######## qos_wrr_arbiter ########
Fig. 1: qos_wrr_arbiter, wires at chosen ports, followed through buffers
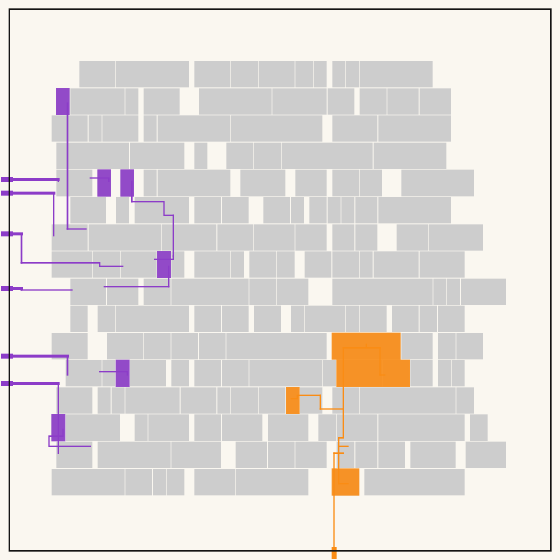
Fig. 2: qos_wrr_arbiter, signal metal coverage by tile
The die is cut into 11 by 11 equal tiles; black is low, pale yellow is high, scaled to the fullest tile. Values are wire area over tile area, all layers added.
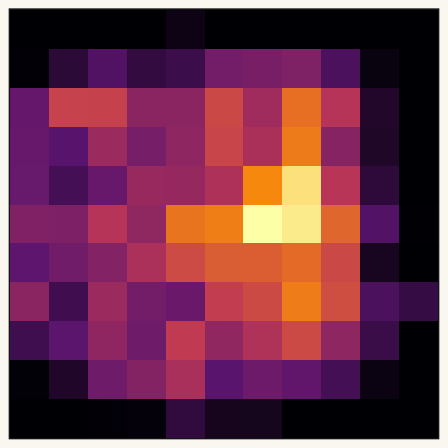
## src/rtl/qos_wrr_arbiter.sv

```systemverilog
// Two-channel weighted-round-robin scheduler with an almost-full urgency override.
// Pops are combinational; the granted word, its valid flag and its VC select are registered.
module qos_wrr_arbiter #(
  parameter int DATA_WIDTH = 6,
  parameter int WEIGHT_W   = 4,
  parameter int WEIGHT0    = 3,
  parameter int WEIGHT1    = 1
) (
  input  logic                  clk,
  input  logic                  reset,
  input  logic                  enb,
  input  logic                  vc0_empty,
  input  logic                  vc1_empty,
  input  logic                  vc0_almost_full,
  input  logic                  vc1_almost_full,
  input  logic [DATA_WIDTH-1:0] vc0_data,
  input  logic [DATA_WIDTH-1:0] vc1_data,
  input  logic                  out_ready,
  output logic                  pop_vc0,
  output logic                  pop_vc1,
  output logic [DATA_WIDTH-1:0] data_out,
  output logic                  valid_out,
  output logic                  selector
);

  // A weight of zero still grants one word per turn.
  localparam logic [WEIGHT_W-1:0] W0 = (WEIGHT0 == 0) ? WEIGHT_W'(1) : WEIGHT_W'(WEIGHT0);
  localparam logic [WEIGHT_W-1:0] W1 = (WEIGHT1 == 0) ? WEIGHT_W'(1) : WEIGHT_W'(WEIGHT1);

  typedef enum logic [1:0] {IDLE, SERVE0, SERVE1} state_t;

  state_t                state_q, state_d;
  logic [WEIGHT_W-1:0]   cnt_q, cnt_d;
  logic                  last_q, last_d;
  logic [DATA_WIDTH-1:0] data_q;
  logic                  vld_q;
  logic                  sel_q;

  logic                  can, elig0, elig1, urg0, urg1;
  logic                  gnt, gsel, urgent;
  logic [WEIGHT_W-1:0]   gcnt, wk;
  logic [WEIGHT_W:0]     cnt_inc;

  // Reset in the gate keeps pops low for the whole reset cycle.
  assign can   = enb & out_ready & ~reset;
  assign elig0 = can & ~vc0_empty;
  assign elig1 = can & ~vc1_empty;
  assign urg1  = elig1 & vc1_almost_full & ~vc0_almost_full;
  assign urg0  = elig0 & vc0_almost_full & ~vc1_almost_full;

  always_comb begin
    gnt     = 1'b0;
    gsel    = 1'b0;
    gcnt    = cnt_q;
    urgent  = 1'b0;
    wk      = W0;
    cnt_inc = '0;
    state_d = state_q;
    cnt_d   = cnt_q;
    last_d  = last_q;

    if (urg1) begin
      gnt    = 1'b1;
      gsel   = 1'b1;
      urgent = 1'b1;
    end else if (urg0) begin
      gnt    = 1'b1;
      gsel   = 1'b0;
      urgent = 1'b1;
    end else begin
      case (state_q)
        IDLE: begin
          if (elig0 && elig1) begin
            gnt  = 1'b1;
            gsel = ~last_q;
            gcnt = '0;
          end else if (elig0 || elig1) begin
            gnt  = 1'b1;
            gsel = elig1;
            gcnt = '0;
          end
        end
        SERVE0: begin
          if (elig0) begin
            gnt  = 1'b1;
            gsel = 1'b0;
          end else if (elig1) begin
            gnt  = 1'b1;
            gsel = 1'b1;
            gcnt = '0;
          end else if (can) begin
            state_d = IDLE;
            cnt_d   = '0;
          end
        end
        SERVE1: begin
          if (elig1) begin
            gnt  = 1'b1;
            gsel = 1'b1;
          end else if (elig0) begin
            gnt  = 1'b1;
            gsel = 1'b0;
            gcnt = '0;
          end else if (can) begin
            state_d = IDLE;
            cnt_d   = '0;
          end
        end
        default: begin
          state_d = IDLE;
          cnt_d   = '0;
        end
      endcase
    end

    // Extra bit on the increment keeps a weight of 2^WEIGHT_W-1 from wrapping.
    wk      = gsel ? W1 : W0;
    cnt_inc = {1'b0, gcnt} + 1'b1;
    if (gnt) begin
      last_d = gsel;
      if (!urgent) begin
        if (cnt_inc >= {1'b0, wk}) begin
          state_d = gsel ? SERVE0 : SERVE1;
          cnt_d   = '0;
        end else begin
          state_d = gsel ? SERVE1 : SERVE0;
          cnt_d   = cnt_inc[WEIGHT_W-1:0];
        end
      end
    end
  end

  assign pop_vc0 = gnt & ~gsel;
  assign pop_vc1 = gnt & gsel;

  always_ff @(posedge clk) begin
    if (reset) begin
      state_q <= IDLE;
      cnt_q   <= '0;
      last_q  <= 1'b1;
      data_q  <= '0;
      vld_q   <= 1'b0;
      sel_q   <= 1'b0;
    end else begin
      state_q <= state_d;
      cnt_q   <= cnt_d;
      last_q  <= last_d;
      vld_q   <= gnt;
      if (gnt) begin
        data_q <= gsel ? vc1_data : vc0_data;
        sel_q  <= gsel;
      end
    end
  end

  assign data_out  = data_q;
  assign valid_out = vld_q;
  assign selector  = sel_q;

endmodule

```

## config.mk

```make
export PLATFORM = sky130hd
export DESIGN_NAME = qos_wrr_arbiter
export DESIGN_NICKNAME = d
export VERILOG_FILES = /design/src/rtl/qos_wrr_arbiter.sv
export SDC_FILE = /design/constraint.sdc
export NUM_CORES = 1
export LEC_CHECK = 0
export ABC_CLOCK_PERIOD_IN_PS = 3500
export CAP_MARGIN = 30
export CORE_MARGIN = 4
export CORE_UTILIZATION = 46
export DETAILED_ROUTE_END_ITERATION = 7
export PLACE_DENSITY = 0.8
export SETUP_SLACK_MARGIN = 0.5
export SYNTH_ARGS = -nofsm -noshare
export SYNTH_HDL_FRONTEND = slang
export SYNTH_SLANG_ARGS = --single-unit
```

## constraint.sdc

```tcl
create_clock -name clk -period 3.5 [get_ports clk]
set_input_delay 0.875 -clock clk [delete_from_list [all_inputs] [get_ports clk]]
set_output_delay 0.875 -clock clk [all_outputs]
set_load 0.02 [all_outputs]
```

==> out/metrics.cfg <==
[worst_hold_path]
hold_class = reg2reg

[timing]
fin_setup_tns_ns = 0
timing.hold.ws_ns = 0.4929
setup_ws_ns = 0.4550

[clocking]
hold_buffers = 0

[final_layout]
bufAreaShareNonClock = 0.3080
finalInstanceArea_sq_um = 1698
finish.utilization = 0.8567
logic_gate_count = 81
seq_area_sq_um = 300.3

[power_and_ir_drop]
swShare = 0.3200
p_total_uw = 442.4
power.static_leakage_uw = 0.0006958

[detailed_routing]
drtIter0Drc = 40

[outcome]
status = completed

[synth]
yosys.area_share.simple = 0.2298
aoi_share = 0.3030
netlist_logic_family_top = AND-OR/OR-AND gates

[worst_setup_path]
cp_max_fo = 3
crit_path_end_kind = register
cpLargestDelayFamily = AND-OR/OR-AND gates
path_class = in2reg

About Fig. 1:
| color | port | direction | end cells | buffers | wire |
|---|---|---|---|---|---|
| orange | `vc1_almost_full` | input | 5 | 1 | 40.3 um |
| purple | `vc0_data` | input | 6 | 6 | 100 um |

About Fig. 2:
fullest tile: 0.70
tiles over half the peak: 20%
nearly empty tiles: 23%
densest ninth of the die: middle


######## quiz_arbiter ########
Fig. 3: quiz_arbiter, metal 3
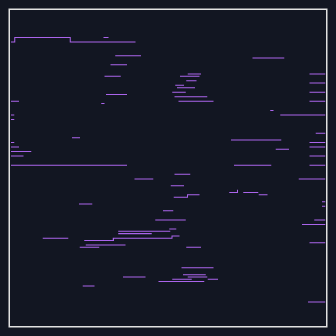
Fig. 4: quiz_arbiter, wires at chosen ports, followed through buffers
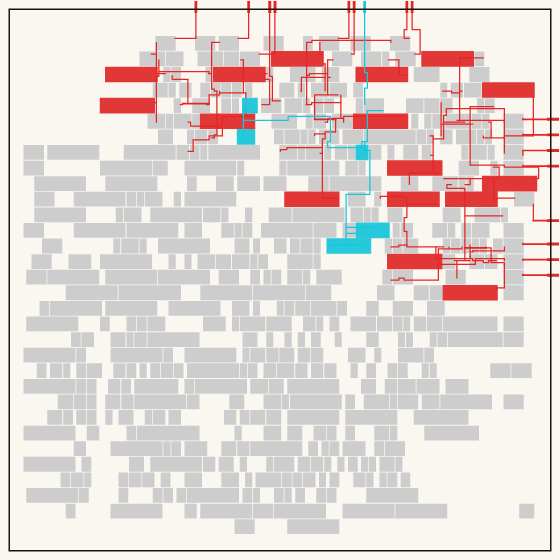
## src/rtl/quiz_arbiter.sv

```systemverilog
// -----------------------------------------------------------------------------
// quiz_arbiter
// Round controller and answer-slot arbiter for a four-contestant quiz buzzer.
// Sequences IDLE -> ARMED -> ANSWER -> TIMEOUT, grants the answer slot to the
// first eligible contestant, flags false starts, runs the answer countdown
// from an internal prescaler and applies host add/subtract to the granted
// contestant's score.
//
// Ports
//   clk_i      system clock
//   rst_ni     asynchronous active-low reset
//   arm_i      host start-round pulse (one cycle)
//   clr_i      host clear pulse (one cycle), highest priority
//   add_i      host award pulse (one cycle)
//   sub_i      host penalty pulse (one cycle)
//   req_i      contestant key levels, req_i[0] = contestant 1
//   grant_o    one-hot winner
//   foul_o     sticky false-start flags
//   state_o    00 IDLE, 01 ARMED, 10 ANSWER, 11 TIMEOUT
//   remain_o   seconds left in the answer window
//   buzz_o     timeout alarm
//   scores_o   nibble i = score of contestant i+1
// -----------------------------------------------------------------------------
module quiz_arbiter #(
  parameter int unsigned TICK_DIV   = 12000000,
  parameter int unsigned ANSWER_SEC = 30,
  parameter int unsigned INIT_SCORE = 5,
  parameter int unsigned MAX_SCORE  = 9
) (
  input  logic        clk_i,
  input  logic        rst_ni,
  input  logic        arm_i,
  input  logic        clr_i,
  input  logic        add_i,
  input  logic        sub_i,
  input  logic [3:0]  req_i,
  output logic [3:0]  grant_o,
  output logic [3:0]  foul_o,
  output logic [1:0]  state_o,
  output logic [4:0]  remain_o,
  output logic        buzz_o,
  output logic [15:0] scores_o
);

  localparam logic [1:0]  ST_IDLE    = 2'b00;
  localparam logic [1:0]  ST_ARMED   = 2'b01;
  localparam logic [1:0]  ST_ANSWER  = 2'b10;
  localparam logic [1:0]  ST_TIMEOUT = 2'b11;

  localparam logic [23:0] TICK_LAST   = 24'(TICK_DIV - 1);
  localparam logic [4:0]  REMAIN_INIT = 5'(ANSWER_SEC);
  localparam logic [3:0]  SCORE_INIT  = 4'(INIT_SCORE);
  localparam logic [3:0]  SCORE_MAX   = 4'(MAX_SCORE);
  localparam logic [15:0] SCORES_INIT = {4{SCORE_INIT}};

  logic [3:0]  sync1_q, sync2_q, prev_q;
  logic [3:0]  rise_s, eligible_s;
  logic [1:0]  state_q, state_d;
  logic [3:0]  grant_q, grant_d;
  logic [3:0]  foul_q, foul_d;
  logic [4:0]  remain_q, remain_d;
  logic        buzz_q, buzz_d;
  logic [15:0] scores_q, scores_d;
  logic [23:0] cnt_q, cnt_d;

  // Isolate the lowest set bit (two's-complement trick).
  function automatic logic [3:0] lowest_one(input logic [3:0] v);
    return v & (~v + 4'd1);
  endfunction

  // Saturating +1/-1 on the granted nibble; add and sub together cancel.
  function automatic logic [15:0] score_update(input logic [15:0] s,
                                               input logic [3:0]  g,
                                               input logic        a,
                                               input logic        b);
    logic [15:0] r;
    r = s;
    for (int i = 0; i < 4; i++) begin
      if (g[i] && a && !b) begin
        if (s[i*4 +: 4] < SCORE_MAX) r[i*4 +: 4] = s[i*4 +: 4] + 4'd1;
        else                         r[i*4 +: 4] = SCORE_MAX;
      end else if (g[i] && b && !a) begin
        if (s[i*4 +: 4] != 4'd0) r[i*4 +: 4] = s[i*4 +: 4] - 4'd1;
        else                     r[i*4 +: 4] = 4'd0;
      end else begin
        r[i*4 +: 4] = s[i*4 +: 4];
      end
    end
    return r;
  endfunction

  // Key synchronizer and edge register; flops clear on reset so a key held
  // through reset is seen as a fresh press afterwards.
  always_ff @(posedge clk_i or negedge rst_ni) begin
    if (!rst_ni) begin
      sync1_q <= 4'd0;
      sync2_q <= 4'd0;
      prev_q  <= 4'd0;
    end else begin
      sync1_q <= req_i;
      sync2_q <= sync1_q;
      prev_q  <= sync2_q;
    end
  end

  assign rise_s     = sync2_q & ~prev_q;
  assign eligible_s = rise_s & ~foul_q;

  // Round sequencing, arbitration, countdown and scoring.
  always_comb begin
    state_d  = state_q;
    grant_d  = grant_q;
    foul_d   = foul_q;
    remain_d = remain_q;
    buzz_d   = buzz_q;
    scores_d = scores_q;
    cnt_d    = cnt_q;
    if (clr_i) begin
      scores_d = SCORES_INIT;
      state_d  = ST_IDLE;
      grant_d  = 4'd0;
      foul_d   = 4'd0;
      buzz_d   = 1'b0;
      remain_d = REMAIN_INIT;
      cnt_d    = 24'd0;
    end else begin
      case (state_q)
        ST_IDLE: begin
          // Any press before the round is armed is a false start.
          foul_d = foul_q | rise_s;
          if (arm_i) state_d = ST_ARMED;
          else       state_d = ST_IDLE;
        end
        ST_ARMED: begin
          if (|eligible_s) begin
            grant_d  = lowest_one(eligible_s);
            remain_d = REMAIN_INIT;
            cnt_d    = 24'd0;
            state_d  = ST_ANSWER;
          end else if (arm_i) begin
            foul_d = 4'd0;
          end else begin
            foul_d = foul_q;
          end
        end
        ST_ANSWER: begin
          if (add_i || sub_i) begin
            scores_d = score_update(scores_q, grant_q, add_i, sub_i);
            grant_d  = 4'd0;
            foul_d   = 4'd0;
            buzz_d   = 1'b0;
            remain_d = REMAIN_INIT;
            state_d  = ST_IDLE;
          end else if (cnt_q == TICK_LAST) begin
            cnt_d = 24'd0;
            if (remain_q <= 5'd1) begin
              remain_d = 5'd0;
              buzz_d   = 1'b1;
              state_d  = ST_TIMEOUT;
            end else begin
              remain_d = remain_q - 5'd1;
            end
          end else begin
            cnt_d = cnt_q + 24'd1;
          end
        end
        ST_TIMEOUT: begin
          if (add_i || sub_i) begin
            scores_d = score_update(scores_q, grant_q, add_i, sub_i);
            grant_d  = 4'd0;
            foul_d   = 4'd0;
            buzz_d   = 1'b0;
            remain_d = REMAIN_INIT;
            state_d  = ST_IDLE;
          end else if (arm_i) begin
            grant_d  = 4'd0;
            buzz_d   = 1'b0;
            remain_d = REMAIN_INIT;
            state_d  = ST_ARMED;
          end else begin
            remain_d = 5'd0;
          end
        end
        default: begin
          state_d = ST_IDLE;
        end
      endcase
    end
  end

  // Round state registers.
  always_ff @(posedge clk_i or negedge rst_ni) begin
    if (!rst_ni) begin
      state_q  <= ST_IDLE;
      grant_q  <= 4'd0;
      foul_q   <= 4'd0;
      remain_q <= REMAIN_INIT;
      buzz_q   <= 1'b0;
      scores_q <= SCORES_INIT;
      cnt_q    <= 24'd0;
    end else begin
      state_q  <= state_d;
      grant_q  <= grant_d;
      foul_q   <= foul_d;
      remain_q <= remain_d;
      buzz_q   <= buzz_d;
      scores_q <= scores_d;
      cnt_q    <= cnt_d;
    end
  end

  assign grant_o  = grant_q;
  assign foul_o   = foul_q;
  assign state_o  = state_q;
  assign remain_o = remain_q;
  assign buzz_o   = buzz_q;
  assign scores_o = scores_q;

endmodule

```

## config.mk

```make
export PLATFORM = sky130hd
export DESIGN_NAME = quiz_arbiter
export DESIGN_NICKNAME = d
export VERILOG_FILES = /design/src/rtl/quiz_arbiter.sv
export SDC_FILE = /design/constraint.sdc
export NUM_CORES = 1
export LEC_CHECK = 0
export CORE_MARGIN = 2
export CORE_UTILIZATION = 50
export CTS_BUF_LIST = sky130_fd_sc_hd__clkbuf_16
export DETAILED_ROUTE_END_ITERATION = 16
export GPL_TIMING_DRIVEN = 0
export PLACE_DENSITY = 0.76
export SYNTH_ARGS = -nofsm -noshare
export SYNTH_HDL_FRONTEND = slang
export SYNTH_SLANG_ARGS = --single-unit
export TNS_END_PERCENT = 10
```

## constraint.sdc

```tcl
create_clock -name clk_i -period 2.9 [get_ports clk_i]
set_input_delay 0.58 -clock clk_i [delete_from_list [all_inputs] [get_ports clk_i]]
set_output_delay 0.58 -clock clk_i [all_outputs]
set_load 0.01 [all_outputs]
```

==> out/metrics.cfg <==
[outcome]
status = completed

[synth]
fp_nets = 472
async_reset_ff_frac = 1.000
top_cell = dfrtp_1
top_cells_by_count = dfrtp_1, nor2_1, a21oi_1, o21ai_0
top_area_frac = 0.3444
yosysTopAreaCell = dfrtp_1
netlist_logic_family_top = AND-OR/OR-AND gates

[timing]
relSlewSlack = 0.4191
fin_setup_tns_ns = 0
slew_viol_final = 0
fmax_mhz = 387.1
rsz0062_at_grt = no
finalWorstPathRequiredPeriod_ns = 2.583

[final_layout]
ff_count = 68
top_register = cnt_q
antennaDiodeCount = 0
fillCellCount = 680
nNonClkInverters = 28
comb_share = 0.4423

[worst_setup_path]
cp_data_arrival_time_ns = 2.79

[clocking]
htree_levels = 3
cts_sinks = 68

[floorplan]
rows = 32
floorplan.core_util = 0.5212
taps = 102
core_area_sq_um = 7807

[placed_design]
gp_congestion = 0.8880

[job]
maxCapViolations = 0

[power_and_ir_drop]
seq_power_share = 0.419
p_seq_uw = 1000
p_clk_frac = 0.488

[grt]
grt_pass1_wl_mm = 16.27

[detailed_routing]
routedLengthMet1_mm = 4.514
wl_met3_um = 458

About Fig. 3:
share of all routed wire: 4.8%
longest straight run: 34.3 um

About Fig. 4:
| color | port | direction | end cells | buffers | wire |
|---|---|---|---|---|---|
| red | `scores_o` | output | 16 | 16 | 635 um |
| cyan | `sub_i` | input | 8 | 1 | 102 um |


######## relu_stream_arbiter ########
Fig. 5: relu_stream_arbiter, placed standard cells
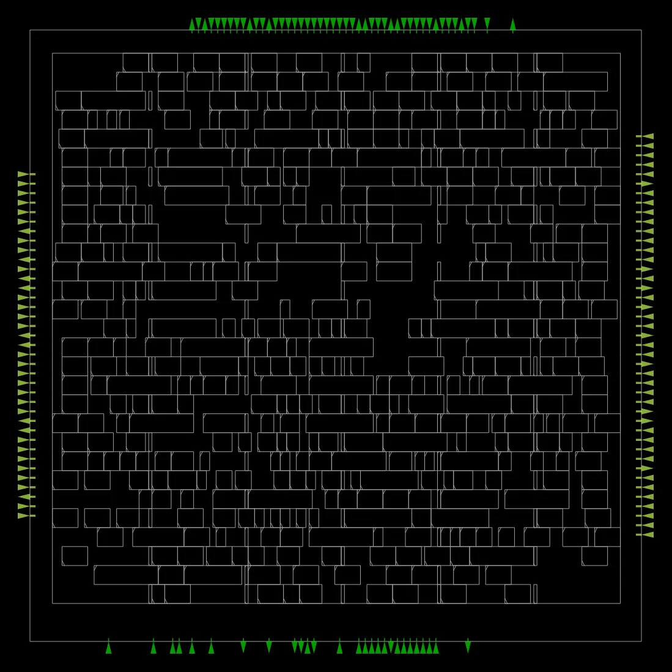
Fig. 6: relu_stream_arbiter, metal 3
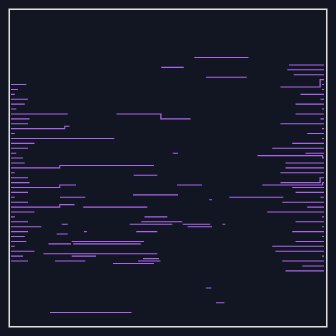
**src/rtl/relu_stream_arbiter.sv**
```systemverilog
// relu_stream_arbiter
// Packet-granular round-robin arbiter that merges NUM_CH framed accumulator
// streams into one registered stream for a shared ReLu/saturation stage.
// A channel wins on its sop beat and keeps the stage until its eop beat;
// at most one beat is issued per cycle because the ReLu stage cannot stall.
module relu_stream_arbiter #(
  parameter int NUM_CH     = 4,
  parameter int DATA_WIDTH = 24,
  parameter int CH_W       = (NUM_CH > 1) ? $clog2(NUM_CH) : 1
) (
  input  logic                         clk,
  input  logic                         reset_n,
  input  logic [NUM_CH*DATA_WIDTH-1:0] in_data_i,
  input  logic [NUM_CH-1:0]            in_valid_i,
  input  logic [NUM_CH-1:0]            in_sop_i,
  input  logic [NUM_CH-1:0]            in_eop_i,
  input  logic [NUM_CH-1:0]            in_sof_i,
  input  logic [NUM_CH-1:0]            in_eof_i,
  output logic [NUM_CH-1:0]            in_ready_o,
  output logic [DATA_WIDTH-1:0]        out_data_o,
  output logic                         out_valid_o,
  output logic                         out_sop_o,
  output logic                         out_eop_o,
  output logic                         out_sof_o,
  output logic                         out_eof_o,
  output logic [CH_W-1:0]              out_ch_o,
  output logic                         proto_err_o
);

  typedef enum logic {
    IDLE = 1'b0,
    BUSY = 1'b1
  } state_t;

  state_t                state;
  logic [CH_W-1:0]       grant;       // channel that owns the stage while BUSY
  logic [CH_W-1:0]       last;        // most recent winner; search starts after it
  logic [CH_W-1:0]       pick;
  logic [CH_W-1:0]       rr_idx;
  logic [CH_W-1:0]       sel;
  logic                  pick_found;
  logic                  xfer;
  logic                  stray_beat;
  logic [NUM_CH-1:0]     sop_req;
  logic [DATA_WIDTH-1:0] sel_data;

  assign sop_req    = in_valid_i & in_sop_i;
  assign stray_beat = |(in_valid_i & ~in_sop_i);
  assign sel_data   = in_data_i[int'(sel)*DATA_WIDTH +: DATA_WIDTH];

  // Cyclic search for the first sop request after the previous winner.
  always_comb begin
    // NOTE: every variable gets a default before any conditional assignment,
    // otherwise a path that skips the assignment infers a latch.
    pick       = last;
    pick_found = 1'b0;
    rr_idx     = '0;
    for (int k = 1; k <= NUM_CH; k++) begin
      rr_idx = CH_W'((int'(last) + k) % NUM_CH);
      if (!pick_found && sop_req[rr_idx]) begin
        pick_found = 1'b1;
        pick       = rr_idx;
      end
    end
  end

  // Ready, beat select and transfer qualifier; depends only on arbiter state and
  // the valid/sop inputs, never on the output register.
  always_comb begin
    in_ready_o = '0;
    sel        = grant;
    xfer       = 1'b0;
    if (state == IDLE) begin
      sel  = pick;
      xfer = pick_found;
      // Ready is masked while reset is asserted so no upstream beat is
      // consumed by a block whose registers are being held clear.
      if (pick_found) in_ready_o[pick] = reset_n;
    end else begin
      xfer              = in_valid_i[grant];
      in_ready_o[grant] = reset_n;
    end
  end

  // Arbiter FSM, registered output beat and sticky protocol error.
  always_ff @(posedge clk or negedge reset_n) begin
    if (!reset_n) begin
      state       <= IDLE;
      grant       <= '0;
      last        <= CH_W'(NUM_CH - 1);
      out_data_o  <= '0;
      out_valid_o <= 1'b0;
      out_sop_o   <= 1'b0;
      out_eop_o   <= 1'b0;
      out_sof_o   <= 1'b0;
      out_eof_o   <= 1'b0;
      out_ch_o    <= '0;
      proto_err_o <= 1'b0;
    end else begin
      // NOTE: sequential state uses non-blocking assignments so every register
      // samples the pre-edge values regardless of statement order.
      out_valid_o <= xfer;
      out_sop_o   <= xfer & in_sop_i[sel];
      out_eop_o   <= xfer & in_eop_i[sel];
      out_sof_o   <= xfer & in_sof_i[sel];
      out_eof_o   <= xfer & in_eof_i[sel];
      // Data and tag hold their last value across idle cycles.
      if (xfer) begin
        out_data_o <= sel_data;
        out_ch_o   <= sel;
      end

      case (state)
        IDLE: begin
          // A valid beat without sop cannot start a packet; it is held and flagged.
          if (stray_beat) proto_err_o <= 1'b1;
          if (pick_found) begin
            grant <= pick;
            last  <= pick;
            // A single-beat packet ends in the same cycle it is granted.
            if (!in_eop_i[pick]) state <= BUSY;
          end
        end
        BUSY: begin
          if (xfer) begin
            // A second sop inside the packet is forwarded but flagged.
            if (in_sop_i[grant]) proto_err_o <= 1'b1;
            if (in_eop_i[grant]) state <= IDLE;
          end
        end
        default: state <= IDLE;
      endcase
    end
  end

endmodule

```
**config.mk**
```make
export PLATFORM = sky130hd
export DESIGN_NAME = relu_stream_arbiter
export DESIGN_NICKNAME = d
export VERILOG_FILES = /design/src/rtl/relu_stream_arbiter.sv
export SDC_FILE = /design/constraint.sdc
export NUM_CORES = 1
export LEC_CHECK = 0
export CAP_MARGIN = 30
export CORE_MARGIN = 3
export CORE_UTILIZATION = 38
export DETAILED_ROUTE_END_ITERATION = 7
export GPL_TIMING_DRIVEN = 0
export HOLD_SLACK_MARGIN = 0.1
export PLACE_DENSITY = 0.82
export SLEW_MARGIN = 10
export SYNTH_ARGS = -nofsm -noshare
export SYNTH_HDL_FRONTEND = slang
export SYNTH_SLANG_ARGS = --single-unit
```
**constraint.sdc**
```tcl
create_clock -name clk -period 2.9 [get_ports clk]
set_input_delay 0.29 -clock clk [delete_from_list [all_inputs] [get_ports clk]]
set_output_delay 0.29 -clock clk [all_outputs]
set_load 0.03 [all_outputs]
```
==> out/metrics.cfg <==
[placed_design]
port_buffers = 153
placed_cell_area_sq_um = 4177

[detailed_routing]
drc = 0
postRouteAntennaNets = 0

[power_and_ir_drop]
seq_power_share = 0.197
top_power_group = combinational logic
clock_power_uw = 418
p_seq_uw = 958
p_total_uw = 4861

[grt]
grt_most_used_layer = met2
grt_pass1_vias = 3069
antenna_found_initial = 0

[synth]
yosysSeqAreaShare = 0.3664
synth-xor-area-share = 0
top_cell = nand2_1
netlist_logic_family_top = AND-OR/OR-AND gates
yosysWarnings = 0
synthAdderAreaFrac = 0
synth_area_sq_um = 2534

[final_layout]
ff_count = 37
antennaDiodeCount = 0
final_nets = 558
largest_class = buffers
signal_buffers = 179

[worst_setup_path]
critPathSlowestCell = dfstp_2

[floorplan]
floorplan.core_util = 0.3945
die_y_um = 87.66
die-area_sq_um = 7683

[worst_hold_path]
hold_class = in2async

[clocking]
path_clk_slew_ns = 0.08
hold_buffers = 1

[outcome]
status = completed

[timing]
setup_ws_ns = 0.1875

## Picture notes: Fig. 5
Layout Utilization: 0.6731
row count: 29

## Picture notes: Fig. 6
nets with wire on the layer: 103
longest straight run: 31.3 um
main direction: horizontal
share of all routed wire: 9.0%


######## lz77_job_scheduler ########
`src/rtl/lz77_ctrl_pkg.sv`:
```
// Shared definitions for the LZ77 encoder job scheduler: FSM states,
// the string terminator, abort codes and the default counter width.
package lz77_ctrl_pkg;

  typedef enum logic [2:0] {
    ST_IDLE  = 3'd0,
    ST_GRANT = 3'd1,
    ST_LOAD  = 3'd2,
    ST_RUN   = 3'd3,
    ST_DONE  = 3'd4,
    ST_ABORT = 3'd5
  } state_t;

  // Every job string ends with '$'.
  localparam logic [7:0] END_CHAR = 8'h24;

  localparam logic [1:0] ERR_NONE     = 2'd0;
  localparam logic [1:0] ERR_UNDERRUN = 2'd1;
  localparam logic [1:0] ERR_OVERLEN  = 2'd2;
  localparam logic [1:0] ERR_WDOG     = 2'd3;

  localparam int DEF_CNT_W = 14;

endpackage

```
`src/rtl/rr_arb2.sv`:
```
// Two-way round-robin arbiter. The source granted last loses priority
// when the pointer is updated; after reset source 0 is preferred.
module rr_arb2 (
  input  logic       clk,
  input  logic       reset,
  input  logic [1:0] req,
  input  logic       update,
  output logic       req_any,
  output logic       idx
);

  // prio = 1 means source 1 wins a tie
  logic prio;

  // Pick a source: tie broken by the pointer, otherwise the lone requester
  always_comb begin
    req_any = req[0] | req[1];
    if (req[0] && req[1]) begin
      idx = prio;
    end else if (req[1]) begin
      idx = 1'b1;
    end else begin
      idx = 1'b0;
    end
  end

  // Hand priority to the other source once a grant is taken
  always_ff @(posedge clk) begin
    if (reset) begin
      prio <= 1'b0;
    end else if (update && req_any) begin
      prio <= ~idx;
    end else begin
      prio <= prio;
    end
  end

endmodule

```
`src/rtl/lz77_job_scheduler.sv`:
```
// Shares one LZ77 encoder between two string sources: arbitrates, keeps
// the encoder in reset while idle, streams the granted string into it
// one character per cycle, counts emitted tokens and reports the result.
module lz77_job_scheduler
  import lz77_ctrl_pkg::*;
#(
  parameter int MAX_LEN     = 8193,
  parameter int WDOG_CYCLES = 1048575,
  parameter int CNT_W       = DEF_CNT_W
) (
  input  logic             clk,
  input  logic             reset,
  input  logic [1:0]       req,
  input  logic [7:0]       src0_data,
  input  logic             src0_valid,
  output logic             src0_ready,
  input  logic [7:0]       src1_data,
  input  logic             src1_valid,
  output logic             src1_ready,
  output logic             enc_reset,
  output logic [7:0]       enc_chardata,
  input  logic             enc_valid,
  input  logic             enc_finish,
  output logic [1:0]       grant,
  output logic             busy,
  output logic [CNT_W-1:0] tok_cnt,
  output logic             done,
  output logic             done_id,
  output logic             err,
  output logic [1:0]       err_code
);

  localparam int               WD_W    = $clog2(WDOG_CYCLES + 1);
  localparam logic [CNT_W-1:0] LEN_LIM = CNT_W'(MAX_LEN);
  localparam logic [WD_W-1:0]  WD_LAST = WD_W'(WDOG_CYCLES - 1);
  localparam logic [WD_W-1:0]  WD_MAX  = '1;

  state_t           state, state_nx;
  logic [1:0]       abort_code;
  logic             sel;          // latched source of the current job
  logic             cur_valid;
  logic [7:0]       cur_data;
  logic             ready_cur;
  logic             take;         // character handshake this cycle
  logic [CNT_W-1:0] cap_cnt;      // load count after this cycle's capture
  logic [CNT_W-1:0] load_cnt;
  logic [WD_W-1:0]  wd_cnt;       // RUN cycles already spent
  logic             arb_any;
  logic             arb_idx;
  logic             arb_update;

  function automatic logic [CNT_W-1:0] inc_sat(input logic [CNT_W-1:0] v);
    return (v == '1) ? v : v + CNT_W'(1);
  endfunction

  assign arb_update = (state == ST_IDLE);
  assign busy       = (state != ST_IDLE);

  rr_arb2 u_arb (
    .clk     (clk),
    .reset   (reset),
    .req     (req),
    .update  (arb_update),
    .req_any (arb_any),
    .idx     (arb_idx)
  );

  // Source mux and handshake; ready drops once '$' is already on the encoder
  always_comb begin
    cur_valid = sel ? src1_valid : src0_valid;
    cur_data  = sel ? src1_data : src0_data;
    case (state)
      ST_GRANT: ready_cur = 1'b1;
      ST_LOAD:  ready_cur = (enc_chardata != END_CHAR);
      default:  ready_cur = 1'b0;
    endcase
    take       = ready_cur & cur_valid;
    cap_cnt    = (state == ST_GRANT) ? CNT_W'(1) : inc_sat(load_cnt);
    src0_ready = ready_cur & ~sel;
    src1_ready = ready_cur & sel;
  end

  // Next-state logic and abort cause
  always_comb begin
    state_nx   = state;
    abort_code = ERR_NONE;
    case (state)
      ST_IDLE: begin
        if (arb_any) state_nx = ST_GRANT;
        else         state_nx = ST_IDLE;
      end
      ST_GRANT: begin
        if (!take) begin
          state_nx = ST_GRANT;
        end else if (cap_cnt >= LEN_LIM && cur_data != END_CHAR) begin
          state_nx   = ST_ABORT;
          abort_code = ERR_OVERLEN;
        end else begin
          state_nx = ST_LOAD;
        end
      end
      ST_LOAD: begin
        if (enc_chardata == END_CHAR) begin
          state_nx = ST_RUN;
        end else if (!cur_valid) begin
          // the encoder consumes a character every cycle and cannot wait
          state_nx   = ST_ABORT;
          abort_code = ERR_UNDERRUN;
        end else if (cap_cnt >= LEN_LIM && cur_data != END_CHAR) begin
          state_nx   = ST_ABORT;
          abort_code = ERR_OVERLEN;
        end else begin
          state_nx = ST_LOAD;
        end
      end
      ST_RUN: begin
        if (enc_finish) begin
          state_nx = ST_DONE;
        end else if (wd_cnt >= WD_LAST) begin
          state_nx   = ST_ABORT;
          abort_code = ERR_WDOG;
        end else begin
          state_nx = ST_RUN;
        end
      end
      ST_DONE:  state_nx = ST_IDLE;
      ST_ABORT: state_nx = ST_IDLE;
      default:  state_nx = ST_IDLE;
    endcase
  end

  // State register
  always_ff @(posedge clk) begin
    if (reset) state <= ST_IDLE;
    else       state <= state_nx;
  end

  // Latch the granted source for the whole job
  always_ff @(posedge clk) begin
    if (reset) begin
      sel   <= 1'b0;
      grant <= 2'b00;
    end else if (state == ST_IDLE && arb_any) begin
      sel   <= arb_idx;
      grant <= arb_idx ? 2'b10 : 2'b01;
    end else if (state_nx == ST_IDLE) begin
      sel   <= sel;
      grant <= 2'b00;
    end else begin
      sel   <= sel;
      grant <= grant;
    end
  end

  // Encoder pins: out of reset only while loading or running
  always_ff @(posedge clk) begin
    if (reset) begin
      enc_reset    <= 1'b1;
      enc_chardata <= 8'h00;
    end else begin
      enc_reset    <= !(state_nx == ST_LOAD || state_nx == ST_RUN);
      enc_chardata <= (state_nx == ST_LOAD) ? cur_data : 8'h00;
    end
  end

  // Load and watchdog counters
  always_ff @(posedge clk) begin
    if (reset) begin
      load_cnt <= '0;
      wd_cnt   <= '0;
    end else begin
      load_cnt <= take ? cap_cnt : load_cnt;
      if (state != ST_RUN)      wd_cnt <= '0;
      else if (wd_cnt == WD_MAX) wd_cnt <= wd_cnt;
      else                       wd_cnt <= wd_cnt + WD_W'(1);
    end
  end

  // Token counter: cleared when a new job is granted, saturating in RUN
  always_ff @(posedge clk) begin
    if (reset) begin
      tok_cnt <= '0;
    end else if (state == ST_IDLE && arb_any) begin
      tok_cnt <= '0;
    end else if (state == ST_RUN && enc_valid) begin
      tok_cnt <= inc_sat(tok_cnt);
    end else begin
      tok_cnt <= tok_cnt;
    end
  end

  // One-cycle completion / abort reporting
  always_ff @(posedge clk) begin
    if (reset) begin
      done     <= 1'b0;
      err      <= 1'b0;
      err_code <= ERR_NONE;
      done_id  <= 1'b0;
    end else begin
      done     <= (state_nx == ST_DONE);
      err      <= (state_nx == ST_ABORT);
      err_code <= (state_nx == ST_ABORT) ? abort_code : ERR_NONE;
      if (state_nx == ST_DONE || state_nx == ST_ABORT) done_id <= sel;
      else                                             done_id <= done_id;
    end
  end

endmodule

```
`config.mk`:
```
export PLATFORM = sky130hd
export DESIGN_NAME = lz77_job_scheduler
export DESIGN_NICKNAME = d
export VERILOG_FILES = /design/src/rtl/lz77_ctrl_pkg.sv /design/src/rtl/rr_arb2.sv /design/src/rtl/lz77_job_scheduler.sv
export SDC_FILE = /design/constraint.sdc
export NUM_CORES = 1
export LEC_CHECK = 0
export CORE_MARGIN = 4
export CORE_UTILIZATION = 40
export DETAILED_ROUTE_END_ITERATION = 8
export PLACE_DENSITY_LB_ADDON = 0.08
export SYNTH_ARGS = -nofsm -noshare
export SYNTH_HDL_FRONTEND = slang
export SYNTH_SLANG_ARGS = --single-unit
```
`constraint.sdc`:
```
create_clock -name clk -period 4.8 [get_ports clk]
set_clock_uncertainty 0.15 [all_clocks]
set_input_delay 1.44 -clock clk [delete_from_list [all_inputs] [get_ports clk]]
set_output_delay 1.44 -clock clk [all_outputs]
set_load 0.02 [all_outputs]
```
Fig. 7: lz77_job_scheduler, metal 3
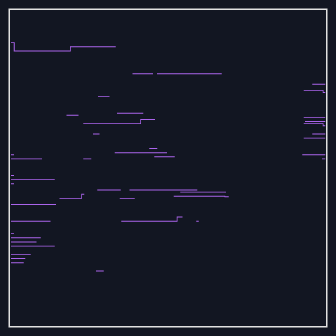
share of all routed wire: 4.3%
main direction: horizontal
nets with wire on the layer: 35

Fig. 8: lz77_job_scheduler, signal metal coverage by tile
The die is cut into 21 by 21 equal tiles; black is low, pale yellow is high, scaled to the fullest tile. Values are wire area over tile area, all layers added.
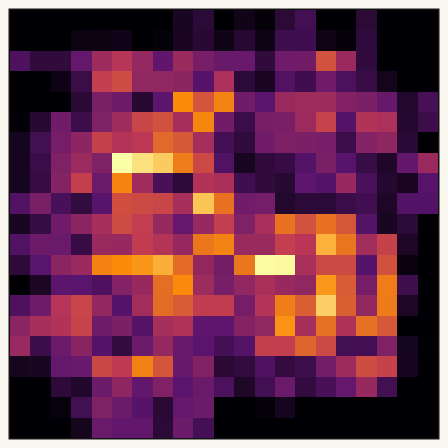
densest ninth of the die: middle
tiles over half the peak: 18%
nearly empty tiles: 18%
fullest tile: 0.46
mean over tiles: 0.13

==> out/metrics.cfg <==
[outcome]
status = completed

[detailed_routing]
drt-wirelength-per-cell_um = 15.08
via_count = 3261
viasPerCell = 5.462

[timing]
fin_crit_sh = 0.8032
timing.hold.ws_ns = 0.3202

[placed_design]
place_inst = 581

[worst_setup_path]
timing.rr.start = load_cnt[0]
cp_data_arrival_time_ns = 2.27
cp_common_cell = nor2_1
crit_cells = 5

[floorplan]
rows = 34
taps = 108
die_y_um = 103.5

[final_layout]
nNonClkInverters = 11
bufAreaShareNonClock = 0.1329
top_register = wd_cnt
lay_top_cells = dfxtp_1, clkdlybuf4s50_1, nor2_1, a21oi_1, nand2_1

[synth]
synthAdderAreaFrac = 0.01371
synth-cells-yosys = 434
synth-xor-area-share = 0.06479
yosys.area_share.simple = 0.3120

[job]
maxCapViolations = 0
tool_warnings = 27

[clocking]
htree_levels = 3
cts_resized = 0
cts_root_buf = clkbuf_8

[power_and_ir_drop]
p_seq_uw = 604
p_clk_frac = 0.387

[grt]
antenna_found_initial = 0
use_met1 = 0.2214

[worst_hold_path]
hold_class = reg2reg


######## fw_local_intc_wb_dispatch ########
Fig. 9: fw_local_intc_wb_dispatch, where the registers sit
Other sequential cells in the stronger gray, the rest of the logic in the fainter gray.
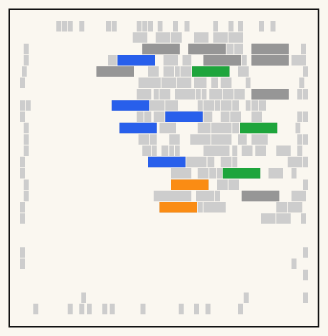
==> src/rtl/fw_local_intc_pkg.sv <==
// rtl/fw_local_intc_pkg.sv - shared types and constants for the local interrupt controller dispatch path
package fw_local_intc_pkg;

    typedef enum logic [2:0] {
        ST_IDLE,
        ST_RD,
        ST_PRESENT,
        ST_WR,
        ST_HOLD
    } state_e;

    // Gives the controller's registered irq time to fall after an acknowledge.
    localparam int HOLD_CYCLES = 2;

    localparam logic [31:0] DEF_PEND_ADDR = 32'h0000_0000;
    localparam logic [31:0] DEF_ACK_ADDR  = 32'h0000_0004;

    function automatic int id_width(input int n);
        return (n <= 1) ? 1 : $clog2(n);
    endfunction

endpackage

==> src/rtl/fw_local_intc_prio_enc.sv <==
// rtl/fw_local_intc_prio_enc.sv - lowest-index priority encoder over the pending word
module fw_local_intc_prio_enc #(
    parameter int N_SRCS = 1,
    parameter int ID_W   = 1
) (
    input  logic [N_SRCS-1:0] req_i,
    output logic [ID_W-1:0]   id_o,
    output logic              any_o
);

    // Scanning downwards lets the lowest set index be the last one written.
    always_comb begin
        id_o  = '0;
        any_o = 1'b0;
        for (int i = N_SRCS - 1; i >= 0; i--) begin
            if (req_i[i]) begin
                id_o  = ID_W'(i);
                any_o = 1'b1;
            end
        end
    end

endmodule

==> src/rtl/fw_local_intc_wb_dispatch.sv <==
// rtl/fw_local_intc_wb_dispatch.sv - Wishbone initiator that reads, dispatches and acknowledges local interrupts
module fw_local_intc_wb_dispatch
    import fw_local_intc_pkg::*;
#(
    parameter int               N_SRCS    = 1,
    parameter int               ADR_W     = 32,
    parameter logic [ADR_W-1:0] PEND_ADDR = ADR_W'(DEF_PEND_ADDR),
    parameter logic [ADR_W-1:0] ACK_ADDR  = ADR_W'(DEF_ACK_ADDR),
    parameter int               TIMEOUT   = 16,
    localparam int              ID_W      = id_width(N_SRCS)
) (
    input  logic              clock,
    input  logic              reset,
    input  logic              irq,
    output logic [ADR_W-1:0]  m_adr,
    output logic [31:0]       m_dat_w,
    input  logic [31:0]       m_dat_r,
    output logic              m_cyc,
    output logic              m_stb,
    output logic              m_we,
    output logic [3:0]        m_sel,
    input  logic              m_ack,
    input  logic              m_err,
    output logic              vec_valid,
    input  logic              vec_ready,
    output logic [ID_W-1:0]   vec_id,
    output logic [N_SRCS-1:0] vec_pend,
    output logic              spurious,
    output logic              bus_fault
);

    localparam int            TW        = $clog2(TIMEOUT + 1);
    localparam logic [TW-1:0] TMO_LAST  = TW'(TIMEOUT - 1);
    localparam int            HW        = $clog2(HOLD_CYCLES + 1);
    localparam logic [HW-1:0] HOLD_LAST = HW'(HOLD_CYCLES - 1);

    state_e              state_q;
    logic [TW-1:0]       tmo_q;
    logic [HW-1:0]       hold_q;
    logic [ADR_W-1:0]    m_adr_q;
    logic [31:0]         m_dat_w_q;
    logic                m_cyc_q;
    logic                m_stb_q;
    logic                m_we_q;
    logic                vec_valid_q;
    logic [ID_W-1:0]     vec_id_q;
    logic [N_SRCS-1:0]   vec_pend_q;
    logic                spurious_q;
    logic                bus_fault_q;

    logic [N_SRCS-1:0]   rd_pend;
    logic [ID_W-1:0]     rd_id;
    logic                rd_any;
    logic                bus_abort;
    logic                unused_rd;

    assign rd_pend   = m_dat_r[N_SRCS-1:0];
    assign unused_rd = ^m_dat_r;

    fw_local_intc_prio_enc #(
        .N_SRCS (N_SRCS),
        .ID_W   (ID_W)
    ) u_prio_enc (
        .req_i (rd_pend),
        .id_o  (rd_id),
        .any_o (rd_any)
    );

    // An error wins over a simultaneous ack; the timeout fires on the TIMEOUT-th cycle of cyc.
    assign bus_abort = m_err || (!m_ack && (tmo_q == TMO_LAST));

    always_ff @(posedge clock or negedge reset) begin
        if (!reset) begin
            state_q     <= ST_IDLE;
            tmo_q       <= '0;
            hold_q      <= '0;
            m_adr_q     <= '0;
            m_dat_w_q   <= '0;
            m_cyc_q     <= 1'b0;
            m_stb_q     <= 1'b0;
            m_we_q      <= 1'b0;
            vec_valid_q <= 1'b0;
            vec_id_q    <= '0;
            vec_pend_q  <= '0;
            spurious_q  <= 1'b0;
            bus_fault_q <= 1'b0;
        end else begin
            spurious_q  <= 1'b0;
            bus_fault_q <= 1'b0;
            case (state_q)
                ST_IDLE: begin
                    if (irq) begin
                        state_q <= ST_RD;
                        m_cyc_q <= 1'b1;
                        m_stb_q <= 1'b1;
                        m_we_q  <= 1'b0;
                        m_adr_q <= PEND_ADDR;
                        tmo_q   <= '0;
                    end
                end
                ST_RD: begin
                    tmo_q <= tmo_q + TW'(1);
                    if (bus_abort) begin
                        m_cyc_q     <= 1'b0;
                        m_stb_q     <= 1'b0;
                        m_we_q      <= 1'b0;
                        bus_fault_q <= 1'b1;
                        hold_q      <= '0;
                        state_q     <= ST_HOLD;
                    end else if (m_ack) begin
                        m_cyc_q <= 1'b0;
                        m_stb_q <= 1'b0;
                        if (rd_any) begin
                            vec_pend_q  <= rd_pend;
                            vec_id_q    <= rd_id;
                            vec_valid_q <= 1'b1;
                            state_q     <= ST_PRESENT;
                        end else begin
                            spurious_q <= 1'b1;
                            hold_q     <= '0;
                            state_q    <= ST_HOLD;
                        end
                    end
                end
                ST_PRESENT: begin
                    if (vec_ready) begin
                        vec_valid_q <= 1'b0;
                        m_cyc_q     <= 1'b1;
                        m_stb_q     <= 1'b1;
                        m_we_q      <= 1'b1;
                        m_adr_q     <= ACK_ADDR;
                        m_dat_w_q   <= 32'(1) << vec_id_q;
                        tmo_q       <= '0;
                        state_q     <= ST_WR;
                    end
                end
                ST_WR: begin
                    tmo_q <= tmo_q + TW'(1);
                    if (bus_abort || m_ack) begin
                        m_cyc_q     <= 1'b0;
                        m_stb_q     <= 1'b0;
                        m_we_q      <= 1'b0;
                        bus_fault_q <= bus_abort;
                        hold_q      <= '0;
                        state_q     <= ST_HOLD;
                    end
                end
                ST_HOLD: begin
                    if (hold_q == HOLD_LAST) begin
                        state_q <= ST_IDLE;
                    end else begin
                        hold_q <= hold_q + HW'(1);
                    end
                end
                default: begin
                    state_q <= ST_IDLE;
                end
            endcase
        end
    end

    assign m_adr     = m_adr_q;
    assign m_dat_w   = m_dat_w_q;
    assign m_cyc     = m_cyc_q;
    assign m_stb     = m_stb_q;
    assign m_we      = m_we_q;
    assign m_sel     = 4'hF;
    assign vec_valid = vec_valid_q;
    assign vec_id    = vec_id_q;
    assign vec_pend  = vec_pend_q;
    assign spurious  = spurious_q;
    assign bus_fault = bus_fault_q;

endmodule

==> config.mk <==
export PLATFORM = sky130hd
export DESIGN_NAME = fw_local_intc_wb_dispatch
export DESIGN_NICKNAME = d
export VERILOG_FILES = /design/src/rtl/fw_local_intc_pkg.sv /design/src/rtl/fw_local_intc_prio_enc.sv /design/src/rtl/fw_local_intc_wb_dispatch.sv
export SDC_FILE = /design/constraint.sdc
export NUM_CORES = 1
export LEC_CHECK = 0
export CORE_AREA = 2 2 72 74
export CTS_BUF_LIST = sky130_fd_sc_hd__clkbuf_8 sky130_fd_sc_hd__clkbuf_16
export CTS_CLUSTER_SIZE = 8
export DETAILED_ROUTE_END_ITERATION = 16
export DIE_AREA = 0 0 74 76
export PLACE_DENSITY = 0.74
export SKIP_LAST_GASP = 1
export SLEW_MARGIN = 40
export SYNTH_ARGS = -nofsm -noshare
export SYNTH_HDL_FRONTEND = slang
export SYNTH_SLANG_ARGS = --single-unit
==> constraint.sdc <==
create_clock -name clock -period 2.04 [get_ports clock]
set_input_delay 0.306 -clock clock [delete_from_list [all_inputs] [get_ports clock]]
set_output_delay 0.306 -clock clock [all_outputs]
set_load 0.03 [all_outputs]
==> out/metrics.cfg <==
[outcome]
status = completed

[worst_setup_path]
cp_cell_sequence = ha_2 -> and3_4 -> ha_4 -> nor2b_4 -> or4b_4 -> nand3_4 -> mux2_4
cp.required_ns = 2.18
crit_path_max_incr_delay_ns = 0.49
crit_path_start_kind = register

[final_layout]
drive_gt1_frac = 0.1732
fillCellCount = 518
top_register = tmo_q
antennaDiodeCount = 0
ff_count = 18
largest_reg_flops = 5

[clocking]
cts_tree = built
cts_resized = 3
hold_buffers = 0
path_clk_slew_ns = 0.07

[placed_design]
place_worst_setup_slack_ns = -0.1370
gp_congestion = 0.7738
placed_cell_area_sq_um = 1430

[detailed_routing]
drt-wirelength-per-cell_um = 8.888
top_layer = met4

[synth]
ff_type = dfrtp_1
synth-xor-area-share = 0
top_cells_by_count = buf_4, dfrtp_1, nand2_1, o21ai_0
yosysUniqueCellTypes = 33
aoi_share = 0.08341
synthAdderAreaFrac = 0.02780
yosysTopAreaCell = buf_4

[power_and_ir_drop]
ir_drop_v = 0.0003655
combPwrFrac = 0.531
top_power_group = combinational logic

[timing]
rsz0062_at_grt = yes
fin_crit_sh = 0.9900
setup_ws_ns = 0.02045

[worst_hold_path]
hold_class = in2async

Notes on Fig. 9 above:
| color | name in the netlist | placed flops |
|---|---|---|
| orange | `hold_q` | 2 |
| green | `state_q` | 3 |
| blue | `tmo_q` | 5 |
not colored: 8


######## pipeline_mem ########
Fig. 10: pipeline_mem, placed standard cells
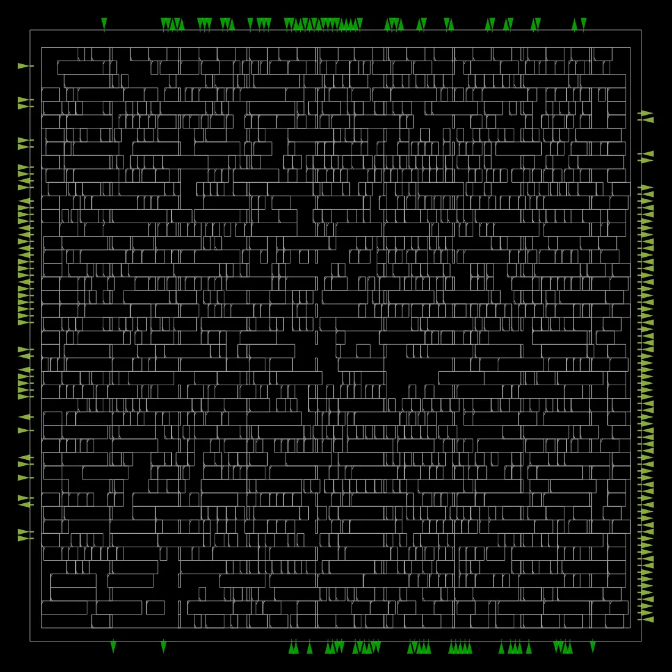
===== config.mk =====
export PLATFORM = sky130hd
export DESIGN_NAME = pipeline_mem
export DESIGN_NICKNAME = d
export VERILOG_FILES = /design/src/rtl/pipeline_mem.sv
export SDC_FILE = /design/constraint.sdc
export NUM_CORES = 1
export LEC_CHECK = 0
export ABC_AREA = 1
export CAP_MARGIN = 15
export CORE_MARGIN = 2
export CORE_UTILIZATION = 55
export CTS_BUF_LIST = sky130_fd_sc_hd__clkbuf_2
export CTS_CLUSTER_SIZE = 40
export DETAILED_ROUTE_END_ITERATION = 10
export PLACE_DENSITY_LB_ADDON = 0.12
export SLEW_MARGIN = 20
export SYNTH_ARGS = -nofsm -noshare
export SYNTH_HDL_FRONTEND = slang
export SYNTH_SLANG_ARGS = --single-unit

===== constraint.sdc =====
create_clock -name clk -period 13.15 [get_ports clk]
set_input_delay 2.63 -clock clk [delete_from_list [all_inputs] [get_ports clk]]
set_output_delay 2.63 -clock clk [all_outputs]
set_load 0.05 [all_outputs]

===== src/rtl/pipeline_mem.sv =====
// MEM stage of the 5-stage RV32I pipeline.
// Registers EX results toward WB and the MEM forwarding path.
// Loads and stores go one byte per cycle over an 8-bit synchronous data-memory port.
// Load bytes are assembled little-endian and then sign- or zero-extended.
// While a multi-byte access is in flight, the stage raises stall_o so IF/ID/EX hold.
//
// Memory port protocol: ram_a_o, ram_wr_o and ram_dout_o are combinational.
// A write takes effect on the rising edge that ends the cycle in which ram_wr_o is high.
// Read data for an address driven in cycle t appears on ram_din_i in cycle t+1.
// There is no valid/ready handshake on the EX side. A request is consumed only in IDLE.
// In LOAD and STORE, the EX inputs are ignored, and stall_o asks upstream to hold.
module pipeline_mem (
    input  logic        clk,
    input  logic        rst,
    input  logic [4:0]  rd_i,
    input  logic        we_i,
    input  logic [31:0] wdata_i,
    input  logic [1:0]  mre_i,
    input  logic        mrsign_i,
    input  logic [1:0]  mwe_i,
    input  logic [31:0] mwdata_i,
    input  logic [31:0] ma_i,
    output logic [31:0] ram_a_o,
    output logic        ram_wr_o,
    output logic [7:0]  ram_dout_o,
    input  logic [7:0]  ram_din_i,
    output logic [4:0]  rd_o,
    output logic        we_o,
    output logic [31:0] wdata_o,
    output logic        stall_o
);

    typedef enum logic [1:0] {
        IDLE  = 2'd0,
        LOAD  = 2'd1,
        STORE = 2'd2
    } state_t;

    // The current state is kept as a named, typed signal so checkers can bind to it.
    state_t      state;
    state_t      state_n;

    // Access context, latched when a request is accepted.
    logic [4:0]  rd_q;
    logic [1:0]  size_q;     // the access size, for both a load and a store
    logic        sign_q;
    logic [31:0] ma_q;
    logic [31:0] mwdata_q;
    logic [2:0]  cnt;        // number of byte addresses issued so far
    logic [23:0] byte_buf;   // load bytes 0..2; the last byte comes straight off ram_din_i

    logic [2:0]  len_q;
    logic [31:0] load_val;
    logic [7:0]  store_byte;

    // Converts a size code to a byte count: 01 -> 1, 10 -> 2, 11 -> 4.
    function automatic logic [2:0] size_bytes(input logic [1:0] s);
        case (s)
            2'b01:   size_bytes = 3'd1;
            2'b10:   size_bytes = 3'd2;
            2'b11:   size_bytes = 3'd4;
            default: size_bytes = 3'd0;
        endcase
    endfunction

    assign len_q = size_bytes(size_q);

    // Selects the latched store byte for the current beat.
    always_comb begin
        store_byte = 8'h00;
        case (cnt[1:0])
            2'd0:    store_byte = mwdata_q[7:0];
            2'd1:    store_byte = mwdata_q[15:8];
            2'd2:    store_byte = mwdata_q[23:16];
            default: store_byte = mwdata_q[31:24];
        endcase
    end

    // Assembles the final load value from the buffered bytes and the last byte in flight.
    always_comb begin
        load_val = 32'h0;
        case (size_q)
            2'b01: load_val = {{24{sign_q & ram_din_i[7]}}, ram_din_i};
            2'b10: load_val = {{16{sign_q & ram_din_i[7]}}, ram_din_i, byte_buf[7:0]};
            2'b11: load_val = {ram_din_i, byte_buf};
            default: load_val = 32'h0;
        endcase
    end

    // State register.
    always_ff @(posedge clk or posedge rst) begin
        if (rst) begin
            state <= IDLE;
        end else begin
            state <= state_n;
        end
    end

    // Computes the next state and drives the memory port and stall request.
    // In IDLE, a load takes priority over a store.
    // While reset is high, the port and the stall request are forced idle.
    always_comb begin
        state_n    = state;
        ram_a_o    = 32'h0;
        ram_wr_o   = 1'b0;
        ram_dout_o = 8'h00;
        stall_o    = 1'b0;
        case (state)
            IDLE: begin
                if (mre_i != 2'b00) begin
                    state_n = LOAD;
                    ram_a_o = ma_i;
                    stall_o = 1'b1;
                end else if (mwe_i != 2'b00) begin
                    ram_a_o    = ma_i;
                    ram_wr_o   = 1'b1;
                    ram_dout_o = mwdata_i[7:0];
                    // A byte store finishes in its own cycle, so it never stalls.
                    if (size_bytes(mwe_i) != 3'd1) begin
                        state_n = STORE;
                        stall_o = 1'b1;
                    end
                end
            end
            LOAD: begin
                if (cnt == len_q) begin
                    // This cycle only collects the last byte. The port is idle.
                    state_n = IDLE;
                end else begin
                    ram_a_o = ma_q + {29'd0, cnt};
                    stall_o = 1'b1;
                end
            end
            STORE: begin
                ram_a_o    = ma_q + {29'd0, cnt};
                ram_wr_o   = 1'b1;
                ram_dout_o = store_byte;
                if (cnt == len_q - 3'd1) begin
                    state_n = IDLE;
                end else begin
                    stall_o = 1'b1;
                end
            end
            default: state_n = IDLE;
        endcase
        if (rst) begin
            ram_a_o    = 32'h0;
            ram_wr_o   = 1'b0;
            ram_dout_o = 8'h00;
            stall_o    = 1'b0;
        end
    end

    // Updates the access context, byte counter and load buffer.
    always_ff @(posedge clk or posedge rst) begin
        if (rst) begin
            rd_q     <= 5'd0;
            size_q   <= 2'b00;
            sign_q   <= 1'b0;
            ma_q     <= 32'h0;
            mwdata_q <= 32'h0;
            cnt      <= 3'd0;
            byte_buf <= 24'h0;
        end else begin
            case (state)
                IDLE: begin
                    if (mre_i != 2'b00) begin
                        rd_q     <= rd_i;
                        size_q   <= mre_i;
                        sign_q   <= mrsign_i;
                        ma_q     <= ma_i;
                        cnt      <= 3'd1;
                        byte_buf <= 24'h0;
                    end else if (mwe_i != 2'b00) begin
                        size_q   <= mwe_i;
                        ma_q     <= ma_i;
                        mwdata_q <= mwdata_i;
                        cnt      <= 3'd1;
                    end
                end
                LOAD: begin
                    if (cnt == len_q) begin
                        cnt <= 3'd0;
                    end else begin
                        // ram_din_i holds the byte addressed in the previous cycle, i.e. byte cnt-1.
                        case (cnt)
                            3'd1:    byte_buf[7:0]   <= ram_din_i;
                            3'd2:    byte_buf[15:8]  <= ram_din_i;
                            3'd3:    byte_buf[23:16] <= ram_din_i;
                            default: byte_buf        <= byte_buf;
                        endcase
                        cnt <= cnt + 3'd1;
                    end
                end
                STORE: begin
                    if (cnt == len_q - 3'd1) begin
                        cnt <= 3'd0;
                    end else begin
                        cnt <= cnt + 3'd1;
                    end
                end
                default: cnt <= 3'd0;
            endcase
        end
    end

    // Writes the WB/forwarding registers.
    // A pass-through op copies the EX values. A completed load writes its result.
    // Every other edge writes a bubble.
    always_ff @(posedge clk or posedge rst) begin
        if (rst) begin
            rd_o    <= 5'd0;
            we_o    <= 1'b0;
            wdata_o <= 32'h0;
        end else begin
            rd_o    <= 5'd0;
            we_o    <= 1'b0;
            wdata_o <= 32'h0;
            if (state == IDLE && mre_i == 2'b00 && mwe_i == 2'b00) begin
                rd_o    <= rd_i;
                we_o    <= we_i;
                wdata_o <= wdata_i;
            end else if (state == LOAD && cnt == len_q) begin
                rd_o    <= rd_q;
                we_o    <= 1'b1;
                wdata_o <= load_val;
            end
        end
    end

endmodule


==> out/metrics.cfg <==
[outcome]
status = completed

[synth]
ff_type = dfrtp_1
mux_area_frac = 0.01153
yosys.area_share.simple = 0.3025
synthAdderAreaFrac = 0.02818
top_cells_by_count = nand2_1, dfrtp_1, inv_1, o21ai_0, nand3_1
synth-xor-area-share = 0.01121

[grt]
grt_pass1_vias = 6855
grt_most_used_layer = met2
gr-total-overflow = 0
use_met3 = 0.05397
grt_max_degree = 90
grt_use_met2 = 0.4365

[final_layout]
final_nets = 1366
signal_buffers = 198
clk_share = 0.02648
mostFrequentLayoutCell = nand2_1
clock_buffer_count = 18
antennaDiodeCount = 1
finish.utilization = 0.7252

[power_and_ir_drop]
p_sw_uw = 1147
combPwrFrac = 0.556
seq_power_share = 0.319

[detailed_routing]
wirelength_mm = 21.11
drt-wirelength-per-cell_um = 14.81
viasPerCell = 5.293
top_layer = met4
wl_met3_mm = 1.620
postRouteAntennaNets = 0

[worst_hold_path]
worstHoldPathCells = 2

[worst_setup_path]
cp.required_ns = 10.52
cp_max_fo = 89
timing.rr.end = wdata_o[16]
crit_cells = 7
critPathSlowestCell = clkdlybuf4s50_1
path_buffers = 6
cp_cell_sequence = clkdlybuf4s50_1 -> buf_4 -> inv_6 -> buf_4 -> o21ai_0 -> inv_1 -> clkdlybuf4s50_1

[timing]
rsz0062_at_grt = no
finalWorstPathRequiredPeriod_ns = 8.385
fmax_mhz = 119.3
timing.hold.ws_ns = 0.4951
hold_viol_final = 0

[clocking]
cts_sinks = 139
cts_root_buf = clkbuf_2

[placed_design]
gp_congestion = 0.9223

About Fig. 10:
tally of filler cells in the layout: 1176
tap cell count: 180


######## multiword_add_seq ########
## config.mk

```make
export PLATFORM = sky130hd
export DESIGN_NAME = multiword_add_seq
export DESIGN_NICKNAME = d
export VERILOG_FILES = /design/src/rtl/multiword_add_seq_pkg.sv /design/src/rtl/multiword_add_seq_cla16.sv /design/src/rtl/multiword_add_seq.sv
export SDC_FILE = /design/constraint.sdc
export NUM_CORES = 1
export LEC_CHECK = 0
export CAP_MARGIN = 20
export CORE_UTILIZATION = 51
export CTS_CLUSTER_DIAMETER = 150
export DETAILED_ROUTE_END_ITERATION = 7
export PLACE_DENSITY = 0.84
export SLEW_MARGIN = 20
export SYNTH_ARGS = -nofsm -noshare
export SYNTH_HDL_FRONTEND = slang
export SYNTH_HIERARCHICAL = 1
export SYNTH_SLANG_ARGS = --single-unit
```

## constraint.sdc

```tcl
create_clock -name clk -period 5.95 [get_ports clk]
set_clock_uncertainty 0.2 [all_clocks]
set_input_delay 1.19 -clock clk [delete_from_list [all_inputs] [get_ports clk]]
set_output_delay 1.19 -clock clk [all_outputs]
set_load 0.005 [all_outputs]
```

## src/rtl/multiword_add_seq_pkg.sv

```systemverilog
// Shared definitions for the sequential multi-word adder/subtractor:
// FSM states, word width and a constant-evaluable clog2.
package multiword_add_seq_pkg;

  localparam int unsigned WORD_W = 16;

  typedef enum logic [1:0] {
    IDLE = 2'd0,
    RUN  = 2'd1,
    DONE = 2'd2
  } state_t;

  function automatic int unsigned clog2(input int unsigned v);
    int unsigned r;
    int unsigned x;
    r = 0;
    x = (v > 0) ? v - 1 : 0;
    while (x > 0) begin
      r = r + 1;
      x = x >> 1;
    end
    return r;
  endfunction

endpackage

```

## src/rtl/multiword_add_seq_cla16.sv

```systemverilog
// 16-bit carry-look-ahead adder: four 4-bit lookahead groups joined by a
// second-level lookahead unit over the group generate/propagate terms.
module CLA_16
  import multiword_add_seq_pkg::*;
(
  input  logic [WORD_W-1:0] in1,
  input  logic [WORD_W-1:0] in2,
  input  logic              Cin,
  output logic [WORD_W-1:0] Sum,
  output logic              Cout
);

  // Returns {c4, c3, c2, c1, c0} for one 4-wide lookahead block.
  function automatic logic [4:0] cla4(input logic [3:0] g, input logic [3:0] p,
                                      input logic ci);
    logic [4:0] c;
    c[0] = ci;
    c[1] = g[0] | (p[0] & ci);
    c[2] = g[1] | (p[1] & g[0]) | (p[1] & p[0] & ci);
    c[3] = g[2] | (p[2] & g[1]) | (p[2] & p[1] & g[0]) | (p[2] & p[1] & p[0] & ci);
    c[4] = g[3] | (p[3] & g[2]) | (p[3] & p[2] & g[1]) | (p[3] & p[2] & p[1] & g[0])
         | (p[3] & p[2] & p[1] & p[0] & ci);
    return c;
  endfunction

  logic [15:0] g;
  logic [15:0] p;
  logic [3:0]  grp_g;
  logic [3:0]  grp_p;
  logic [4:0]  grp_c;
  logic [15:0] c;

  assign g = in1 & in2;
  assign p = in1 ^ in2;

  always_comb begin
    for (int unsigned i = 0; i < 4; i++) begin
      grp_g[i] = g[4*i+3] | (p[4*i+3] & g[4*i+2]) | (p[4*i+3] & p[4*i+2] & g[4*i+1])
               | (p[4*i+3] & p[4*i+2] & p[4*i+1] & g[4*i]);
      grp_p[i] = &p[4*i +: 4];
    end
  end

  assign grp_c = cla4(grp_g, grp_p, Cin);

  always_comb begin
    logic [4:0] cc;
    c = '0;
    for (int unsigned i = 0; i < 4; i++) begin
      cc = cla4(g[4*i +: 4], p[4*i +: 4], grp_c[i]);
      c[4*i +: 4] = cc[3:0];
    end
  end

  assign Sum  = p ^ c;
  assign Cout = grp_c[4];

endmodule

```

## src/rtl/multiword_add_seq.sv

```systemverilog
// Sequential WORDS x 16-bit adder/subtractor: streams operands through one
// CLA_16 least-significant word first, rippling the carry through a register.
module multiword_add_seq
  import multiword_add_seq_pkg::*;
#(
  parameter int unsigned WORDS = 4
) (
  input  logic                      clk,
  input  logic                      rst,
  input  logic                      in_valid,
  output logic                      in_ready,
  input  logic [WORD_W*WORDS-1:0]   op_a,
  input  logic [WORD_W*WORDS-1:0]   op_b,
  input  logic                      cin,
  input  logic                      sub,
  output logic                      out_valid,
  input  logic                      out_ready,
  output logic [WORD_W*WORDS-1:0]   result,
  output logic                      cout,
  output logic                      ovf,
  output logic                      zero
);

  localparam int unsigned W     = WORD_W * WORDS;
  localparam int unsigned IDX_W = (clog2(WORDS) < 1) ? 1 : clog2(WORDS);
  localparam logic [IDX_W-1:0] LAST_IDX = IDX_W'(WORDS - 1);

  state_t            state_q, state_d;
  logic [W-1:0]      a_q, a_d;
  logic [W-1:0]      b_q, b_d;
  logic              carry_q, carry_d;
  logic [IDX_W-1:0]  idx_q, idx_d;
  logic [W-1:0]      result_q, result_d;
  logic              cout_q, cout_d;
  logic              ovf_q, ovf_d;
  logic              zero_q, zero_d;

  logic [WORD_W-1:0] a_word;
  logic [WORD_W-1:0] b_word;
  logic [WORD_W-1:0] sum_word;
  logic              cout_word;
  logic [W-1:0]      merged;

  assign a_word = a_q[int'(idx_q)*WORD_W +: WORD_W];
  assign b_word = b_q[int'(idx_q)*WORD_W +: WORD_W];

  CLA_16 u_cla (
    .in1  (a_word),
    .in2  (b_word),
    .Cin  (carry_q),
    .Sum  (sum_word),
    .Cout (cout_word)
  );

  // Result as it will be after this edge, so zero covers the final word too.
  always_comb begin
    merged = result_q;
    merged[int'(idx_q)*WORD_W +: WORD_W] = sum_word;
  end

  always_comb begin
    state_d  = state_q;
    a_d      = a_q;
    b_d      = b_q;
    carry_d  = carry_q;
    idx_d    = idx_q;
    result_d = result_q;
    cout_d   = cout_q;
    ovf_d    = ovf_q;
    zero_d   = zero_q;
    case (state_q)
      IDLE: begin
        if (in_valid) begin
          a_d     = op_a;
          b_d     = sub ? ~op_b : op_b;
          carry_d = sub ? 1'b1 : cin;
          idx_d   = '0;
          state_d = RUN;
        end
      end
      RUN: begin
        result_d = merged;
        carry_d  = cout_word;
        if (idx_q == LAST_IDX) begin
          idx_d   = '0;
          cout_d  = cout_word;
          ovf_d   = (a_word[WORD_W-1] == b_word[WORD_W-1]) &&
                    (sum_word[WORD_W-1] != a_word[WORD_W-1]);
          zero_d  = (merged == '0);
          state_d = DONE;
        end else begin
          idx_d = idx_q + 1'b1;
        end
      end
      DONE: begin
        if (out_ready) state_d = IDLE;
      end
      default: state_d = IDLE;
    endcase
  end

  always_ff @(posedge clk) begin
    if (rst) begin
      state_q  <= IDLE;
      a_q      <= '0;
      b_q      <= '0;
      carry_q  <= 1'b0;
      idx_q    <= '0;
      result_q <= '0;
      cout_q   <= 1'b0;
      ovf_q    <= 1'b0;
      zero_q   <= 1'b0;
    end else begin
      state_q  <= state_d;
      a_q      <= a_d;
      b_q      <= b_d;
      carry_q  <= carry_d;
      idx_q    <= idx_d;
      result_q <= result_d;
      cout_q   <= cout_d;
      ovf_q    <= ovf_d;
      zero_q   <= zero_d;
    end
  end

  assign in_ready  = (state_q == IDLE);
  assign out_valid = (state_q == DONE);
  assign result    = result_q;
  assign cout      = cout_q;
  assign ovf       = ovf_q;
  assign zero      = zero_q;

endmodule
```

Fig. 11: multiword_add_seq, where the registers sit
Other sequential cells in the stronger gray, the rest of the logic in the fainter gray.
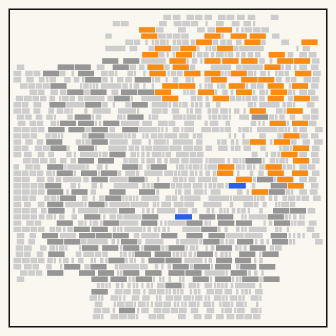
| color | name in the netlist | placed flops |
|---|---|---|
| blue | `idx_q` | 2 |
| orange | `result` | 64 |
not colored: 134

Fig. 12: multiword_add_seq, wires at chosen ports, followed through buffers
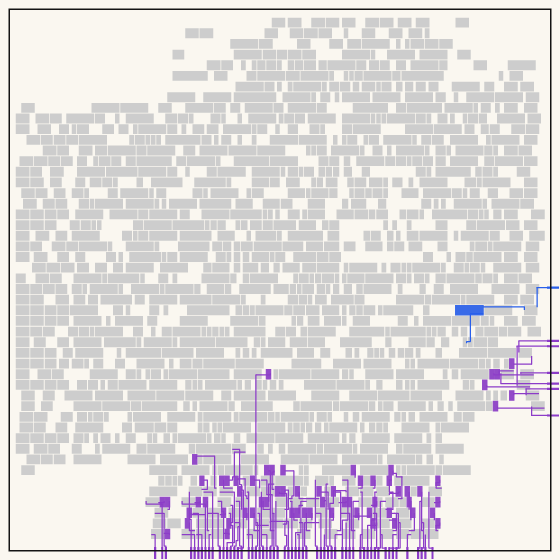
| color | port | direction | end cells | buffers | wire |
|---|---|---|---|---|---|
| blue | `cout` | output | 1 | 1 | 30.8 um |
| purple | `op_a` | input | 64 | 64 | 1110 um |

==> out/metrics.cfg <==
[power_and_ir_drop]
p_clk_frac = 0.356
internal_power_uw = 2382
p_seq_uw = 1470

[final_layout]
final_cells = 1429
seq_area_sq_um = 4006
drive_gt1_frac = 0.07750

[worst_setup_path]
path_class = reg2reg
critPathSlowestCell = dfxtp_2
cp_max_fo = 28
crit_path_max_incr_delay_ns = 0.89

[timing]
finalWorstPathRequiredPeriod_ns = 5.036
fin_crit_sh = 0.8464

[grt]
use_met3 = 0.06469
grt_pass1_vias = 7955
grt_max_degree = 114
track_usage = 0.2793

[detailed_routing]
wl_met2_mm = 12.45
viasPerCell = 5.870

[clocking]
cts_resized = 0
cts_inserted_buffers = 17

[synth]
synth_flops = 200
yosysUniqueCellTypes = 62

[placed_design]
placed_cell_area_sq_um = 11470
place_worst_setup_slack_ns = 0.9294
gp_congestion = 0.9349

[floorplan]
rows = 49
taps = 229
core_area_sq_um = 18020

[outcome]
status = completed


######## fetch_stage ########
===== src/rtl/arm_defines.sv =====
// Shared ARM pipeline definitions.
//   ADDR_WIDTH / INSTR_WIDTH : default address and instruction widths
//   PC_INCR                  : sequential PC step (one 32-bit instruction)
//   NOP_INSTR                : bubble encoding used by downstream stages
//   fetch_entry_t            : {instruction, pc} pair handed from fetch to decode
package arm_defines;

  localparam int unsigned ADDR_WIDTH  = 32;
  localparam int unsigned INSTR_WIDTH = 32;

  localparam logic [ADDR_WIDTH-1:0]  PC_INCR   = 32'd4;
  localparam logic [INSTR_WIDTH-1:0] NOP_INSTR = 32'hE000_0000;

  typedef struct packed {
    logic [INSTR_WIDTH-1:0] instruction;
    logic [ADDR_WIDTH-1:0]  pc;
  } fetch_entry_t;

endpackage


===== src/rtl/fetch_queue.sv =====
// Synchronous ring-buffer FIFO with flush, used between fetch and decode.
//   clk, rst   : clock, synchronous active-high reset
//   flush_i    : drop all contents (pointers and count back to zero)
//   push_i     : enqueue data_i (ignored when full unless popping in the same cycle)
//   pop_i      : dequeue head (ignored when empty)
//   data_o     : head entry, read from storage registers
//   full_o, empty_o, count_o : occupancy status
// Depth must be a power of two so the pointers wrap naturally.
module fetch_queue #(
  parameter int unsigned Depth = 2,
  parameter int unsigned Width = 64
) (
  input  logic                         clk,
  input  logic                         rst,
  input  logic                         flush_i,
  input  logic                         push_i,
  input  logic                         pop_i,
  input  logic [Width-1:0]             data_i,
  output logic [Width-1:0]             data_o,
  output logic                         full_o,
  output logic                         empty_o,
  output logic [$clog2(Depth+1)-1:0]   count_o
);

  localparam int unsigned PtrW = (Depth > 1) ? $clog2(Depth) : 1;
  localparam int unsigned CntW = $clog2(Depth + 1);

  logic [Width-1:0] mem_q [Depth];
  logic [PtrW-1:0]  wr_ptr_q, wr_ptr_d;
  logic [PtrW-1:0]  rd_ptr_q, rd_ptr_d;
  logic [CntW-1:0]  count_q, count_d;
  logic             push_ok, pop_ok;

  assign full_o  = (count_q == CntW'(Depth));
  assign empty_o = (count_q == '0);
  assign count_o = count_q;
  assign data_o  = mem_q[rd_ptr_q];

  // A full queue may still accept a push when the head leaves in the same cycle.
  assign push_ok = push_i & (~full_o | pop_i);
  assign pop_ok  = pop_i & ~empty_o;

  always_comb begin
    wr_ptr_d = wr_ptr_q;
    rd_ptr_d = rd_ptr_q;
    count_d  = count_q;
    if (flush_i) begin
      wr_ptr_d = '0;
      rd_ptr_d = '0;
      count_d  = '0;
    end else begin
      if (push_ok) wr_ptr_d = wr_ptr_q + PtrW'(1);
      if (pop_ok)  rd_ptr_d = rd_ptr_q + PtrW'(1);
      unique case ({push_ok, pop_ok})
        2'b10:   count_d = count_q + CntW'(1);
        2'b01:   count_d = count_q - CntW'(1);
        default: count_d = count_q;
      endcase
    end
  end

  always_ff @(posedge clk) begin
    if (rst) begin
      wr_ptr_q <= '0;
      rd_ptr_q <= '0;
      count_q  <= '0;
    end else begin
      wr_ptr_q <= wr_ptr_d;
      rd_ptr_q <= rd_ptr_d;
      count_q  <= count_d;
    end
  end

  // Storage needs no reset; count gates every read.
  always_ff @(posedge clk) begin
    if (!rst && !flush_i && push_ok) mem_q[wr_ptr_q] <= data_i;
  end

endmodule


===== src/rtl/fetch_stage.sv =====
// Instruction-fetch stage: owns the PC, drives the combinational instruction
// memory and buffers {instruction, PC+4} pairs for decode.
//   clk, rst                        : clock, synchronous active-high reset
//   imem_address / imem_instruction : instruction memory port (same-cycle read)
//   branch_taken / branch_address   : redirect from execute; flushes the queue
//   id_valid / id_ready             : handshake towards decode
//   id_instruction / id_pc          : head entry, zero while id_valid is low
module fetch_stage
  import arm_defines::*;
#(
  parameter int unsigned           ADDR_WIDTH  = arm_defines::ADDR_WIDTH,
  parameter logic [ADDR_WIDTH-1:0] RESET_PC    = '0,
  parameter int unsigned           QUEUE_DEPTH = 2
) (
  input  logic                   clk,
  input  logic                   rst,
  output logic [ADDR_WIDTH-1:0]  imem_address,
  input  logic [INSTR_WIDTH-1:0] imem_instruction,
  input  logic                   branch_taken,
  input  logic [ADDR_WIDTH-1:0]  branch_address,
  input  logic                   id_ready,
  output logic                   id_valid,
  output logic [INSTR_WIDTH-1:0] id_instruction,
  output logic [ADDR_WIDTH-1:0]  id_pc
);

  localparam int unsigned EntryW = INSTR_WIDTH + ADDR_WIDTH;
  localparam int unsigned CntW   = $clog2(QUEUE_DEPTH + 1);

  logic [ADDR_WIDTH-1:0] pc_q, pc_d, pc_plus4;
  logic                  pop, fetch, push;
  logic [EntryW-1:0]     q_head;
  logic                  q_full, q_empty;
  logic [CntW-1:0]       q_count;

  assign imem_address = pc_q;
  assign pc_plus4     = pc_q + ADDR_WIDTH'(PC_INCR);

  assign id_valid = ~q_empty;
  assign pop      = id_valid & id_ready;
  // Back-pressure uses the same-cycle pop so a full queue being drained keeps fetching.
  assign fetch    = ~q_full | pop;
  assign push     = fetch & ~branch_taken;

  always_comb begin
    pc_d = pc_q;
    if (branch_taken) begin
      pc_d = {branch_address[ADDR_WIDTH-1:2], 2'b00};
    end else if (fetch) begin
      pc_d = pc_plus4;
    end
  end

  always_ff @(posedge clk) begin
    if (rst) begin
      pc_q <= RESET_PC;
    end else begin
      pc_q <= pc_d;
    end
  end

  fetch_queue #(
    .Depth (QUEUE_DEPTH),
    .Width (EntryW)
  ) u_fetch_queue (
    .clk     (clk),
    .rst     (rst),
    .flush_i (branch_taken),
    .push_i  (push),
    .pop_i   (pop),
    .data_i  ({imem_instruction, pc_plus4}),
    .data_o  (q_head),
    .full_o  (q_full),
    .empty_o (q_empty),
    .count_o (q_count)
  );

  assign id_instruction = id_valid ? q_head[EntryW-1 -: INSTR_WIDTH] : '0;
  assign id_pc          = id_valid ? q_head[ADDR_WIDTH-1:0] : '0;

  occupancy_bounded: assert property (@(posedge clk) disable iff (rst)
    q_count <= CntW'(QUEUE_DEPTH));

endmodule


===== config.mk =====
export PLATFORM = sky130hd
export DESIGN_NAME = fetch_stage
export DESIGN_NICKNAME = d
export VERILOG_FILES = /design/src/rtl/arm_defines.sv /design/src/rtl/fetch_queue.sv /design/src/rtl/fetch_stage.sv
export SDC_FILE = /design/constraint.sdc
export NUM_CORES = 1
export LEC_CHECK = 0
export CORE_UTILIZATION = 40
export CTS_CLUSTER_SIZE = 16
export DETAILED_ROUTE_END_ITERATION = 10
export GPL_TIMING_DRIVEN = 0
export PLACE_DENSITY = 0.66
export SYNTH_ARGS = -nofsm -noshare
export SYNTH_HDL_FRONTEND = slang
export SYNTH_HIERARCHICAL = 1
export SYNTH_SLANG_ARGS = --single-unit

===== constraint.sdc =====
create_clock -name clk -period 11.8 [get_ports clk]
set_input_delay 1.18 -clock clk [delete_from_list [all_inputs] [get_ports clk]]
set_output_delay 1.18 -clock clk [all_outputs]
set_load 0.005 [all_outputs]

Fig. 13: fetch_stage, metal 3
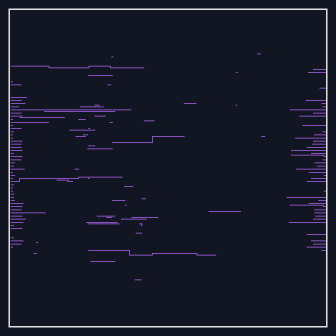
wire length on this layer: 961 um
longest straight run: 52.2 um
main direction: horizontal
nets with wire on the layer: 119
share of all routed wire: 5.4%

Fig. 14: fetch_stage, placed standard cells
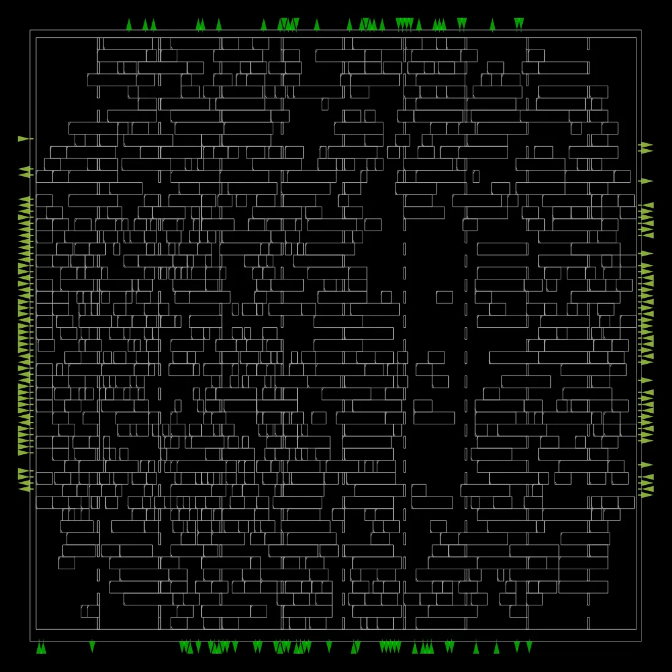
Seq area share: 0.4549
tap cell count: 229
Core Area: 18020 sq um
Layout Utilization: 0.5543
tally of filler cells in the layout: 1521

==> out/metrics.cfg <==
[outcome]
status = completed

[power_and_ir_drop]
combPwrFrac = 0.093
internal_power_uw = 1008
swShare = 0.2399

[worst_setup_path]
path_buffers = 7
cpLargestDelayFamily = buffers and inverters
critPathSlowestCell = nor4b_2

[synth]
synth_area_sq_um = 7370
synth-xor-area-share = 0.06180
yosysWarnings = 6

[detailed_routing]
drc = 0
dr.pass1.iters = 5
drtIter0Drc = 249

[timing]
rsz0062_at_grt = no

[final_layout]
nNonClkInverters = 8

[clocking]
cts_max_path_buffers = 2

[job]
tool_warnings = 28

[grt]
grt_pass1_vias = 5121


######## sig_control_timed ########
Fig. 15: sig_control_timed, signal metal coverage by tile
The die is cut into 10 by 10 equal tiles; black is low, pale yellow is high, scaled to the fullest tile. Values are wire area over tile area, all layers added.
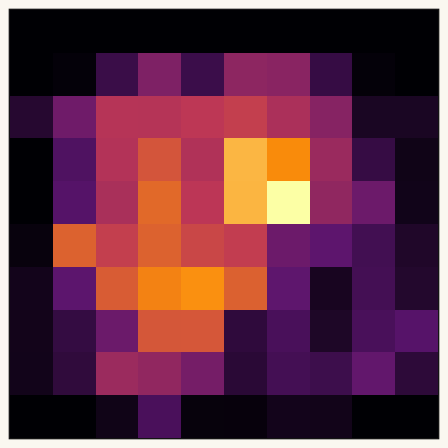
===== src/rtl/sig_control_pkg.sv =====
// Shared definitions for the timed two-road signal controller:
// lamp encodings, phase codes and the phase-to-lamp decode.
package sig_control_pkg;

  localparam logic [2:0] LAMP_GRN = 3'b001;
  localparam logic [2:0] LAMP_YEL = 3'b010;
  localparam logic [2:0] LAMP_RED = 3'b100;

  // Phase codes are visible on the phase output, so the values are fixed.
  typedef enum logic [2:0] {
    HG  = 3'd0,
    HY  = 3'd1,
    RR1 = 3'd2,
    CG  = 3'd3,
    CY  = 3'd4,
    RR2 = 3'd5
  } phase_e;

  typedef struct packed {
    logic [2:0] hwy;
    logic [2:0] crd;
  } lamps_t;

  // Lamp pattern shown for a phase; anything unrecognised shows red on both
  // roads so a corrupted code can never light two non-red approaches.
  function automatic lamps_t phaseLamps(input phase_e p);
    lamps_t l;
    case (p)
      HG:      begin l.hwy = LAMP_GRN; l.crd = LAMP_RED; end
      HY:      begin l.hwy = LAMP_YEL; l.crd = LAMP_RED; end
      RR1:     begin l.hwy = LAMP_RED; l.crd = LAMP_RED; end
      CG:      begin l.hwy = LAMP_RED; l.crd = LAMP_GRN; end
      CY:      begin l.hwy = LAMP_RED; l.crd = LAMP_YEL; end
      RR2:     begin l.hwy = LAMP_RED; l.crd = LAMP_RED; end
      default: begin l.hwy = LAMP_RED; l.crd = LAMP_RED; end
    endcase
    return l;
  endfunction

endpackage


===== src/rtl/sig_phase_timer.sv =====
// Phase timer: counts cycles spent in the current phase. A restart request
// loads zero on the next edge; otherwise the count climbs and sticks at its
// maximum so a very long highway green never wraps back below a threshold.
module sig_phase_timer #(
  parameter int CNT_W = 8
) (
  input  logic             clock,
  input  logic             clear,
  input  logic             restart_i,
  output logic [CNT_W-1:0] count_o
);

  localparam logic [CNT_W-1:0] CNT_MAX = '1;

  logic [CNT_W-1:0] count_q;
  logic [CNT_W-1:0] count_d;

  // Restart wins over counting; a saturated count holds its value.
  always_comb begin
    count_d = count_q;
    if (restart_i) begin
      count_d = '0;
    end else if (count_q != CNT_MAX) begin
      count_d = count_q + 1'b1;
    end
  end

  // Count register, cleared asynchronously with the rest of the controller.
  always_ff @(posedge clock or posedge clear) begin
    if (clear) begin
      count_q <= '0;
    end else begin
      count_q <= count_d;
    end
  end

  assign count_o = count_q;

endmodule


===== src/rtl/sig_control_timed.sv =====
// Timed highway/country-road signal controller.
// Optional build macro SIG_PREEMPT_EN adds a 'preempt' input that gives
// emergency priority to the highway without shortening yellow or all-red.
module sig_control_timed
  import sig_control_pkg::*;
#(
  parameter int CNT_W       = 8,
  parameter int YEL_CYC     = 3,
  parameter int AR_CYC      = 2,
  parameter int HWY_MIN_GRN = 10,
  parameter int CRD_MAX_GRN = 20
) (
  input  logic       clock,
  input  logic       clear,
  input  logic       x,
`ifdef SIG_PREEMPT_EN
  input  logic       preempt,
`endif
  output logic [2:0] hwy,
  output logic [2:0] crd,
  output logic [2:0] phase,
  output logic       timeout
);

  // Timer values at which each timed phase ends ("k cycles" ends at k-1).
  localparam logic [CNT_W-1:0] YEL_LAST = CNT_W'(YEL_CYC - 1);
  localparam logic [CNT_W-1:0] AR_LAST  = CNT_W'(AR_CYC - 1);
  localparam logic [CNT_W-1:0] HG_LAST  = CNT_W'(HWY_MIN_GRN - 1);
  localparam logic [CNT_W-1:0] CG_LAST  = CNT_W'(CRD_MAX_GRN - 1);

  phase_e           phase_q;
  phase_e           phase_d;
  logic             req_q;
  logic             req_d;
  logic             timeout_q;
  logic             timeout_d;
  logic [2:0]       hwy_q;
  logic [2:0]       crd_q;
  logic [CNT_W-1:0] timer;
  logic             phaseChange;
  logic             preemptOn;
  lamps_t           lampsNext;

`ifdef SIG_PREEMPT_EN
  assign preemptOn = preempt;
`else
  assign preemptOn = 1'b0;
`endif

  assign phaseChange = (phase_d != phase_q);

  sig_phase_timer #(
    .CNT_W(CNT_W)
  ) u_timer (
    .clock     (clock),
    .clear     (clear),
    .restart_i (phaseChange),
    .count_o   (timer)
  );

  // Next phase and the max-green timeout flag; preemption forces the
  // country road off and keeps the highway green, but the timed yellow and
  // all-red intervals always run to completion.
  always_comb begin
    phase_d   = phase_q;
    timeout_d = 1'b0;
    case (phase_q)
      HG: begin
        if (!preemptOn && (req_q || x) && (timer >= HG_LAST)) begin
          phase_d = HY;
        end
      end
      HY: begin
        if (timer == YEL_LAST) begin
          phase_d = RR1;
        end
      end
      RR1: begin
        if (timer == AR_LAST) begin
          phase_d = preemptOn ? RR2 : CG;
        end
      end
      CG: begin
        if (preemptOn) begin
          phase_d = CY;
        end else if (timer == CG_LAST) begin
          phase_d   = CY;
          timeout_d = 1'b1;
        end else if (!x) begin
          phase_d = CY;
        end
      end
      CY: begin
        if (timer == YEL_LAST) begin
          phase_d = RR2;
        end
      end
      RR2: begin
        if (timer == AR_LAST) begin
          phase_d = HG;
        end
      end
      default: begin
        phase_d = HG;
      end
    endcase
  end

  // Request latch: remembers a car seen during highway green so that a
  // one-cycle sensor pulse still gets served; released once country green
  // begins.
  always_comb begin
    req_d = req_q;
    if ((phase_d == CG) && (phase_q != CG)) begin
      req_d = 1'b0;
    end else if ((phase_q == HG) && x) begin
      req_d = 1'b1;
    end
  end

  assign lampsNext = phaseLamps(phase_d);

  // Phase FSM state with registered lamps decoded from the next phase, so
  // lamps and phase code change on the same edge.
  always_ff @(posedge clock or posedge clear) begin
    if (clear) begin
      phase_q   <= HG;
      req_q     <= 1'b0;
      timeout_q <= 1'b0;
      hwy_q     <= LAMP_GRN;
      crd_q     <= LAMP_RED;
    end else begin
      phase_q   <= phase_d;
      req_q     <= req_d;
      timeout_q <= timeout_d;
      hwy_q     <= lampsNext.hwy;
      crd_q     <= lampsNext.crd;
    end
  end

  assign phase   = phase_q;
  assign hwy     = hwy_q;
  assign crd     = crd_q;
  assign timeout = timeout_q;

endmodule


===== config.mk =====
export PLATFORM = sky130hd
export DESIGN_NAME = sig_control_timed
export DESIGN_NICKNAME = d
export VERILOG_FILES = /design/src/rtl/sig_control_pkg.sv /design/src/rtl/sig_phase_timer.sv /design/src/rtl/sig_control_timed.sv
export SDC_FILE = /design/constraint.sdc
export NUM_CORES = 1
export LEC_CHECK = 0
export ABC_CLOCK_PERIOD_IN_PS = 5960
export CAP_MARGIN = 0
export CORE_MARGIN = 3
export CORE_UTILIZATION = 56
export CTS_BUF_LIST = sky130_fd_sc_hd__clkbuf_16
export CTS_CLUSTER_SIZE = 10
export DETAILED_ROUTE_END_ITERATION = 12
export PLACE_DENSITY_LB_ADDON = 0.2
export SYNTH_ARGS = -nofsm -noshare
export SYNTH_HDL_FRONTEND = slang
export SYNTH_SLANG_ARGS = --single-unit

===== constraint.sdc =====
create_clock -name clock -period 5.96 [get_ports clock]
set_input_delay 1.49 -clock clock [delete_from_list [all_inputs] [get_ports clock]]
set_output_delay 1.49 -clock clock [all_outputs]
set_load 0.03 [all_outputs]

==> out/metrics.cfg <==
[final_layout]
final_nets = 121
comb_share = 0.4236
fillCellCount = 123
nNonClkInverters = 4
seq_area_sq_um = 478.0

[worst_hold_path]
holdPathEnd = req_q

[power_and_ir_drop]
clock_power_uw = 134
swShare = 0.3969

[timing]
tightestPinTransition_ns = 0.7016

[clocking]
path_clk_slew_ns = 0.05
cts_tree = built
cts_resized = 0

[synth]
fp_nets = 107

[floorplan]
core_area_sq_um = 1629

[detailed_routing]
routedLengthMet1_um = 986
drtIter0Drc = 30
wirelength_mm = 2.156

[worst_setup_path]
timing.rr.start = u_timer.count_o[0]

[grt]
use_met3 = 0.06116

[outcome]
status = completed

## Picture notes: Fig. 15
densest ninth of the die: middle
fullest tile: 0.55
nearly empty tiles: 22%
emptiest ninth of the die: top right
mean over tiles: 0.14
tiles over half the peak: 18%


######## branch_gshare_spec ########
Fig. 16: branch_gshare_spec, placed standard cells
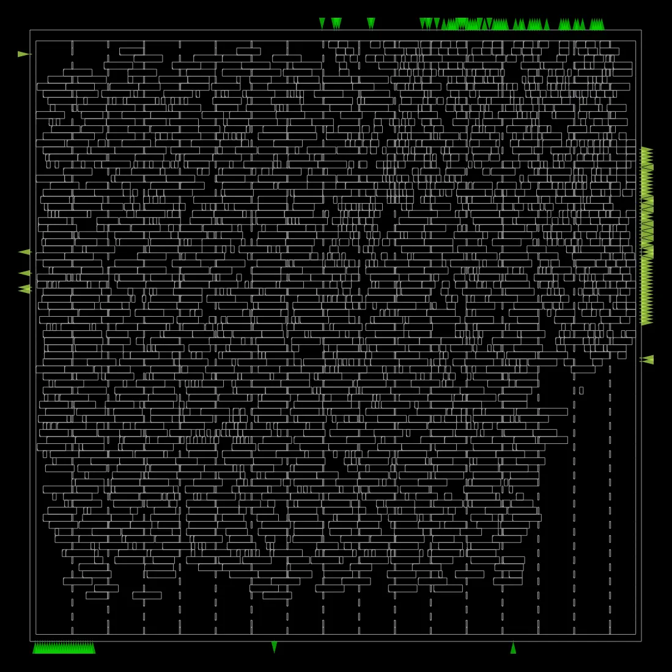
Fig. 17: branch_gshare_spec, where the registers sit
Other sequential cells in the stronger gray, the rest of the logic in the fainter gray.
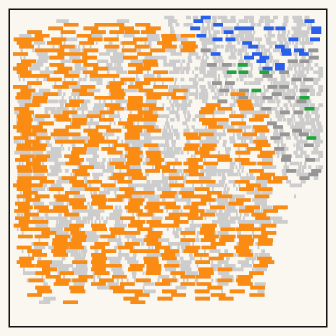
Fig. 18: branch_gshare_spec, signal metal coverage by tile
The die is cut into 24 by 24 equal tiles; black is low, pale yellow is high, scaled to the fullest tile. Values are wire area over tile area, all layers added.
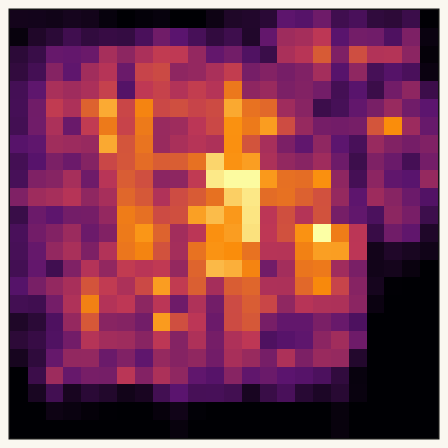
<file path="src/rtl/branch_gshare_spec.sv">
// GShare direction predictor: PHT of saturating counters indexed by PC xor speculative
// global history, sweep-initialised after reset, with EX-side training, history repair and stats.
module branch_gshare_spec #(
    parameter int PHT_IDX_BITS = 8,
    parameter int CTR_BITS     = 2,
    parameter int GHR_BITS     = 8,
    parameter int CNT_BITS     = 32
) (
    input  logic                    clk,
    input  logic                    rst,
    input  logic                    if_valid,
    input  logic                    if_is_branch,
    input  logic [31:0]             pc_if,
    output logic                    pred_taken_if,
    output logic [PHT_IDX_BITS-1:0] pht_idx_if,
    output logic [GHR_BITS-1:0]     ghr_snap_if,
    output logic                    pred_ready,
    input  logic                    ex_update_en,
    input  logic                    ex_actual_taken,
    input  logic                    ex_pred_taken,
    input  logic [PHT_IDX_BITS-1:0] pht_idx_ex,
    input  logic [GHR_BITS-1:0]     ghr_snap_ex,
    output logic                    ex_mispredict,
    output logic [CNT_BITS-1:0]     stat_updates,
    output logic [CNT_BITS-1:0]     stat_mispred
);

    localparam int PHT_SIZE = 1 << PHT_IDX_BITS;
    localparam logic [CTR_BITS-1:0] CTR_INIT = {1'b0, {(CTR_BITS-1){1'b1}}};
    localparam logic [CTR_BITS-1:0] CTR_MAX  = '1;
    localparam logic [PHT_IDX_BITS-1:0] PTR_LAST = '1;

    typedef enum logic {S_INIT, S_RUN} state_t;

    state_t                  state, state_nxt;
    logic                    run;
    logic [PHT_IDX_BITS-1:0] init_ptr;
    logic [CTR_BITS-1:0]     pht [PHT_SIZE];
    logic [GHR_BITS-1:0]     spec_ghr;
    logic [CNT_BITS-1:0]     stat_updates_p1;
    logic [CNT_BITS-1:0]     stat_mispred_p1;
    logic                    mispred_p1;
    logic                    accept;
    logic                    mispred;
    logic                    unused_pc_bits;

    function automatic logic [CTR_BITS-1:0] sat_ctr(input logic [CTR_BITS-1:0] c, input logic up);
        if (up)
            return (c == CTR_MAX) ? c : c + CTR_BITS'(1);
        else
            return (c == '0) ? c : c - CTR_BITS'(1);
    endfunction

    function automatic logic [CNT_BITS-1:0] sat_inc(input logic [CNT_BITS-1:0] c);
        return (&c) ? c : c + CNT_BITS'(1);
    endfunction

    always_ff @(posedge clk) begin
        if (rst)
            state <= S_INIT;
        else
            state <= state_nxt;
    end

    always_comb begin
        state_nxt = state;
        case (state)
            S_INIT:  if (init_ptr == PTR_LAST) state_nxt = S_RUN;
            S_RUN:   state_nxt = S_RUN;
            default: state_nxt = S_INIT;
        endcase
    end

    always_comb begin
        run           = (state == S_RUN);
        pred_ready    = run;
        pred_taken_if = run && pht[pht_idx_if][CTR_BITS-1];
    end

    assign pht_idx_if     = pc_if[PHT_IDX_BITS+1:2] ^ PHT_IDX_BITS'(spec_ghr);
    assign ghr_snap_if    = spec_ghr;
    assign unused_pc_bits = ^{pc_if[31:PHT_IDX_BITS+2], pc_if[1:0]};

    assign accept  = run && ex_update_en;
    assign mispred = accept && (ex_actual_taken != ex_pred_taken);

    always_ff @(posedge clk) begin
        if (rst)
            init_ptr <= '0;
        else if (!run)
            init_ptr <= init_ptr + PHT_IDX_BITS'(1);
    end

    // PHT contents are data: rebuilt by the INIT sweep rather than by reset
    always_ff @(posedge clk) begin
        if (!run)
            pht[init_ptr] <= CTR_INIT;
        else if (ex_update_en)
            pht[pht_idx_ex] <= sat_ctr(pht[pht_idx_ex], ex_actual_taken);
    end

    // A mispredict repair wins over a same-cycle IF shift, which is on the wrong path
    always_ff @(posedge clk) begin
        if (rst)
            spec_ghr <= '0;
        else if (mispred)
            spec_ghr <= {ghr_snap_ex[GHR_BITS-2:0], ex_actual_taken};
        else if (run && if_valid && if_is_branch)
            spec_ghr <= {spec_ghr[GHR_BITS-2:0], pred_taken_if};
    end

    // EX result stage: registered mispredict pulse and saturating statistics
    always_ff @(posedge clk) begin
        if (rst) begin
            mispred_p1      <= 1'b0;
            stat_updates_p1 <= '0;
            stat_mispred_p1 <= '0;
        end else begin
            mispred_p1 <= mispred;
            if (accept)
                stat_updates_p1 <= sat_inc(stat_updates_p1);
            if (mispred)
                stat_mispred_p1 <= sat_inc(stat_mispred_p1);
        end
    end

    assign ex_mispredict = mispred_p1;
    assign stat_updates  = stat_updates_p1;
    assign stat_mispred  = stat_mispred_p1;

endmodule

</file>
<file path="config.mk">
export PLATFORM = sky130hd
export DESIGN_NAME = branch_gshare_spec
export DESIGN_NICKNAME = d
export VERILOG_FILES = /design/src/rtl/branch_gshare_spec.sv
export SDC_FILE = /design/constraint.sdc
export NUM_CORES = 1
export LEC_CHECK = 0
export CORE_MARGIN = 2
export CORE_UTILIZATION = 50
export CTS_CLUSTER_SIZE = 28
export DETAILED_ROUTE_END_ITERATION = 16
export GPL_ROUTABILITY_DRIVEN = 0
export PLACE_DENSITY = 0.68
export SLEW_MARGIN = 20
export SYNTH_ARGS = -nofsm -noshare
export SYNTH_HDL_FRONTEND = slang
export SYNTH_SLANG_ARGS = --single-unit
export TNS_END_PERCENT = 20
</file>
<file path="constraint.sdc">
create_clock -name clk -period 22.4 [get_ports clk]
set_input_delay 3.36 -clock clk [delete_from_list [all_inputs] [get_ports clk]]
set_output_delay 3.36 -clock clk [all_outputs]
set_load 0.03 [all_outputs]
</file>
==> out/metrics.cfg <==
[synth]
yosys.area_share.simple = 0.1055
synth_flops = 594
yosysUniqueCellTypes = 66
mux_area_frac = 0.1611
top_area_frac = 0.5742
fp_nets = 1908
ys_chip_area_sq_um = 26770
synth_area_sq_um = 26770

[final_layout]
drive_gt1_frac = 0.1686
clk_share = 0.06367
fillCellCount = 4096
mostFrequentLayoutCell = edfxtp_1
logic_gate_count = 1110
lay_top_cells = edfxtp_1, nor2_1, mux4_2, nand2_1, clkdlybuf4s50_1
comb_share = 0.3002

[worst_setup_path]
crit_path_start_kind = input pin
r2r_slack_ns = 17.90
path_class = in2out
cp_data_arrival_time_ns = 8.09
cpLargestDelayFamily = buffers and inverters

[clocking]
path_clk_slew_ns = 0.06

[power_and_ir_drop]
p_clk_frac = 0.438
swShare = 0.2157
seq_power_share = 0.522
power_density_nw_per_um2 = 74.55
p_seq_uw = 1190

[grt]
grt_max_degree = 225
grt_use_met2 = 0.4170

[detailed_routing]
via_count = 17190
wirelength_mm = 72.18

[placed_design]
placed_cell_area_sq_um = 28530

[timing]
relSlewSlack = 0.1897
slew_viol_final = 0

[worst_hold_path]
worstHoldPathCells = 2
holdPathEnd = stat_updates[1]

[floorplan]
taps = 688

[outcome]
status = completed

About Fig. 16:
row count: 84
seq_cells: 594

About Fig. 17:
| color | name in the netlist | placed flops | where |
|---|---|---|---|
| blue | `stat_updates` | 32 | top right |
| orange | `pht` | 512 | widely spread |
| green | `ghr_snap_if` | 8 | top right |
not colored: 42

About Fig. 18:
tiles over half the peak: 22%
nearly empty tiles: 13%
fullest tile: 0.65


######## fifo_uart_tx ########
Fig. 19: fifo_uart_tx, signal metal coverage by tile
The die is cut into 15 by 15 equal tiles; black is low, pale yellow is high, scaled to the fullest tile. Values are wire area over tile area, all layers added.
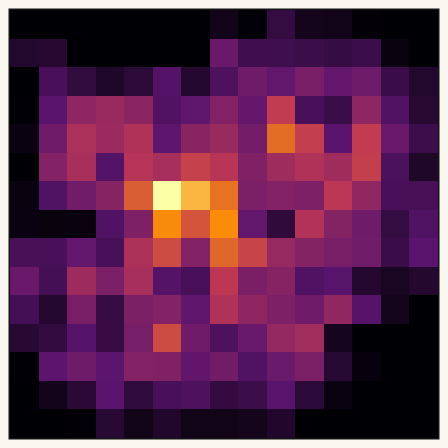
Fig. 20: fifo_uart_tx, wires at chosen ports, followed through buffers
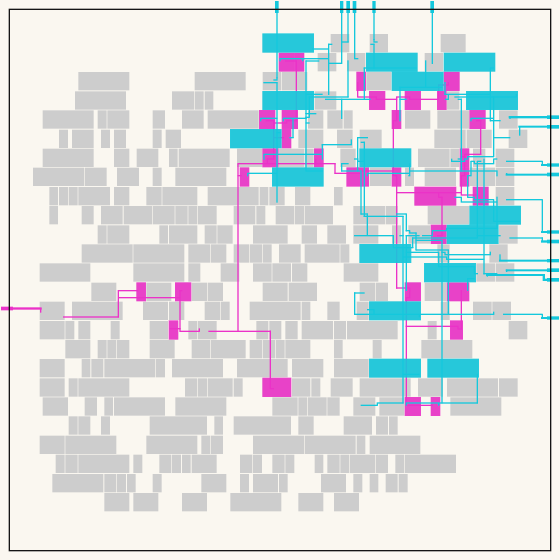
## src/rtl/fifo_uart_tx.sv

```systemverilog
// Drains a 16-bit synchronous FIFO onto an 8N1 UART line, two bytes per word, low byte first.
// One word is in flight at a time; completed words are counted in words_sent.
module fifo_uart_tx #(
    parameter int DATA_W       = 16,
    parameter int CLKS_PER_BIT = 868
) (
    input  logic              clk,
    input  logic              rst,
    input  logic              fifo_empty,
    input  logic [DATA_W-1:0] fifo_dout,
    output logic              fifo_rd_en,
    output logic              tx,
    output logic              busy,
    output logic [15:0]       words_sent
);

    localparam int              CNT_W   = (CLKS_PER_BIT > 1) ? $clog2(CLKS_PER_BIT) : 1;
    localparam logic [CNT_W-1:0] CNT_MAX = CNT_W'(CLKS_PER_BIT - 1);

    localparam logic [2:0] IDLE  = 3'd0;
    localparam logic [2:0] POP   = 3'd1;
    localparam logic [2:0] LOAD  = 3'd2;
    localparam logic [2:0] START = 3'd3;
    localparam logic [2:0] DATA  = 3'd4;
    localparam logic [2:0] STOP  = 3'd5;

    logic [2:0]        state_q, state_d;
    logic [CNT_W-1:0]  cnt_q, cnt_d;
    logic [2:0]        bit_idx_q, bit_idx_d;
    logic              byte_sel_q, byte_sel_d;
    logic [DATA_W-1:0] word_q, word_d;
    logic              tx_q, tx_d;
    logic              fifo_rd_en_q, fifo_rd_en_d;
    logic              busy_q, busy_d;
    logic [15:0]       words_sent_q, words_sent_d;

    logic              baud_tick;
    logic [7:0]        cur_byte;

    assign baud_tick = (cnt_q == CNT_MAX);
    assign cur_byte  = byte_sel_q ? word_q[15:8] : word_q[7:0];

    // tx_d is a function of the current state, so the line lags the FSM by one cycle;
    // this gives the 3-cycle pop-to-start-bit latency and 3 idle-high cycles between words.
    always_comb begin
        // NOTE: every signal gets a default before the case so no path leaves it unassigned (no latches).
        state_d        = state_q;
        cnt_d          = cnt_q + 1'b1;
        bit_idx_d      = bit_idx_q;
        byte_sel_d     = byte_sel_q;
        word_d         = word_q;
        tx_d           = 1'b1;
        fifo_rd_en_d   = 1'b0;
        busy_d         = busy_q;
        words_sent_d   = words_sent_q;

        case (state_q)
            IDLE: begin
                cnt_d = '0;
                if (!fifo_empty) begin
                    fifo_rd_en_d = 1'b1;
                    busy_d       = 1'b1;
                    state_d      = POP;
                end
            end
            POP: begin
                cnt_d   = '0;
                state_d = LOAD;
            end
            LOAD: begin
                cnt_d      = '0;
                word_d     = fifo_dout;
                byte_sel_d = 1'b0;
                state_d    = START;
            end
            START: begin
                tx_d = 1'b0;
                if (baud_tick) begin
                    cnt_d     = '0;
                    bit_idx_d = 3'd0;
                    state_d   = DATA;
                end
            end
            DATA: begin
                tx_d = cur_byte[bit_idx_q];
                if (baud_tick) begin
                    cnt_d = '0;
                    if (bit_idx_q == 3'd7) begin
                        state_d = STOP;
                    end else begin
                        bit_idx_d = bit_idx_q + 3'd1;
                    end
                end
            end
            STOP: begin
                if (baud_tick) begin
                    cnt_d = '0;
                    if (!byte_sel_q) begin
                        byte_sel_d = 1'b1;
                        state_d    = START;
                    end else begin
                        words_sent_d = words_sent_q + 16'd1;
                        busy_d       = 1'b0;
                        state_d      = IDLE;
                    end
                end
            end
            default: begin
                cnt_d   = '0;
                state_d = IDLE;
            end
        endcase
    end

    always_ff @(posedge clk) begin
        // NOTE: the word register is reset too, so a mid-frame reset leaves no stale data behind.
        if (!rst) begin
            state_q      <= IDLE;
            cnt_q        <= '0;
            bit_idx_q    <= 3'd0;
            byte_sel_q   <= 1'b0;
            word_q       <= '0;
            tx_q         <= 1'b1;
            fifo_rd_en_q <= 1'b0;
            busy_q       <= 1'b0;
            words_sent_q <= 16'd0;
        end else begin
            // NOTE: non-blocking assignments so every flop samples the pre-edge value of its _d.
            state_q      <= state_d;
            cnt_q        <= cnt_d;
            bit_idx_q    <= bit_idx_d;
            byte_sel_q   <= byte_sel_d;
            word_q       <= word_d;
            tx_q         <= tx_d;
            fifo_rd_en_q <= fifo_rd_en_d;
            busy_q       <= busy_d;
            words_sent_q <= words_sent_d;
        end
    end

    assign fifo_rd_en = fifo_rd_en_q;
    assign tx         = tx_q;
    assign busy       = busy_q;
    assign words_sent = words_sent_q;

endmodule

```

## config.mk

```make
export PLATFORM = sky130hd
export DESIGN_NAME = fifo_uart_tx
export DESIGN_NICKNAME = d
export VERILOG_FILES = /design/src/rtl/fifo_uart_tx.sv
export SDC_FILE = /design/constraint.sdc
export NUM_CORES = 1
export LEC_CHECK = 0
export CAP_MARGIN = 20
export CORE_MARGIN = 3
export CORE_UTILIZATION = 50
export DETAILED_ROUTE_END_ITERATION = 6
export PLACE_DENSITY = 0.75
export SYNTH_ARGS = -nofsm -noshare
export SYNTH_HDL_FRONTEND = slang
export SYNTH_SLANG_ARGS = --single-unit
export TNS_END_PERCENT = 100
```

## constraint.sdc

```tcl
create_clock -name clk -period 2.8 [get_ports clk]
set_input_delay 0.56 -clock clk [delete_from_list [all_inputs] [get_ports clk]]
set_output_delay 0.56 -clock clk [all_outputs]
set_load 0.1 [all_outputs]
```

==> out/metrics.cfg <==
[power_and_ir_drop]
p_total_uw = 1567
clock_power_uw = 424
seq_power_share = 0.541
top_power_group = sequential cells

[timing]
relSlewSlack = 0.5103
hold_viol_final = 0
slew_viol_final = 0
timing.hold.ws_ns = 0.4556
rsz0062_at_grt = no
setup_viol = 0

[worst_hold_path]
holdPathEnd = word_q[0]

[synth]
synth-cells-yosys = 287
yosysWarnings = 0
synthTopCellsByArea = dfxtp_1, nand2_1, mux2i_1, a21oi_1, nand2b_1
netlist_instances = 287
syn-mean-instance-area_sq_um = 8.728
ff_type = dfxtp_1
top_cells_by_count = nand2_1, dfxtp_1, a21oi_1, nand2b_1, nor2_1

[outcome]
status = completed

[worst_setup_path]
cp_cell_sequence = ha_1 -> ha_1 -> or4b_1 -> a2111oi_1 -> nand3_1 -> a21oi_1
cp_max_fo = 7
crit_cells = 6
cpLargestDelayFamily = AND-OR/OR-AND gates
worstSetupEndpoint = bit_idx_q[2]
startpoint = bit_idx_q[1]

[final_layout]
clock_buffer_count = 8
clk_share = 0.03052
logic_area_sq_um = 1361
lay_top_cells = nand2_1, dfxtp_1, a21oi_1, buf_4, nand2b_1
nNonClkInverters = 6

[grt]
grt_pass1_wl_mm = 8.666
grt_most_used_layer = met2
grt_max_degree = 29

[detailed_routing]
postRouteAntennaNets = 0
drtIter0Drc = 87
dr.pass1.iters = 4
routedLengthMet1_mm = 2.358
viasPerCell = 5.412

[placed_design]
place_worst_setup_slack_ns = 0.5813
gp_congestion = 0.7524
place_inst = 378

[clocking]
cts_tree = built
cts_sinks = 52

About Fig. 19:
densest ninth of the die: middle
emptiest ninth of the die: bottom right
tiles over half the peak: 7.6%

About Fig. 20:
| color | port | direction | end cells | buffers | wire |
|---|---|---|---|---|---|
| cyan | `words_sent` | output | 16 | 16 | 645 um |
| magenta | `rst` | input | 31 | 2 | 243 um |


######## beat_timing_gen ########
## src/rtl/beat_timing_gen.sv

```systemverilog
// ---------------------------------------------------------------------------
// beat_timing_gen
//
// Timing front end for the hardwired controller. Each beat is split into
// three one-clock phases, T1 -> T2 -> T3. The block steps through beats
// W1/W2/W3 and drives the controller's W[3:1] and T3 inputs.
//
// The controller's SHORT/LONG/STOP flags are sampled only on the edge that
// leaves T3. That edge chooses the next beat and decides whether to keep
// running or to halt. A console START press (re)starts sequencing from idle.
//
// Optional build feature:
//   SINGLE_STEP_EN - adds the STEP_MODE input. When STEP_MODE is high at the
//                    end of a beat, it halts just like STOP. Each START press
//                    then runs exactly one beat.
//
// Parameters:
//   SYNC_STAGES  flip-flop stages on the asynchronous START pin (>= 2)
//   BEAT_CNT_W   width of the completed-beat debug counter
//
// Ports:
//   CLK        master clock, rising-edge active
//   CLR        synchronous active-low reset
//   START      console start button, asynchronous, active-high
//   SHORT      controller: after W1, go straight back to W1
//   LONG       controller: after W2, insert W3
//   STOP       controller: halt once the current beat completes
//   STEP_MODE  (SINGLE_STEP_EN only) halt after every beat
//   T1/T2/T3   phase strobes, one-hot while running, all low when idle
//   W[3:1]     one-hot current beat, W[1]=W1 .. W[3]=W3
//   RUN        high while beats are being sequenced
//   BEATS      completed-beat count, wraps
// ---------------------------------------------------------------------------
module beat_timing_gen #(
  parameter int SYNC_STAGES = 2,
  parameter int BEAT_CNT_W  = 16
) (
  input  logic                  CLK,
  input  logic                  CLR,
  input  logic                  START,
  input  logic                  SHORT,
  input  logic                  LONG,
  input  logic                  STOP,
`ifdef SINGLE_STEP_EN
  input  logic                  STEP_MODE,
`endif
  output logic                  T1,
  output logic                  T2,
  output logic                  T3,
  output logic [3:1]            W,
  output logic                  RUN,
  output logic [BEAT_CNT_W-1:0] BEATS
);

  typedef enum logic [1:0] {
    IDLE = 2'd0,
    PH1  = 2'd1,
    PH2  = 2'd2,
    PH3  = 2'd3
  } state_t;

  state_t                 state;
  logic [SYNC_STAGES-1:0] start_sync;
  logic                   start_prev;
  logic                   start_level;
  logic                   start_rise;
  logic                   halt_req;
  logic [3:1]             w_next;

  // START is asynchronous, so it first passes through a plain shift-register
  // synchroniser. start_prev holds the previous synchronised level. It is
  // updated on every clock, including while running. As a result, an edge
  // that arrives while running (or on the edge that drops into IDLE) is
  // consumed and never replayed later. A button held down therefore
  // produces only one rising edge.
  always_ff @(posedge CLK) begin
    if (!CLR) begin
      start_sync <= '0;
      start_prev <= 1'b0;
    end else begin
      start_sync <= {start_sync[SYNC_STAGES-2:0], START};
      start_prev <= start_level;
    end
  end

  assign start_level = start_sync[SYNC_STAGES-1];
  assign start_rise  = start_level & ~start_prev;

  // Next-beat selection and the halt request. These only matter on the
  // edge that leaves PH3. Their results land in registers, so the
  // controller flags never reach an output combinationally. An illegal
  // W code falls back to W1.
  always_comb begin
    w_next   = 3'b001;
    halt_req = STOP;
`ifdef SINGLE_STEP_EN
    halt_req = STOP | STEP_MODE;
`endif
    case (W)
      3'b001:  w_next = SHORT ? 3'b001 : 3'b010;
      3'b010:  w_next = LONG  ? 3'b100 : 3'b001;
      default: w_next = 3'b001;
    endcase
  end

  // Phase sequencer. Every output is registered alongside the state.
  // In PH3, W and BEATS update on the same edge that drops T3.
  // That edge also either re-enters PH1 or parks in IDLE.
  always_ff @(posedge CLK) begin
    if (!CLR) begin
      state <= IDLE;
      RUN   <= 1'b0;
      W     <= 3'b001;
      T1    <= 1'b0;
      T2    <= 1'b0;
      T3    <= 1'b0;
      BEATS <= '0;
    end else begin
      case (state)
        IDLE: begin
          if (start_rise) begin
            state <= PH1;
            RUN   <= 1'b1;
            T1    <= 1'b1;
          end
        end
        PH1: begin
          state <= PH2;
          T1    <= 1'b0;
          T2    <= 1'b1;
        end
        PH2: begin
          state <= PH3;
          T2    <= 1'b0;
          T3    <= 1'b1;
        end
        PH3: begin
          T3    <= 1'b0;
          W     <= w_next;
          BEATS <= BEATS + BEAT_CNT_W'(1);
          if (halt_req) begin
            state <= IDLE;
            RUN   <= 1'b0;
          end else begin
            state <= PH1;
            T1    <= 1'b1;
          end
        end
        default: begin
          state <= IDLE;
          RUN   <= 1'b0;
          T1    <= 1'b0;
          T2    <= 1'b0;
          T3    <= 1'b0;
        end
      endcase
    end
  end

endmodule

```

## config.mk

```make
export PLATFORM = sky130hd
export DESIGN_NAME = beat_timing_gen
export DESIGN_NICKNAME = d
export VERILOG_FILES = /design/src/rtl/beat_timing_gen.sv
export SDC_FILE = /design/constraint.sdc
export NUM_CORES = 1
export LEC_CHECK = 0
export ABC_AREA = 1
export CORE_MARGIN = 2
export CORE_UTILIZATION = 45
export DETAILED_ROUTE_END_ITERATION = 7
export PLACE_DENSITY = 0.72
export SLEW_MARGIN = 25
export SYNTH_ARGS = -nofsm -noshare
export SYNTH_HDL_FRONTEND = slang
export SYNTH_SLANG_ARGS = --single-unit
```

## constraint.sdc

```tcl
create_clock -name CLK -period 2.3 [get_ports CLK]
set_clock_uncertainty 0.1 [all_clocks]
set_input_delay 0.46 -clock CLK [delete_from_list [all_inputs] [get_ports CLK]]
set_output_delay 0.46 -clock CLK [all_outputs]
set_load 0.02 [all_outputs]
```

Fig. 21: beat_timing_gen, signal metal coverage by tile
The die is cut into 12 by 12 equal tiles; black is low, pale yellow is high, scaled to the fullest tile. Values are wire area over tile area, all layers added.
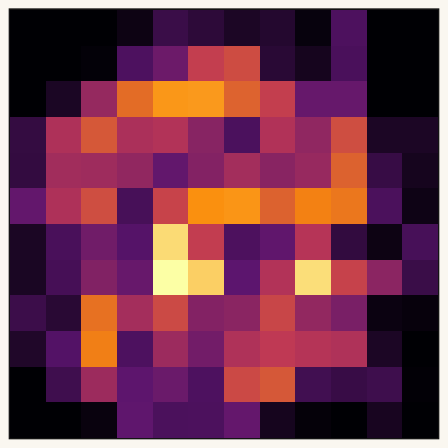
nearly empty tiles: 15%
densest ninth of the die: middle
tiles over half the peak: 21%
mean over tiles: 0.12
fullest tile: 0.40

Fig. 22: beat_timing_gen, wires at chosen ports, followed through buffers
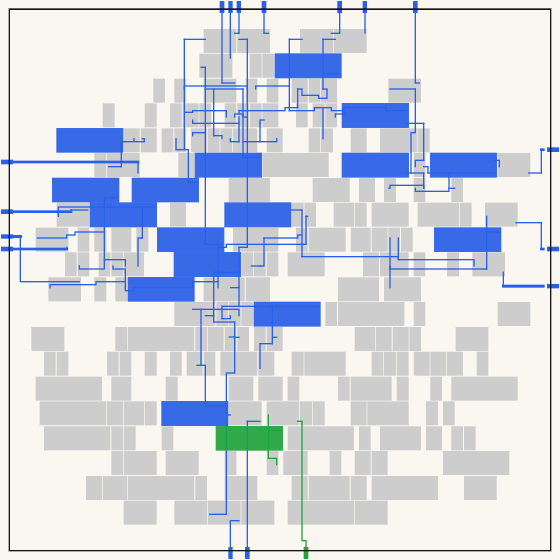
| color | port | direction | end cells | buffers | wire |
|---|---|---|---|---|---|
| green | `T3` | output | 1 | 1 | 22.4 um |
| blue | `BEATS` | output | 16 | 16 | 567 um |

Fig. 23: beat_timing_gen, placed standard cells
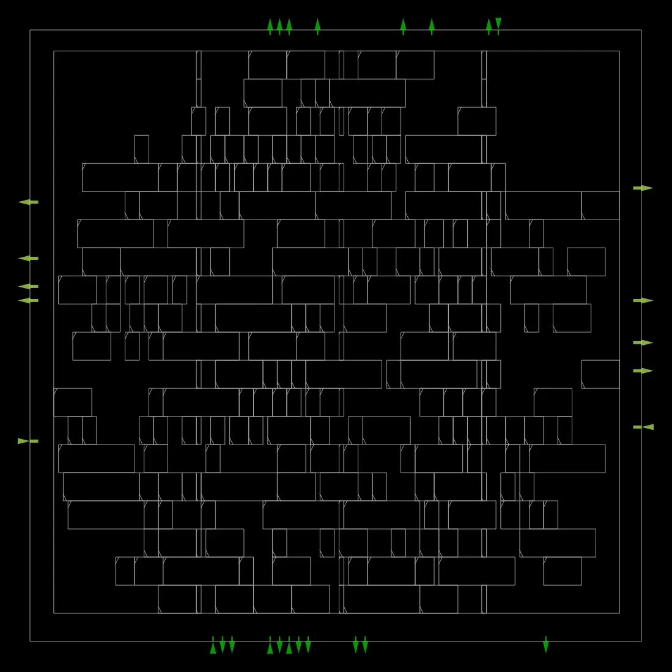
tap cell count: 33
Final Non-Filler Cells: 247
seq_cells: 28

==> out/metrics.cfg <==
[clocking]
hold_buffers = 0
cts_resized = 0
cts_root_buf = clkbuf_4

[detailed_routing]
wl_met3_um = 71

[synth]
yosysUniqueCellTypes = 25
async_reset_ff_frac = 0
synthTopCellsByArea = dfxtp_1, nand2_1, nor2_1, ha_1, inv_1
top_cell = nand2_1
netlist_instances = 183
top_area_frac = 0.4095
synth_flops = 28
synthAdderAreaFrac = 0.06399
syn-mean-instance-area_sq_um = 7.480
synth_area_sq_um = 1369

[worst_setup_path]
timing.rr.start = state[0]
critPathSlowestCell = clkdlybuf4s50_1
r2r_slack_ns = 0.59
timing.rr.end = BEATS[14]
rr_worst_depth = 6
path_buffers = 1
crit_path_max_incr_delay_ns = 0.65

[final_layout]
nNonClkInverters = 25
logic_area_sq_um = 698.2
logic_gate_count = 127
largest_class = logic gates
seq_area_sq_um = 560.5
clock_buffer_count = 4
signal_buffers = 30
sh_seq_area = 0.3249
fillCellCount = 279

[timing]
fin_setup_tns_ns = 0
relSlewSlack = 0.7294
fin_crit_sh = 0.8709

[power_and_ir_drop]
p_clk_frac = 0.211
power_density_nw_per_um2 = 657.0

[placed_design]
place_inst = 243
hpwlAfterDp_mm = 2.061
port_buffers = 28
placed_cell_area_sq_um = 1689
place_worst_setup_slack_ns = 0.5659

[grt]
grt_pass1_vias = 1075
grt_use_met2 = 0.2730
grt_most_used_layer = met2

[floorplan]
die_y_um = 59.15

[outcome]
status = completed


######## axis_nibble_downsizer ########
Fig. 24: axis_nibble_downsizer, where the registers sit
Other sequential cells in the stronger gray, the rest of the logic in the fainter gray.
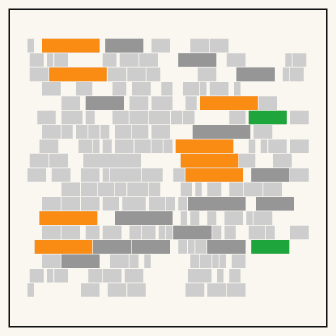
**config.mk**
```make
export PLATFORM = sky130hd
export DESIGN_NAME = axis_nibble_downsizer
export DESIGN_NICKNAME = d
export VERILOG_FILES = /design/src/rtl/axis_nibble_downsizer.sv
export SDC_FILE = /design/constraint.sdc
export NUM_CORES = 1
export LEC_CHECK = 0
export CORE_MARGIN = 3
export CORE_UTILIZATION = 44
export CTS_CLUSTER_SIZE = 30
export DETAILED_ROUTE_END_ITERATION = 8
export GPL_TIMING_DRIVEN = 0
export HOLD_SLACK_MARGIN = 0.03
export PLACE_DENSITY = 0.8
export SYNTH_ARGS = -nofsm -noshare
export SYNTH_HDL_FRONTEND = slang
export SYNTH_SLANG_ARGS = --single-unit
```
**constraint.sdc**
```tcl
create_clock -name clk -period 3.3 [get_ports clk]
set_clock_uncertainty 0.05 [all_clocks]
set_input_delay 0.66 -clock clk [delete_from_list [all_inputs] [get_ports clk]]
set_output_delay 0.66 -clock clk [all_outputs]
set_load 0.05 [all_outputs]
```
**src/rtl/axis_nibble_downsizer.sv**
```systemverilog
// Splits 16-bit nibble-packed AXI-Stream words (tkeep = valid-bit count) into
// byte beats, most-significant valid nibble first. Optional stats: AXIS_DN_STATS_EN.
module axis_nibble_downsizer #(
  parameter int DATA_WIDTH = 16,
  parameter int CNT_WIDTH  = 16
) (
  input  logic                  clk,
  input  logic                  areset,
  input  logic [DATA_WIDTH-1:0] s_axis_tdata,
  input  logic                  s_axis_tvalid,
  output logic                  s_axis_tready,
  input  logic                  s_axis_tlast,
  input  logic [7:0]            s_axis_tkeep,
  output logic [7:0]            m_axis_tdata,
  output logic                  m_axis_tvalid,
  input  logic                  m_axis_tready,
  output logic                  m_axis_tlast,
  output logic [7:0]            m_axis_tkeep
`ifdef AXIS_DN_STATS_EN
  ,
  output logic [CNT_WIDTH-1:0]  pkt_cnt,
  output logic [7:0]            err_cnt
`endif
);

  if (DATA_WIDTH != 16 || CNT_WIDTH < 1) begin : g_bad_cfg
    $error("axis_nibble_downsizer: only DATA_WIDTH=16 and CNT_WIDTH>=1 are supported");
  end

  typedef enum logic [1:0] {IDLE, FIRST, LAST} state_t;

  function automatic logic [7:0] sat_inc8(input logic [7:0] v);
    return (v == 8'hFF) ? v : v + 8'd1;
  endfunction

  function automatic logic keep_illegal(input logic [7:0] k);
    return !(k == 8'd4 || k == 8'd8 || k == 8'd12 || k == 8'd16);
  endfunction

  state_t     state, state_n;
  logic [7:0] data_p1, data_n;
  logic [7:0] keep_p1, keep_n;
  logic       last_p1, last_n;
  logic [7:0] hold_p0, hold_n;
  logic [7:0] hkeep_p0, hkeep_n;
  logic       hlast_p0, hlast_n;
  logic       accept;

  assign s_axis_tready = !areset &&
                         ((state == IDLE) || (state == LAST && m_axis_tready));
  assign accept        = s_axis_tvalid && s_axis_tready;
  assign m_axis_tvalid = (state != IDLE);
  assign m_axis_tdata  = data_p1;
  assign m_axis_tkeep  = keep_p1;
  assign m_axis_tlast  = last_p1;

  always_comb begin
    state_n = state;
    data_n  = data_p1;
    keep_n  = keep_p1;
    last_n  = last_p1;
    hold_n  = hold_p0;
    hkeep_n = hkeep_p0;
    hlast_n = hlast_p0;

    case (state)
      FIRST: if (m_axis_tready) begin
        state_n = LAST;
        data_n  = hold_p0;
        keep_n  = hkeep_p0;
        last_n  = hlast_p0;
      end
      LAST:    if (m_axis_tready && !accept) state_n = IDLE;
      default: ;
    endcase

    // A new word always overrides, including the hand-over from a consumed LAST beat
    if (accept) begin
      case (s_axis_tkeep)
        8'd12: begin
          data_n  = s_axis_tdata[11:4];
          keep_n  = 8'd8;
          last_n  = 1'b0;
          hold_n  = {4'h0, s_axis_tdata[3:0]};
          hkeep_n = 8'd4;
          hlast_n = s_axis_tlast;
          state_n = FIRST;
        end
        8'd8: begin
          data_n  = s_axis_tdata[7:0];
          keep_n  = 8'd8;
          last_n  = s_axis_tlast;
          state_n = LAST;
        end
        8'd4: begin
          data_n  = {4'h0, s_axis_tdata[3:0]};
          keep_n  = 8'd4;
          last_n  = s_axis_tlast;
          state_n = LAST;
        end
        default: begin
          data_n  = s_axis_tdata[15:8];
          keep_n  = 8'd8;
          last_n  = 1'b0;
          hold_n  = s_axis_tdata[7:0];
          hkeep_n = 8'd8;
          hlast_n = s_axis_tlast;
          state_n = FIRST;
        end
      endcase
    end
  end

  // Output stage: beat registers are cleared on reset so no stale beat survives
  always_ff @(posedge clk) begin
    if (areset) begin
      state   <= IDLE;
      data_p1 <= 8'h00;
      keep_p1 <= 8'h00;
      last_p1 <= 1'b0;
    end else begin
      state   <= state_n;
      data_p1 <= data_n;
      keep_p1 <= keep_n;
      last_p1 <= last_n;
    end
  end

  always_ff @(posedge clk) begin
    hold_p0  <= hold_n;
    hkeep_p0 <= hkeep_n;
    hlast_p0 <= hlast_n;
  end

`ifdef AXIS_DN_STATS_EN
  always_ff @(posedge clk) begin
    if (areset) begin
      pkt_cnt <= '0;
      err_cnt <= 8'h00;
    end else begin
      if (m_axis_tvalid && m_axis_tready && m_axis_tlast) pkt_cnt <= pkt_cnt + 1'b1;
      if (accept && keep_illegal(s_axis_tkeep))          err_cnt <= sat_inc8(err_cnt);
    end
  end
`endif

endmodule
```
==> out/metrics.cfg <==
[synth]
yosysUniqueCellTypes = 35
ys_chip_area_sq_um = 1272
yosys.area_share.simple = 0.1662

[power_and_ir_drop]
seq_power_share = 0.441
clock_power_uw = 216
swShare = 0.2925
p_sw_uw = 226.0

[placed_design]
place_inst = 195

[floorplan]
core_area_sq_um = 2613
die-area_sq_um = 3573
floorplan.core_util = 0.4871

[clocking]
cts_tree = built
htree_levels = 1
cts_sinks = 24
cts_max_path_buffers = 2
path_clk_slew_ns = 0.14

[detailed_routing]
postRouteAntennaNets = 0
dr.pass1.iters = 4
wirelength_mm = 2.992

[worst_hold_path]
worstHoldPathCells = 2

[worst_setup_path]
r2r_slack_ns = 1.58
path_buffers = 3
worstSetupEndpoint = s_axis_tready
crit_path_max_incr_delay_ns = 0.52

[grt]
grt_pass1_wl_mm = 4.692
gr-total-overflow = 0
track_usage = 0.1752
antenna_found_initial = 0

[final_layout]
clock_buffer_count = 3
lay_top_cells = clkdlybuf4s50_1, mux2i_1, dfxtp_1, edfxtp_1, nand2_1
final_cells = 199
ff_count = 24
syn_to_final_growth_pct = 41.00
nNonClkInverters = 2
finish.utilization = 0.6868
logic_gate_count = 86

[timing]
slew_viol_final = 0
finalWorstPathRequiredPeriod_ns = 2.834
relSlewSlack = 0.6656

[outcome]
status = completed

## Picture notes: Fig. 24
| color | name in the netlist | placed flops |
|---|---|---|
| green | `m_axis_tkeep` | 2 |
| orange | `hold_p0` | 8 |
not colored: 14



==> layout pictures side by side <==
Where the registers sit.
Other sequential cells in the stronger gray, the rest of the logic in the fainter gray.
panel A
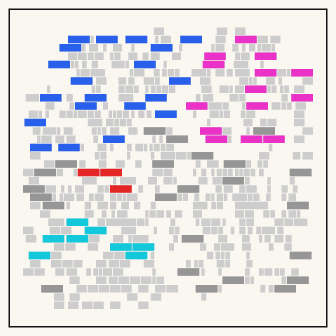
panel B
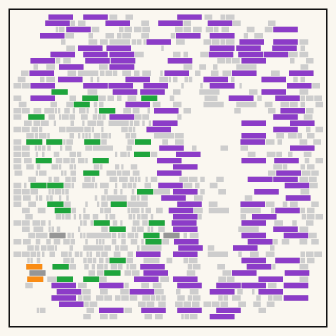
panel C
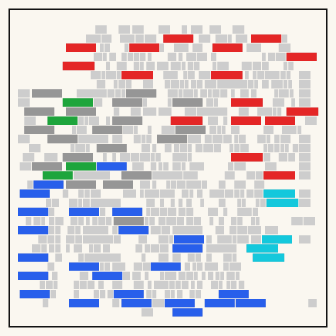
panel D
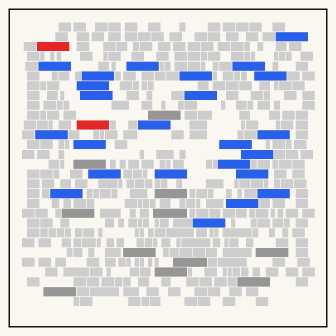
panel E
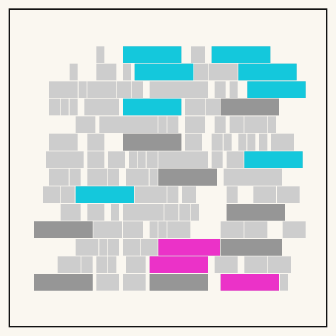
panel F
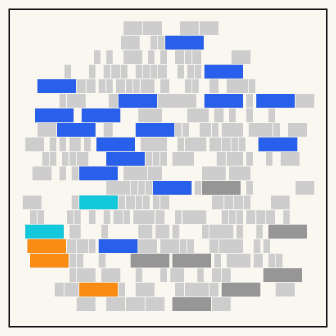
panel D -> relu_stream_arbiter
panel C -> quiz_arbiter
panel F -> beat_timing_gen
panel E -> sig_control_timed
panel B -> fetch_stage
panel A -> lz77_job_scheduler

Key to panel A:
| color | name in the netlist | placed flops |
|---|---|---|
| magenta | `tok_cnt` | 14 |
| cyan | `enc_chardata` | 8 |
| red | `state` | 3 |
| blue | `wd_cnt` | 20 |


==> notes/layouts.md <==
Pictures saved along the way, in no particular order.

Wires at chosen ports, followed through buffers.
(a)
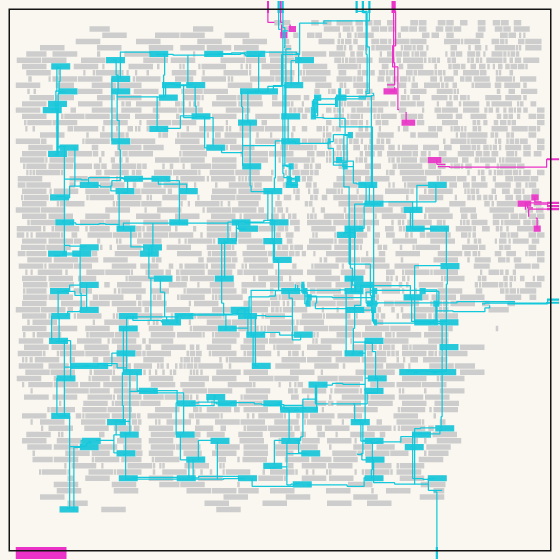
(b)
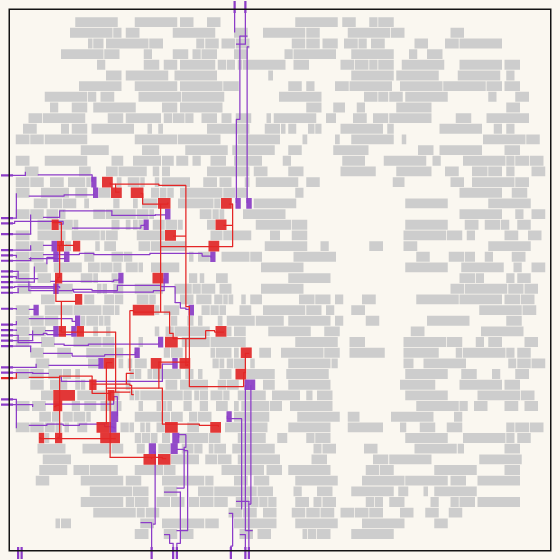
(c)
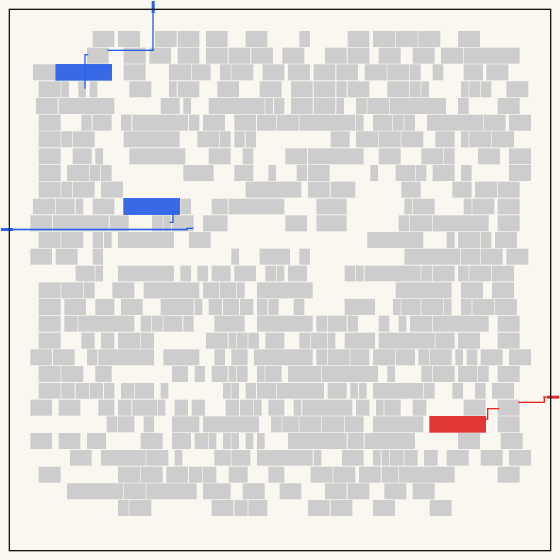
(d)
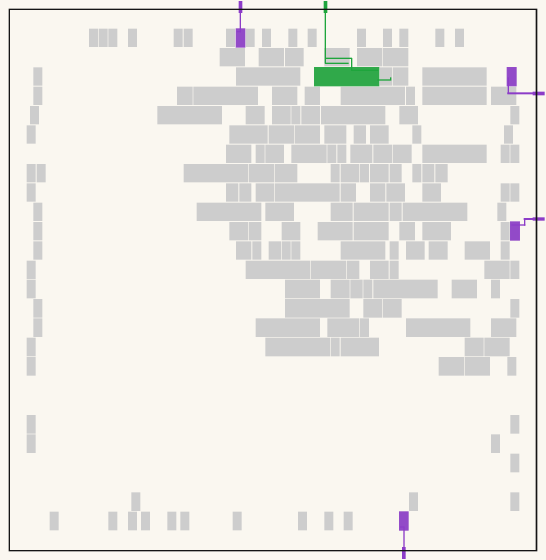
(e)
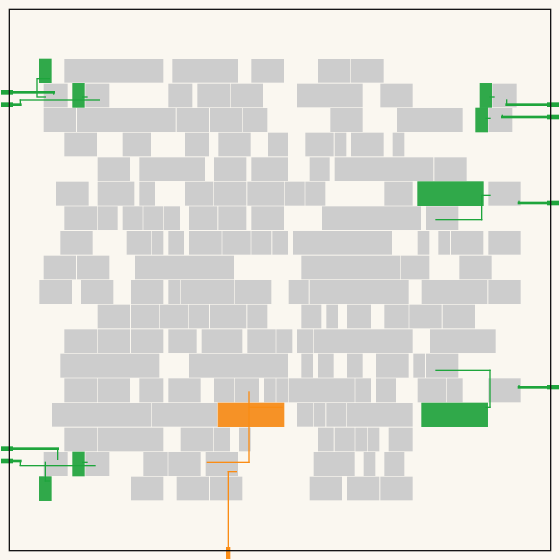
(f)
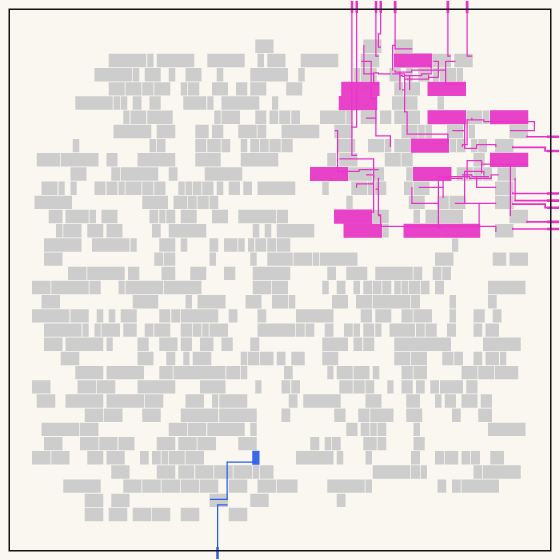
Of these, fewest cells: (e)
(c): relu_stream_arbiter
(d): fw_local_intc_wb_dispatch
(f): lz77_job_scheduler
(a): branch_gshare_spec
(e): axis_nibble_downsizer
(b): fetch_stage

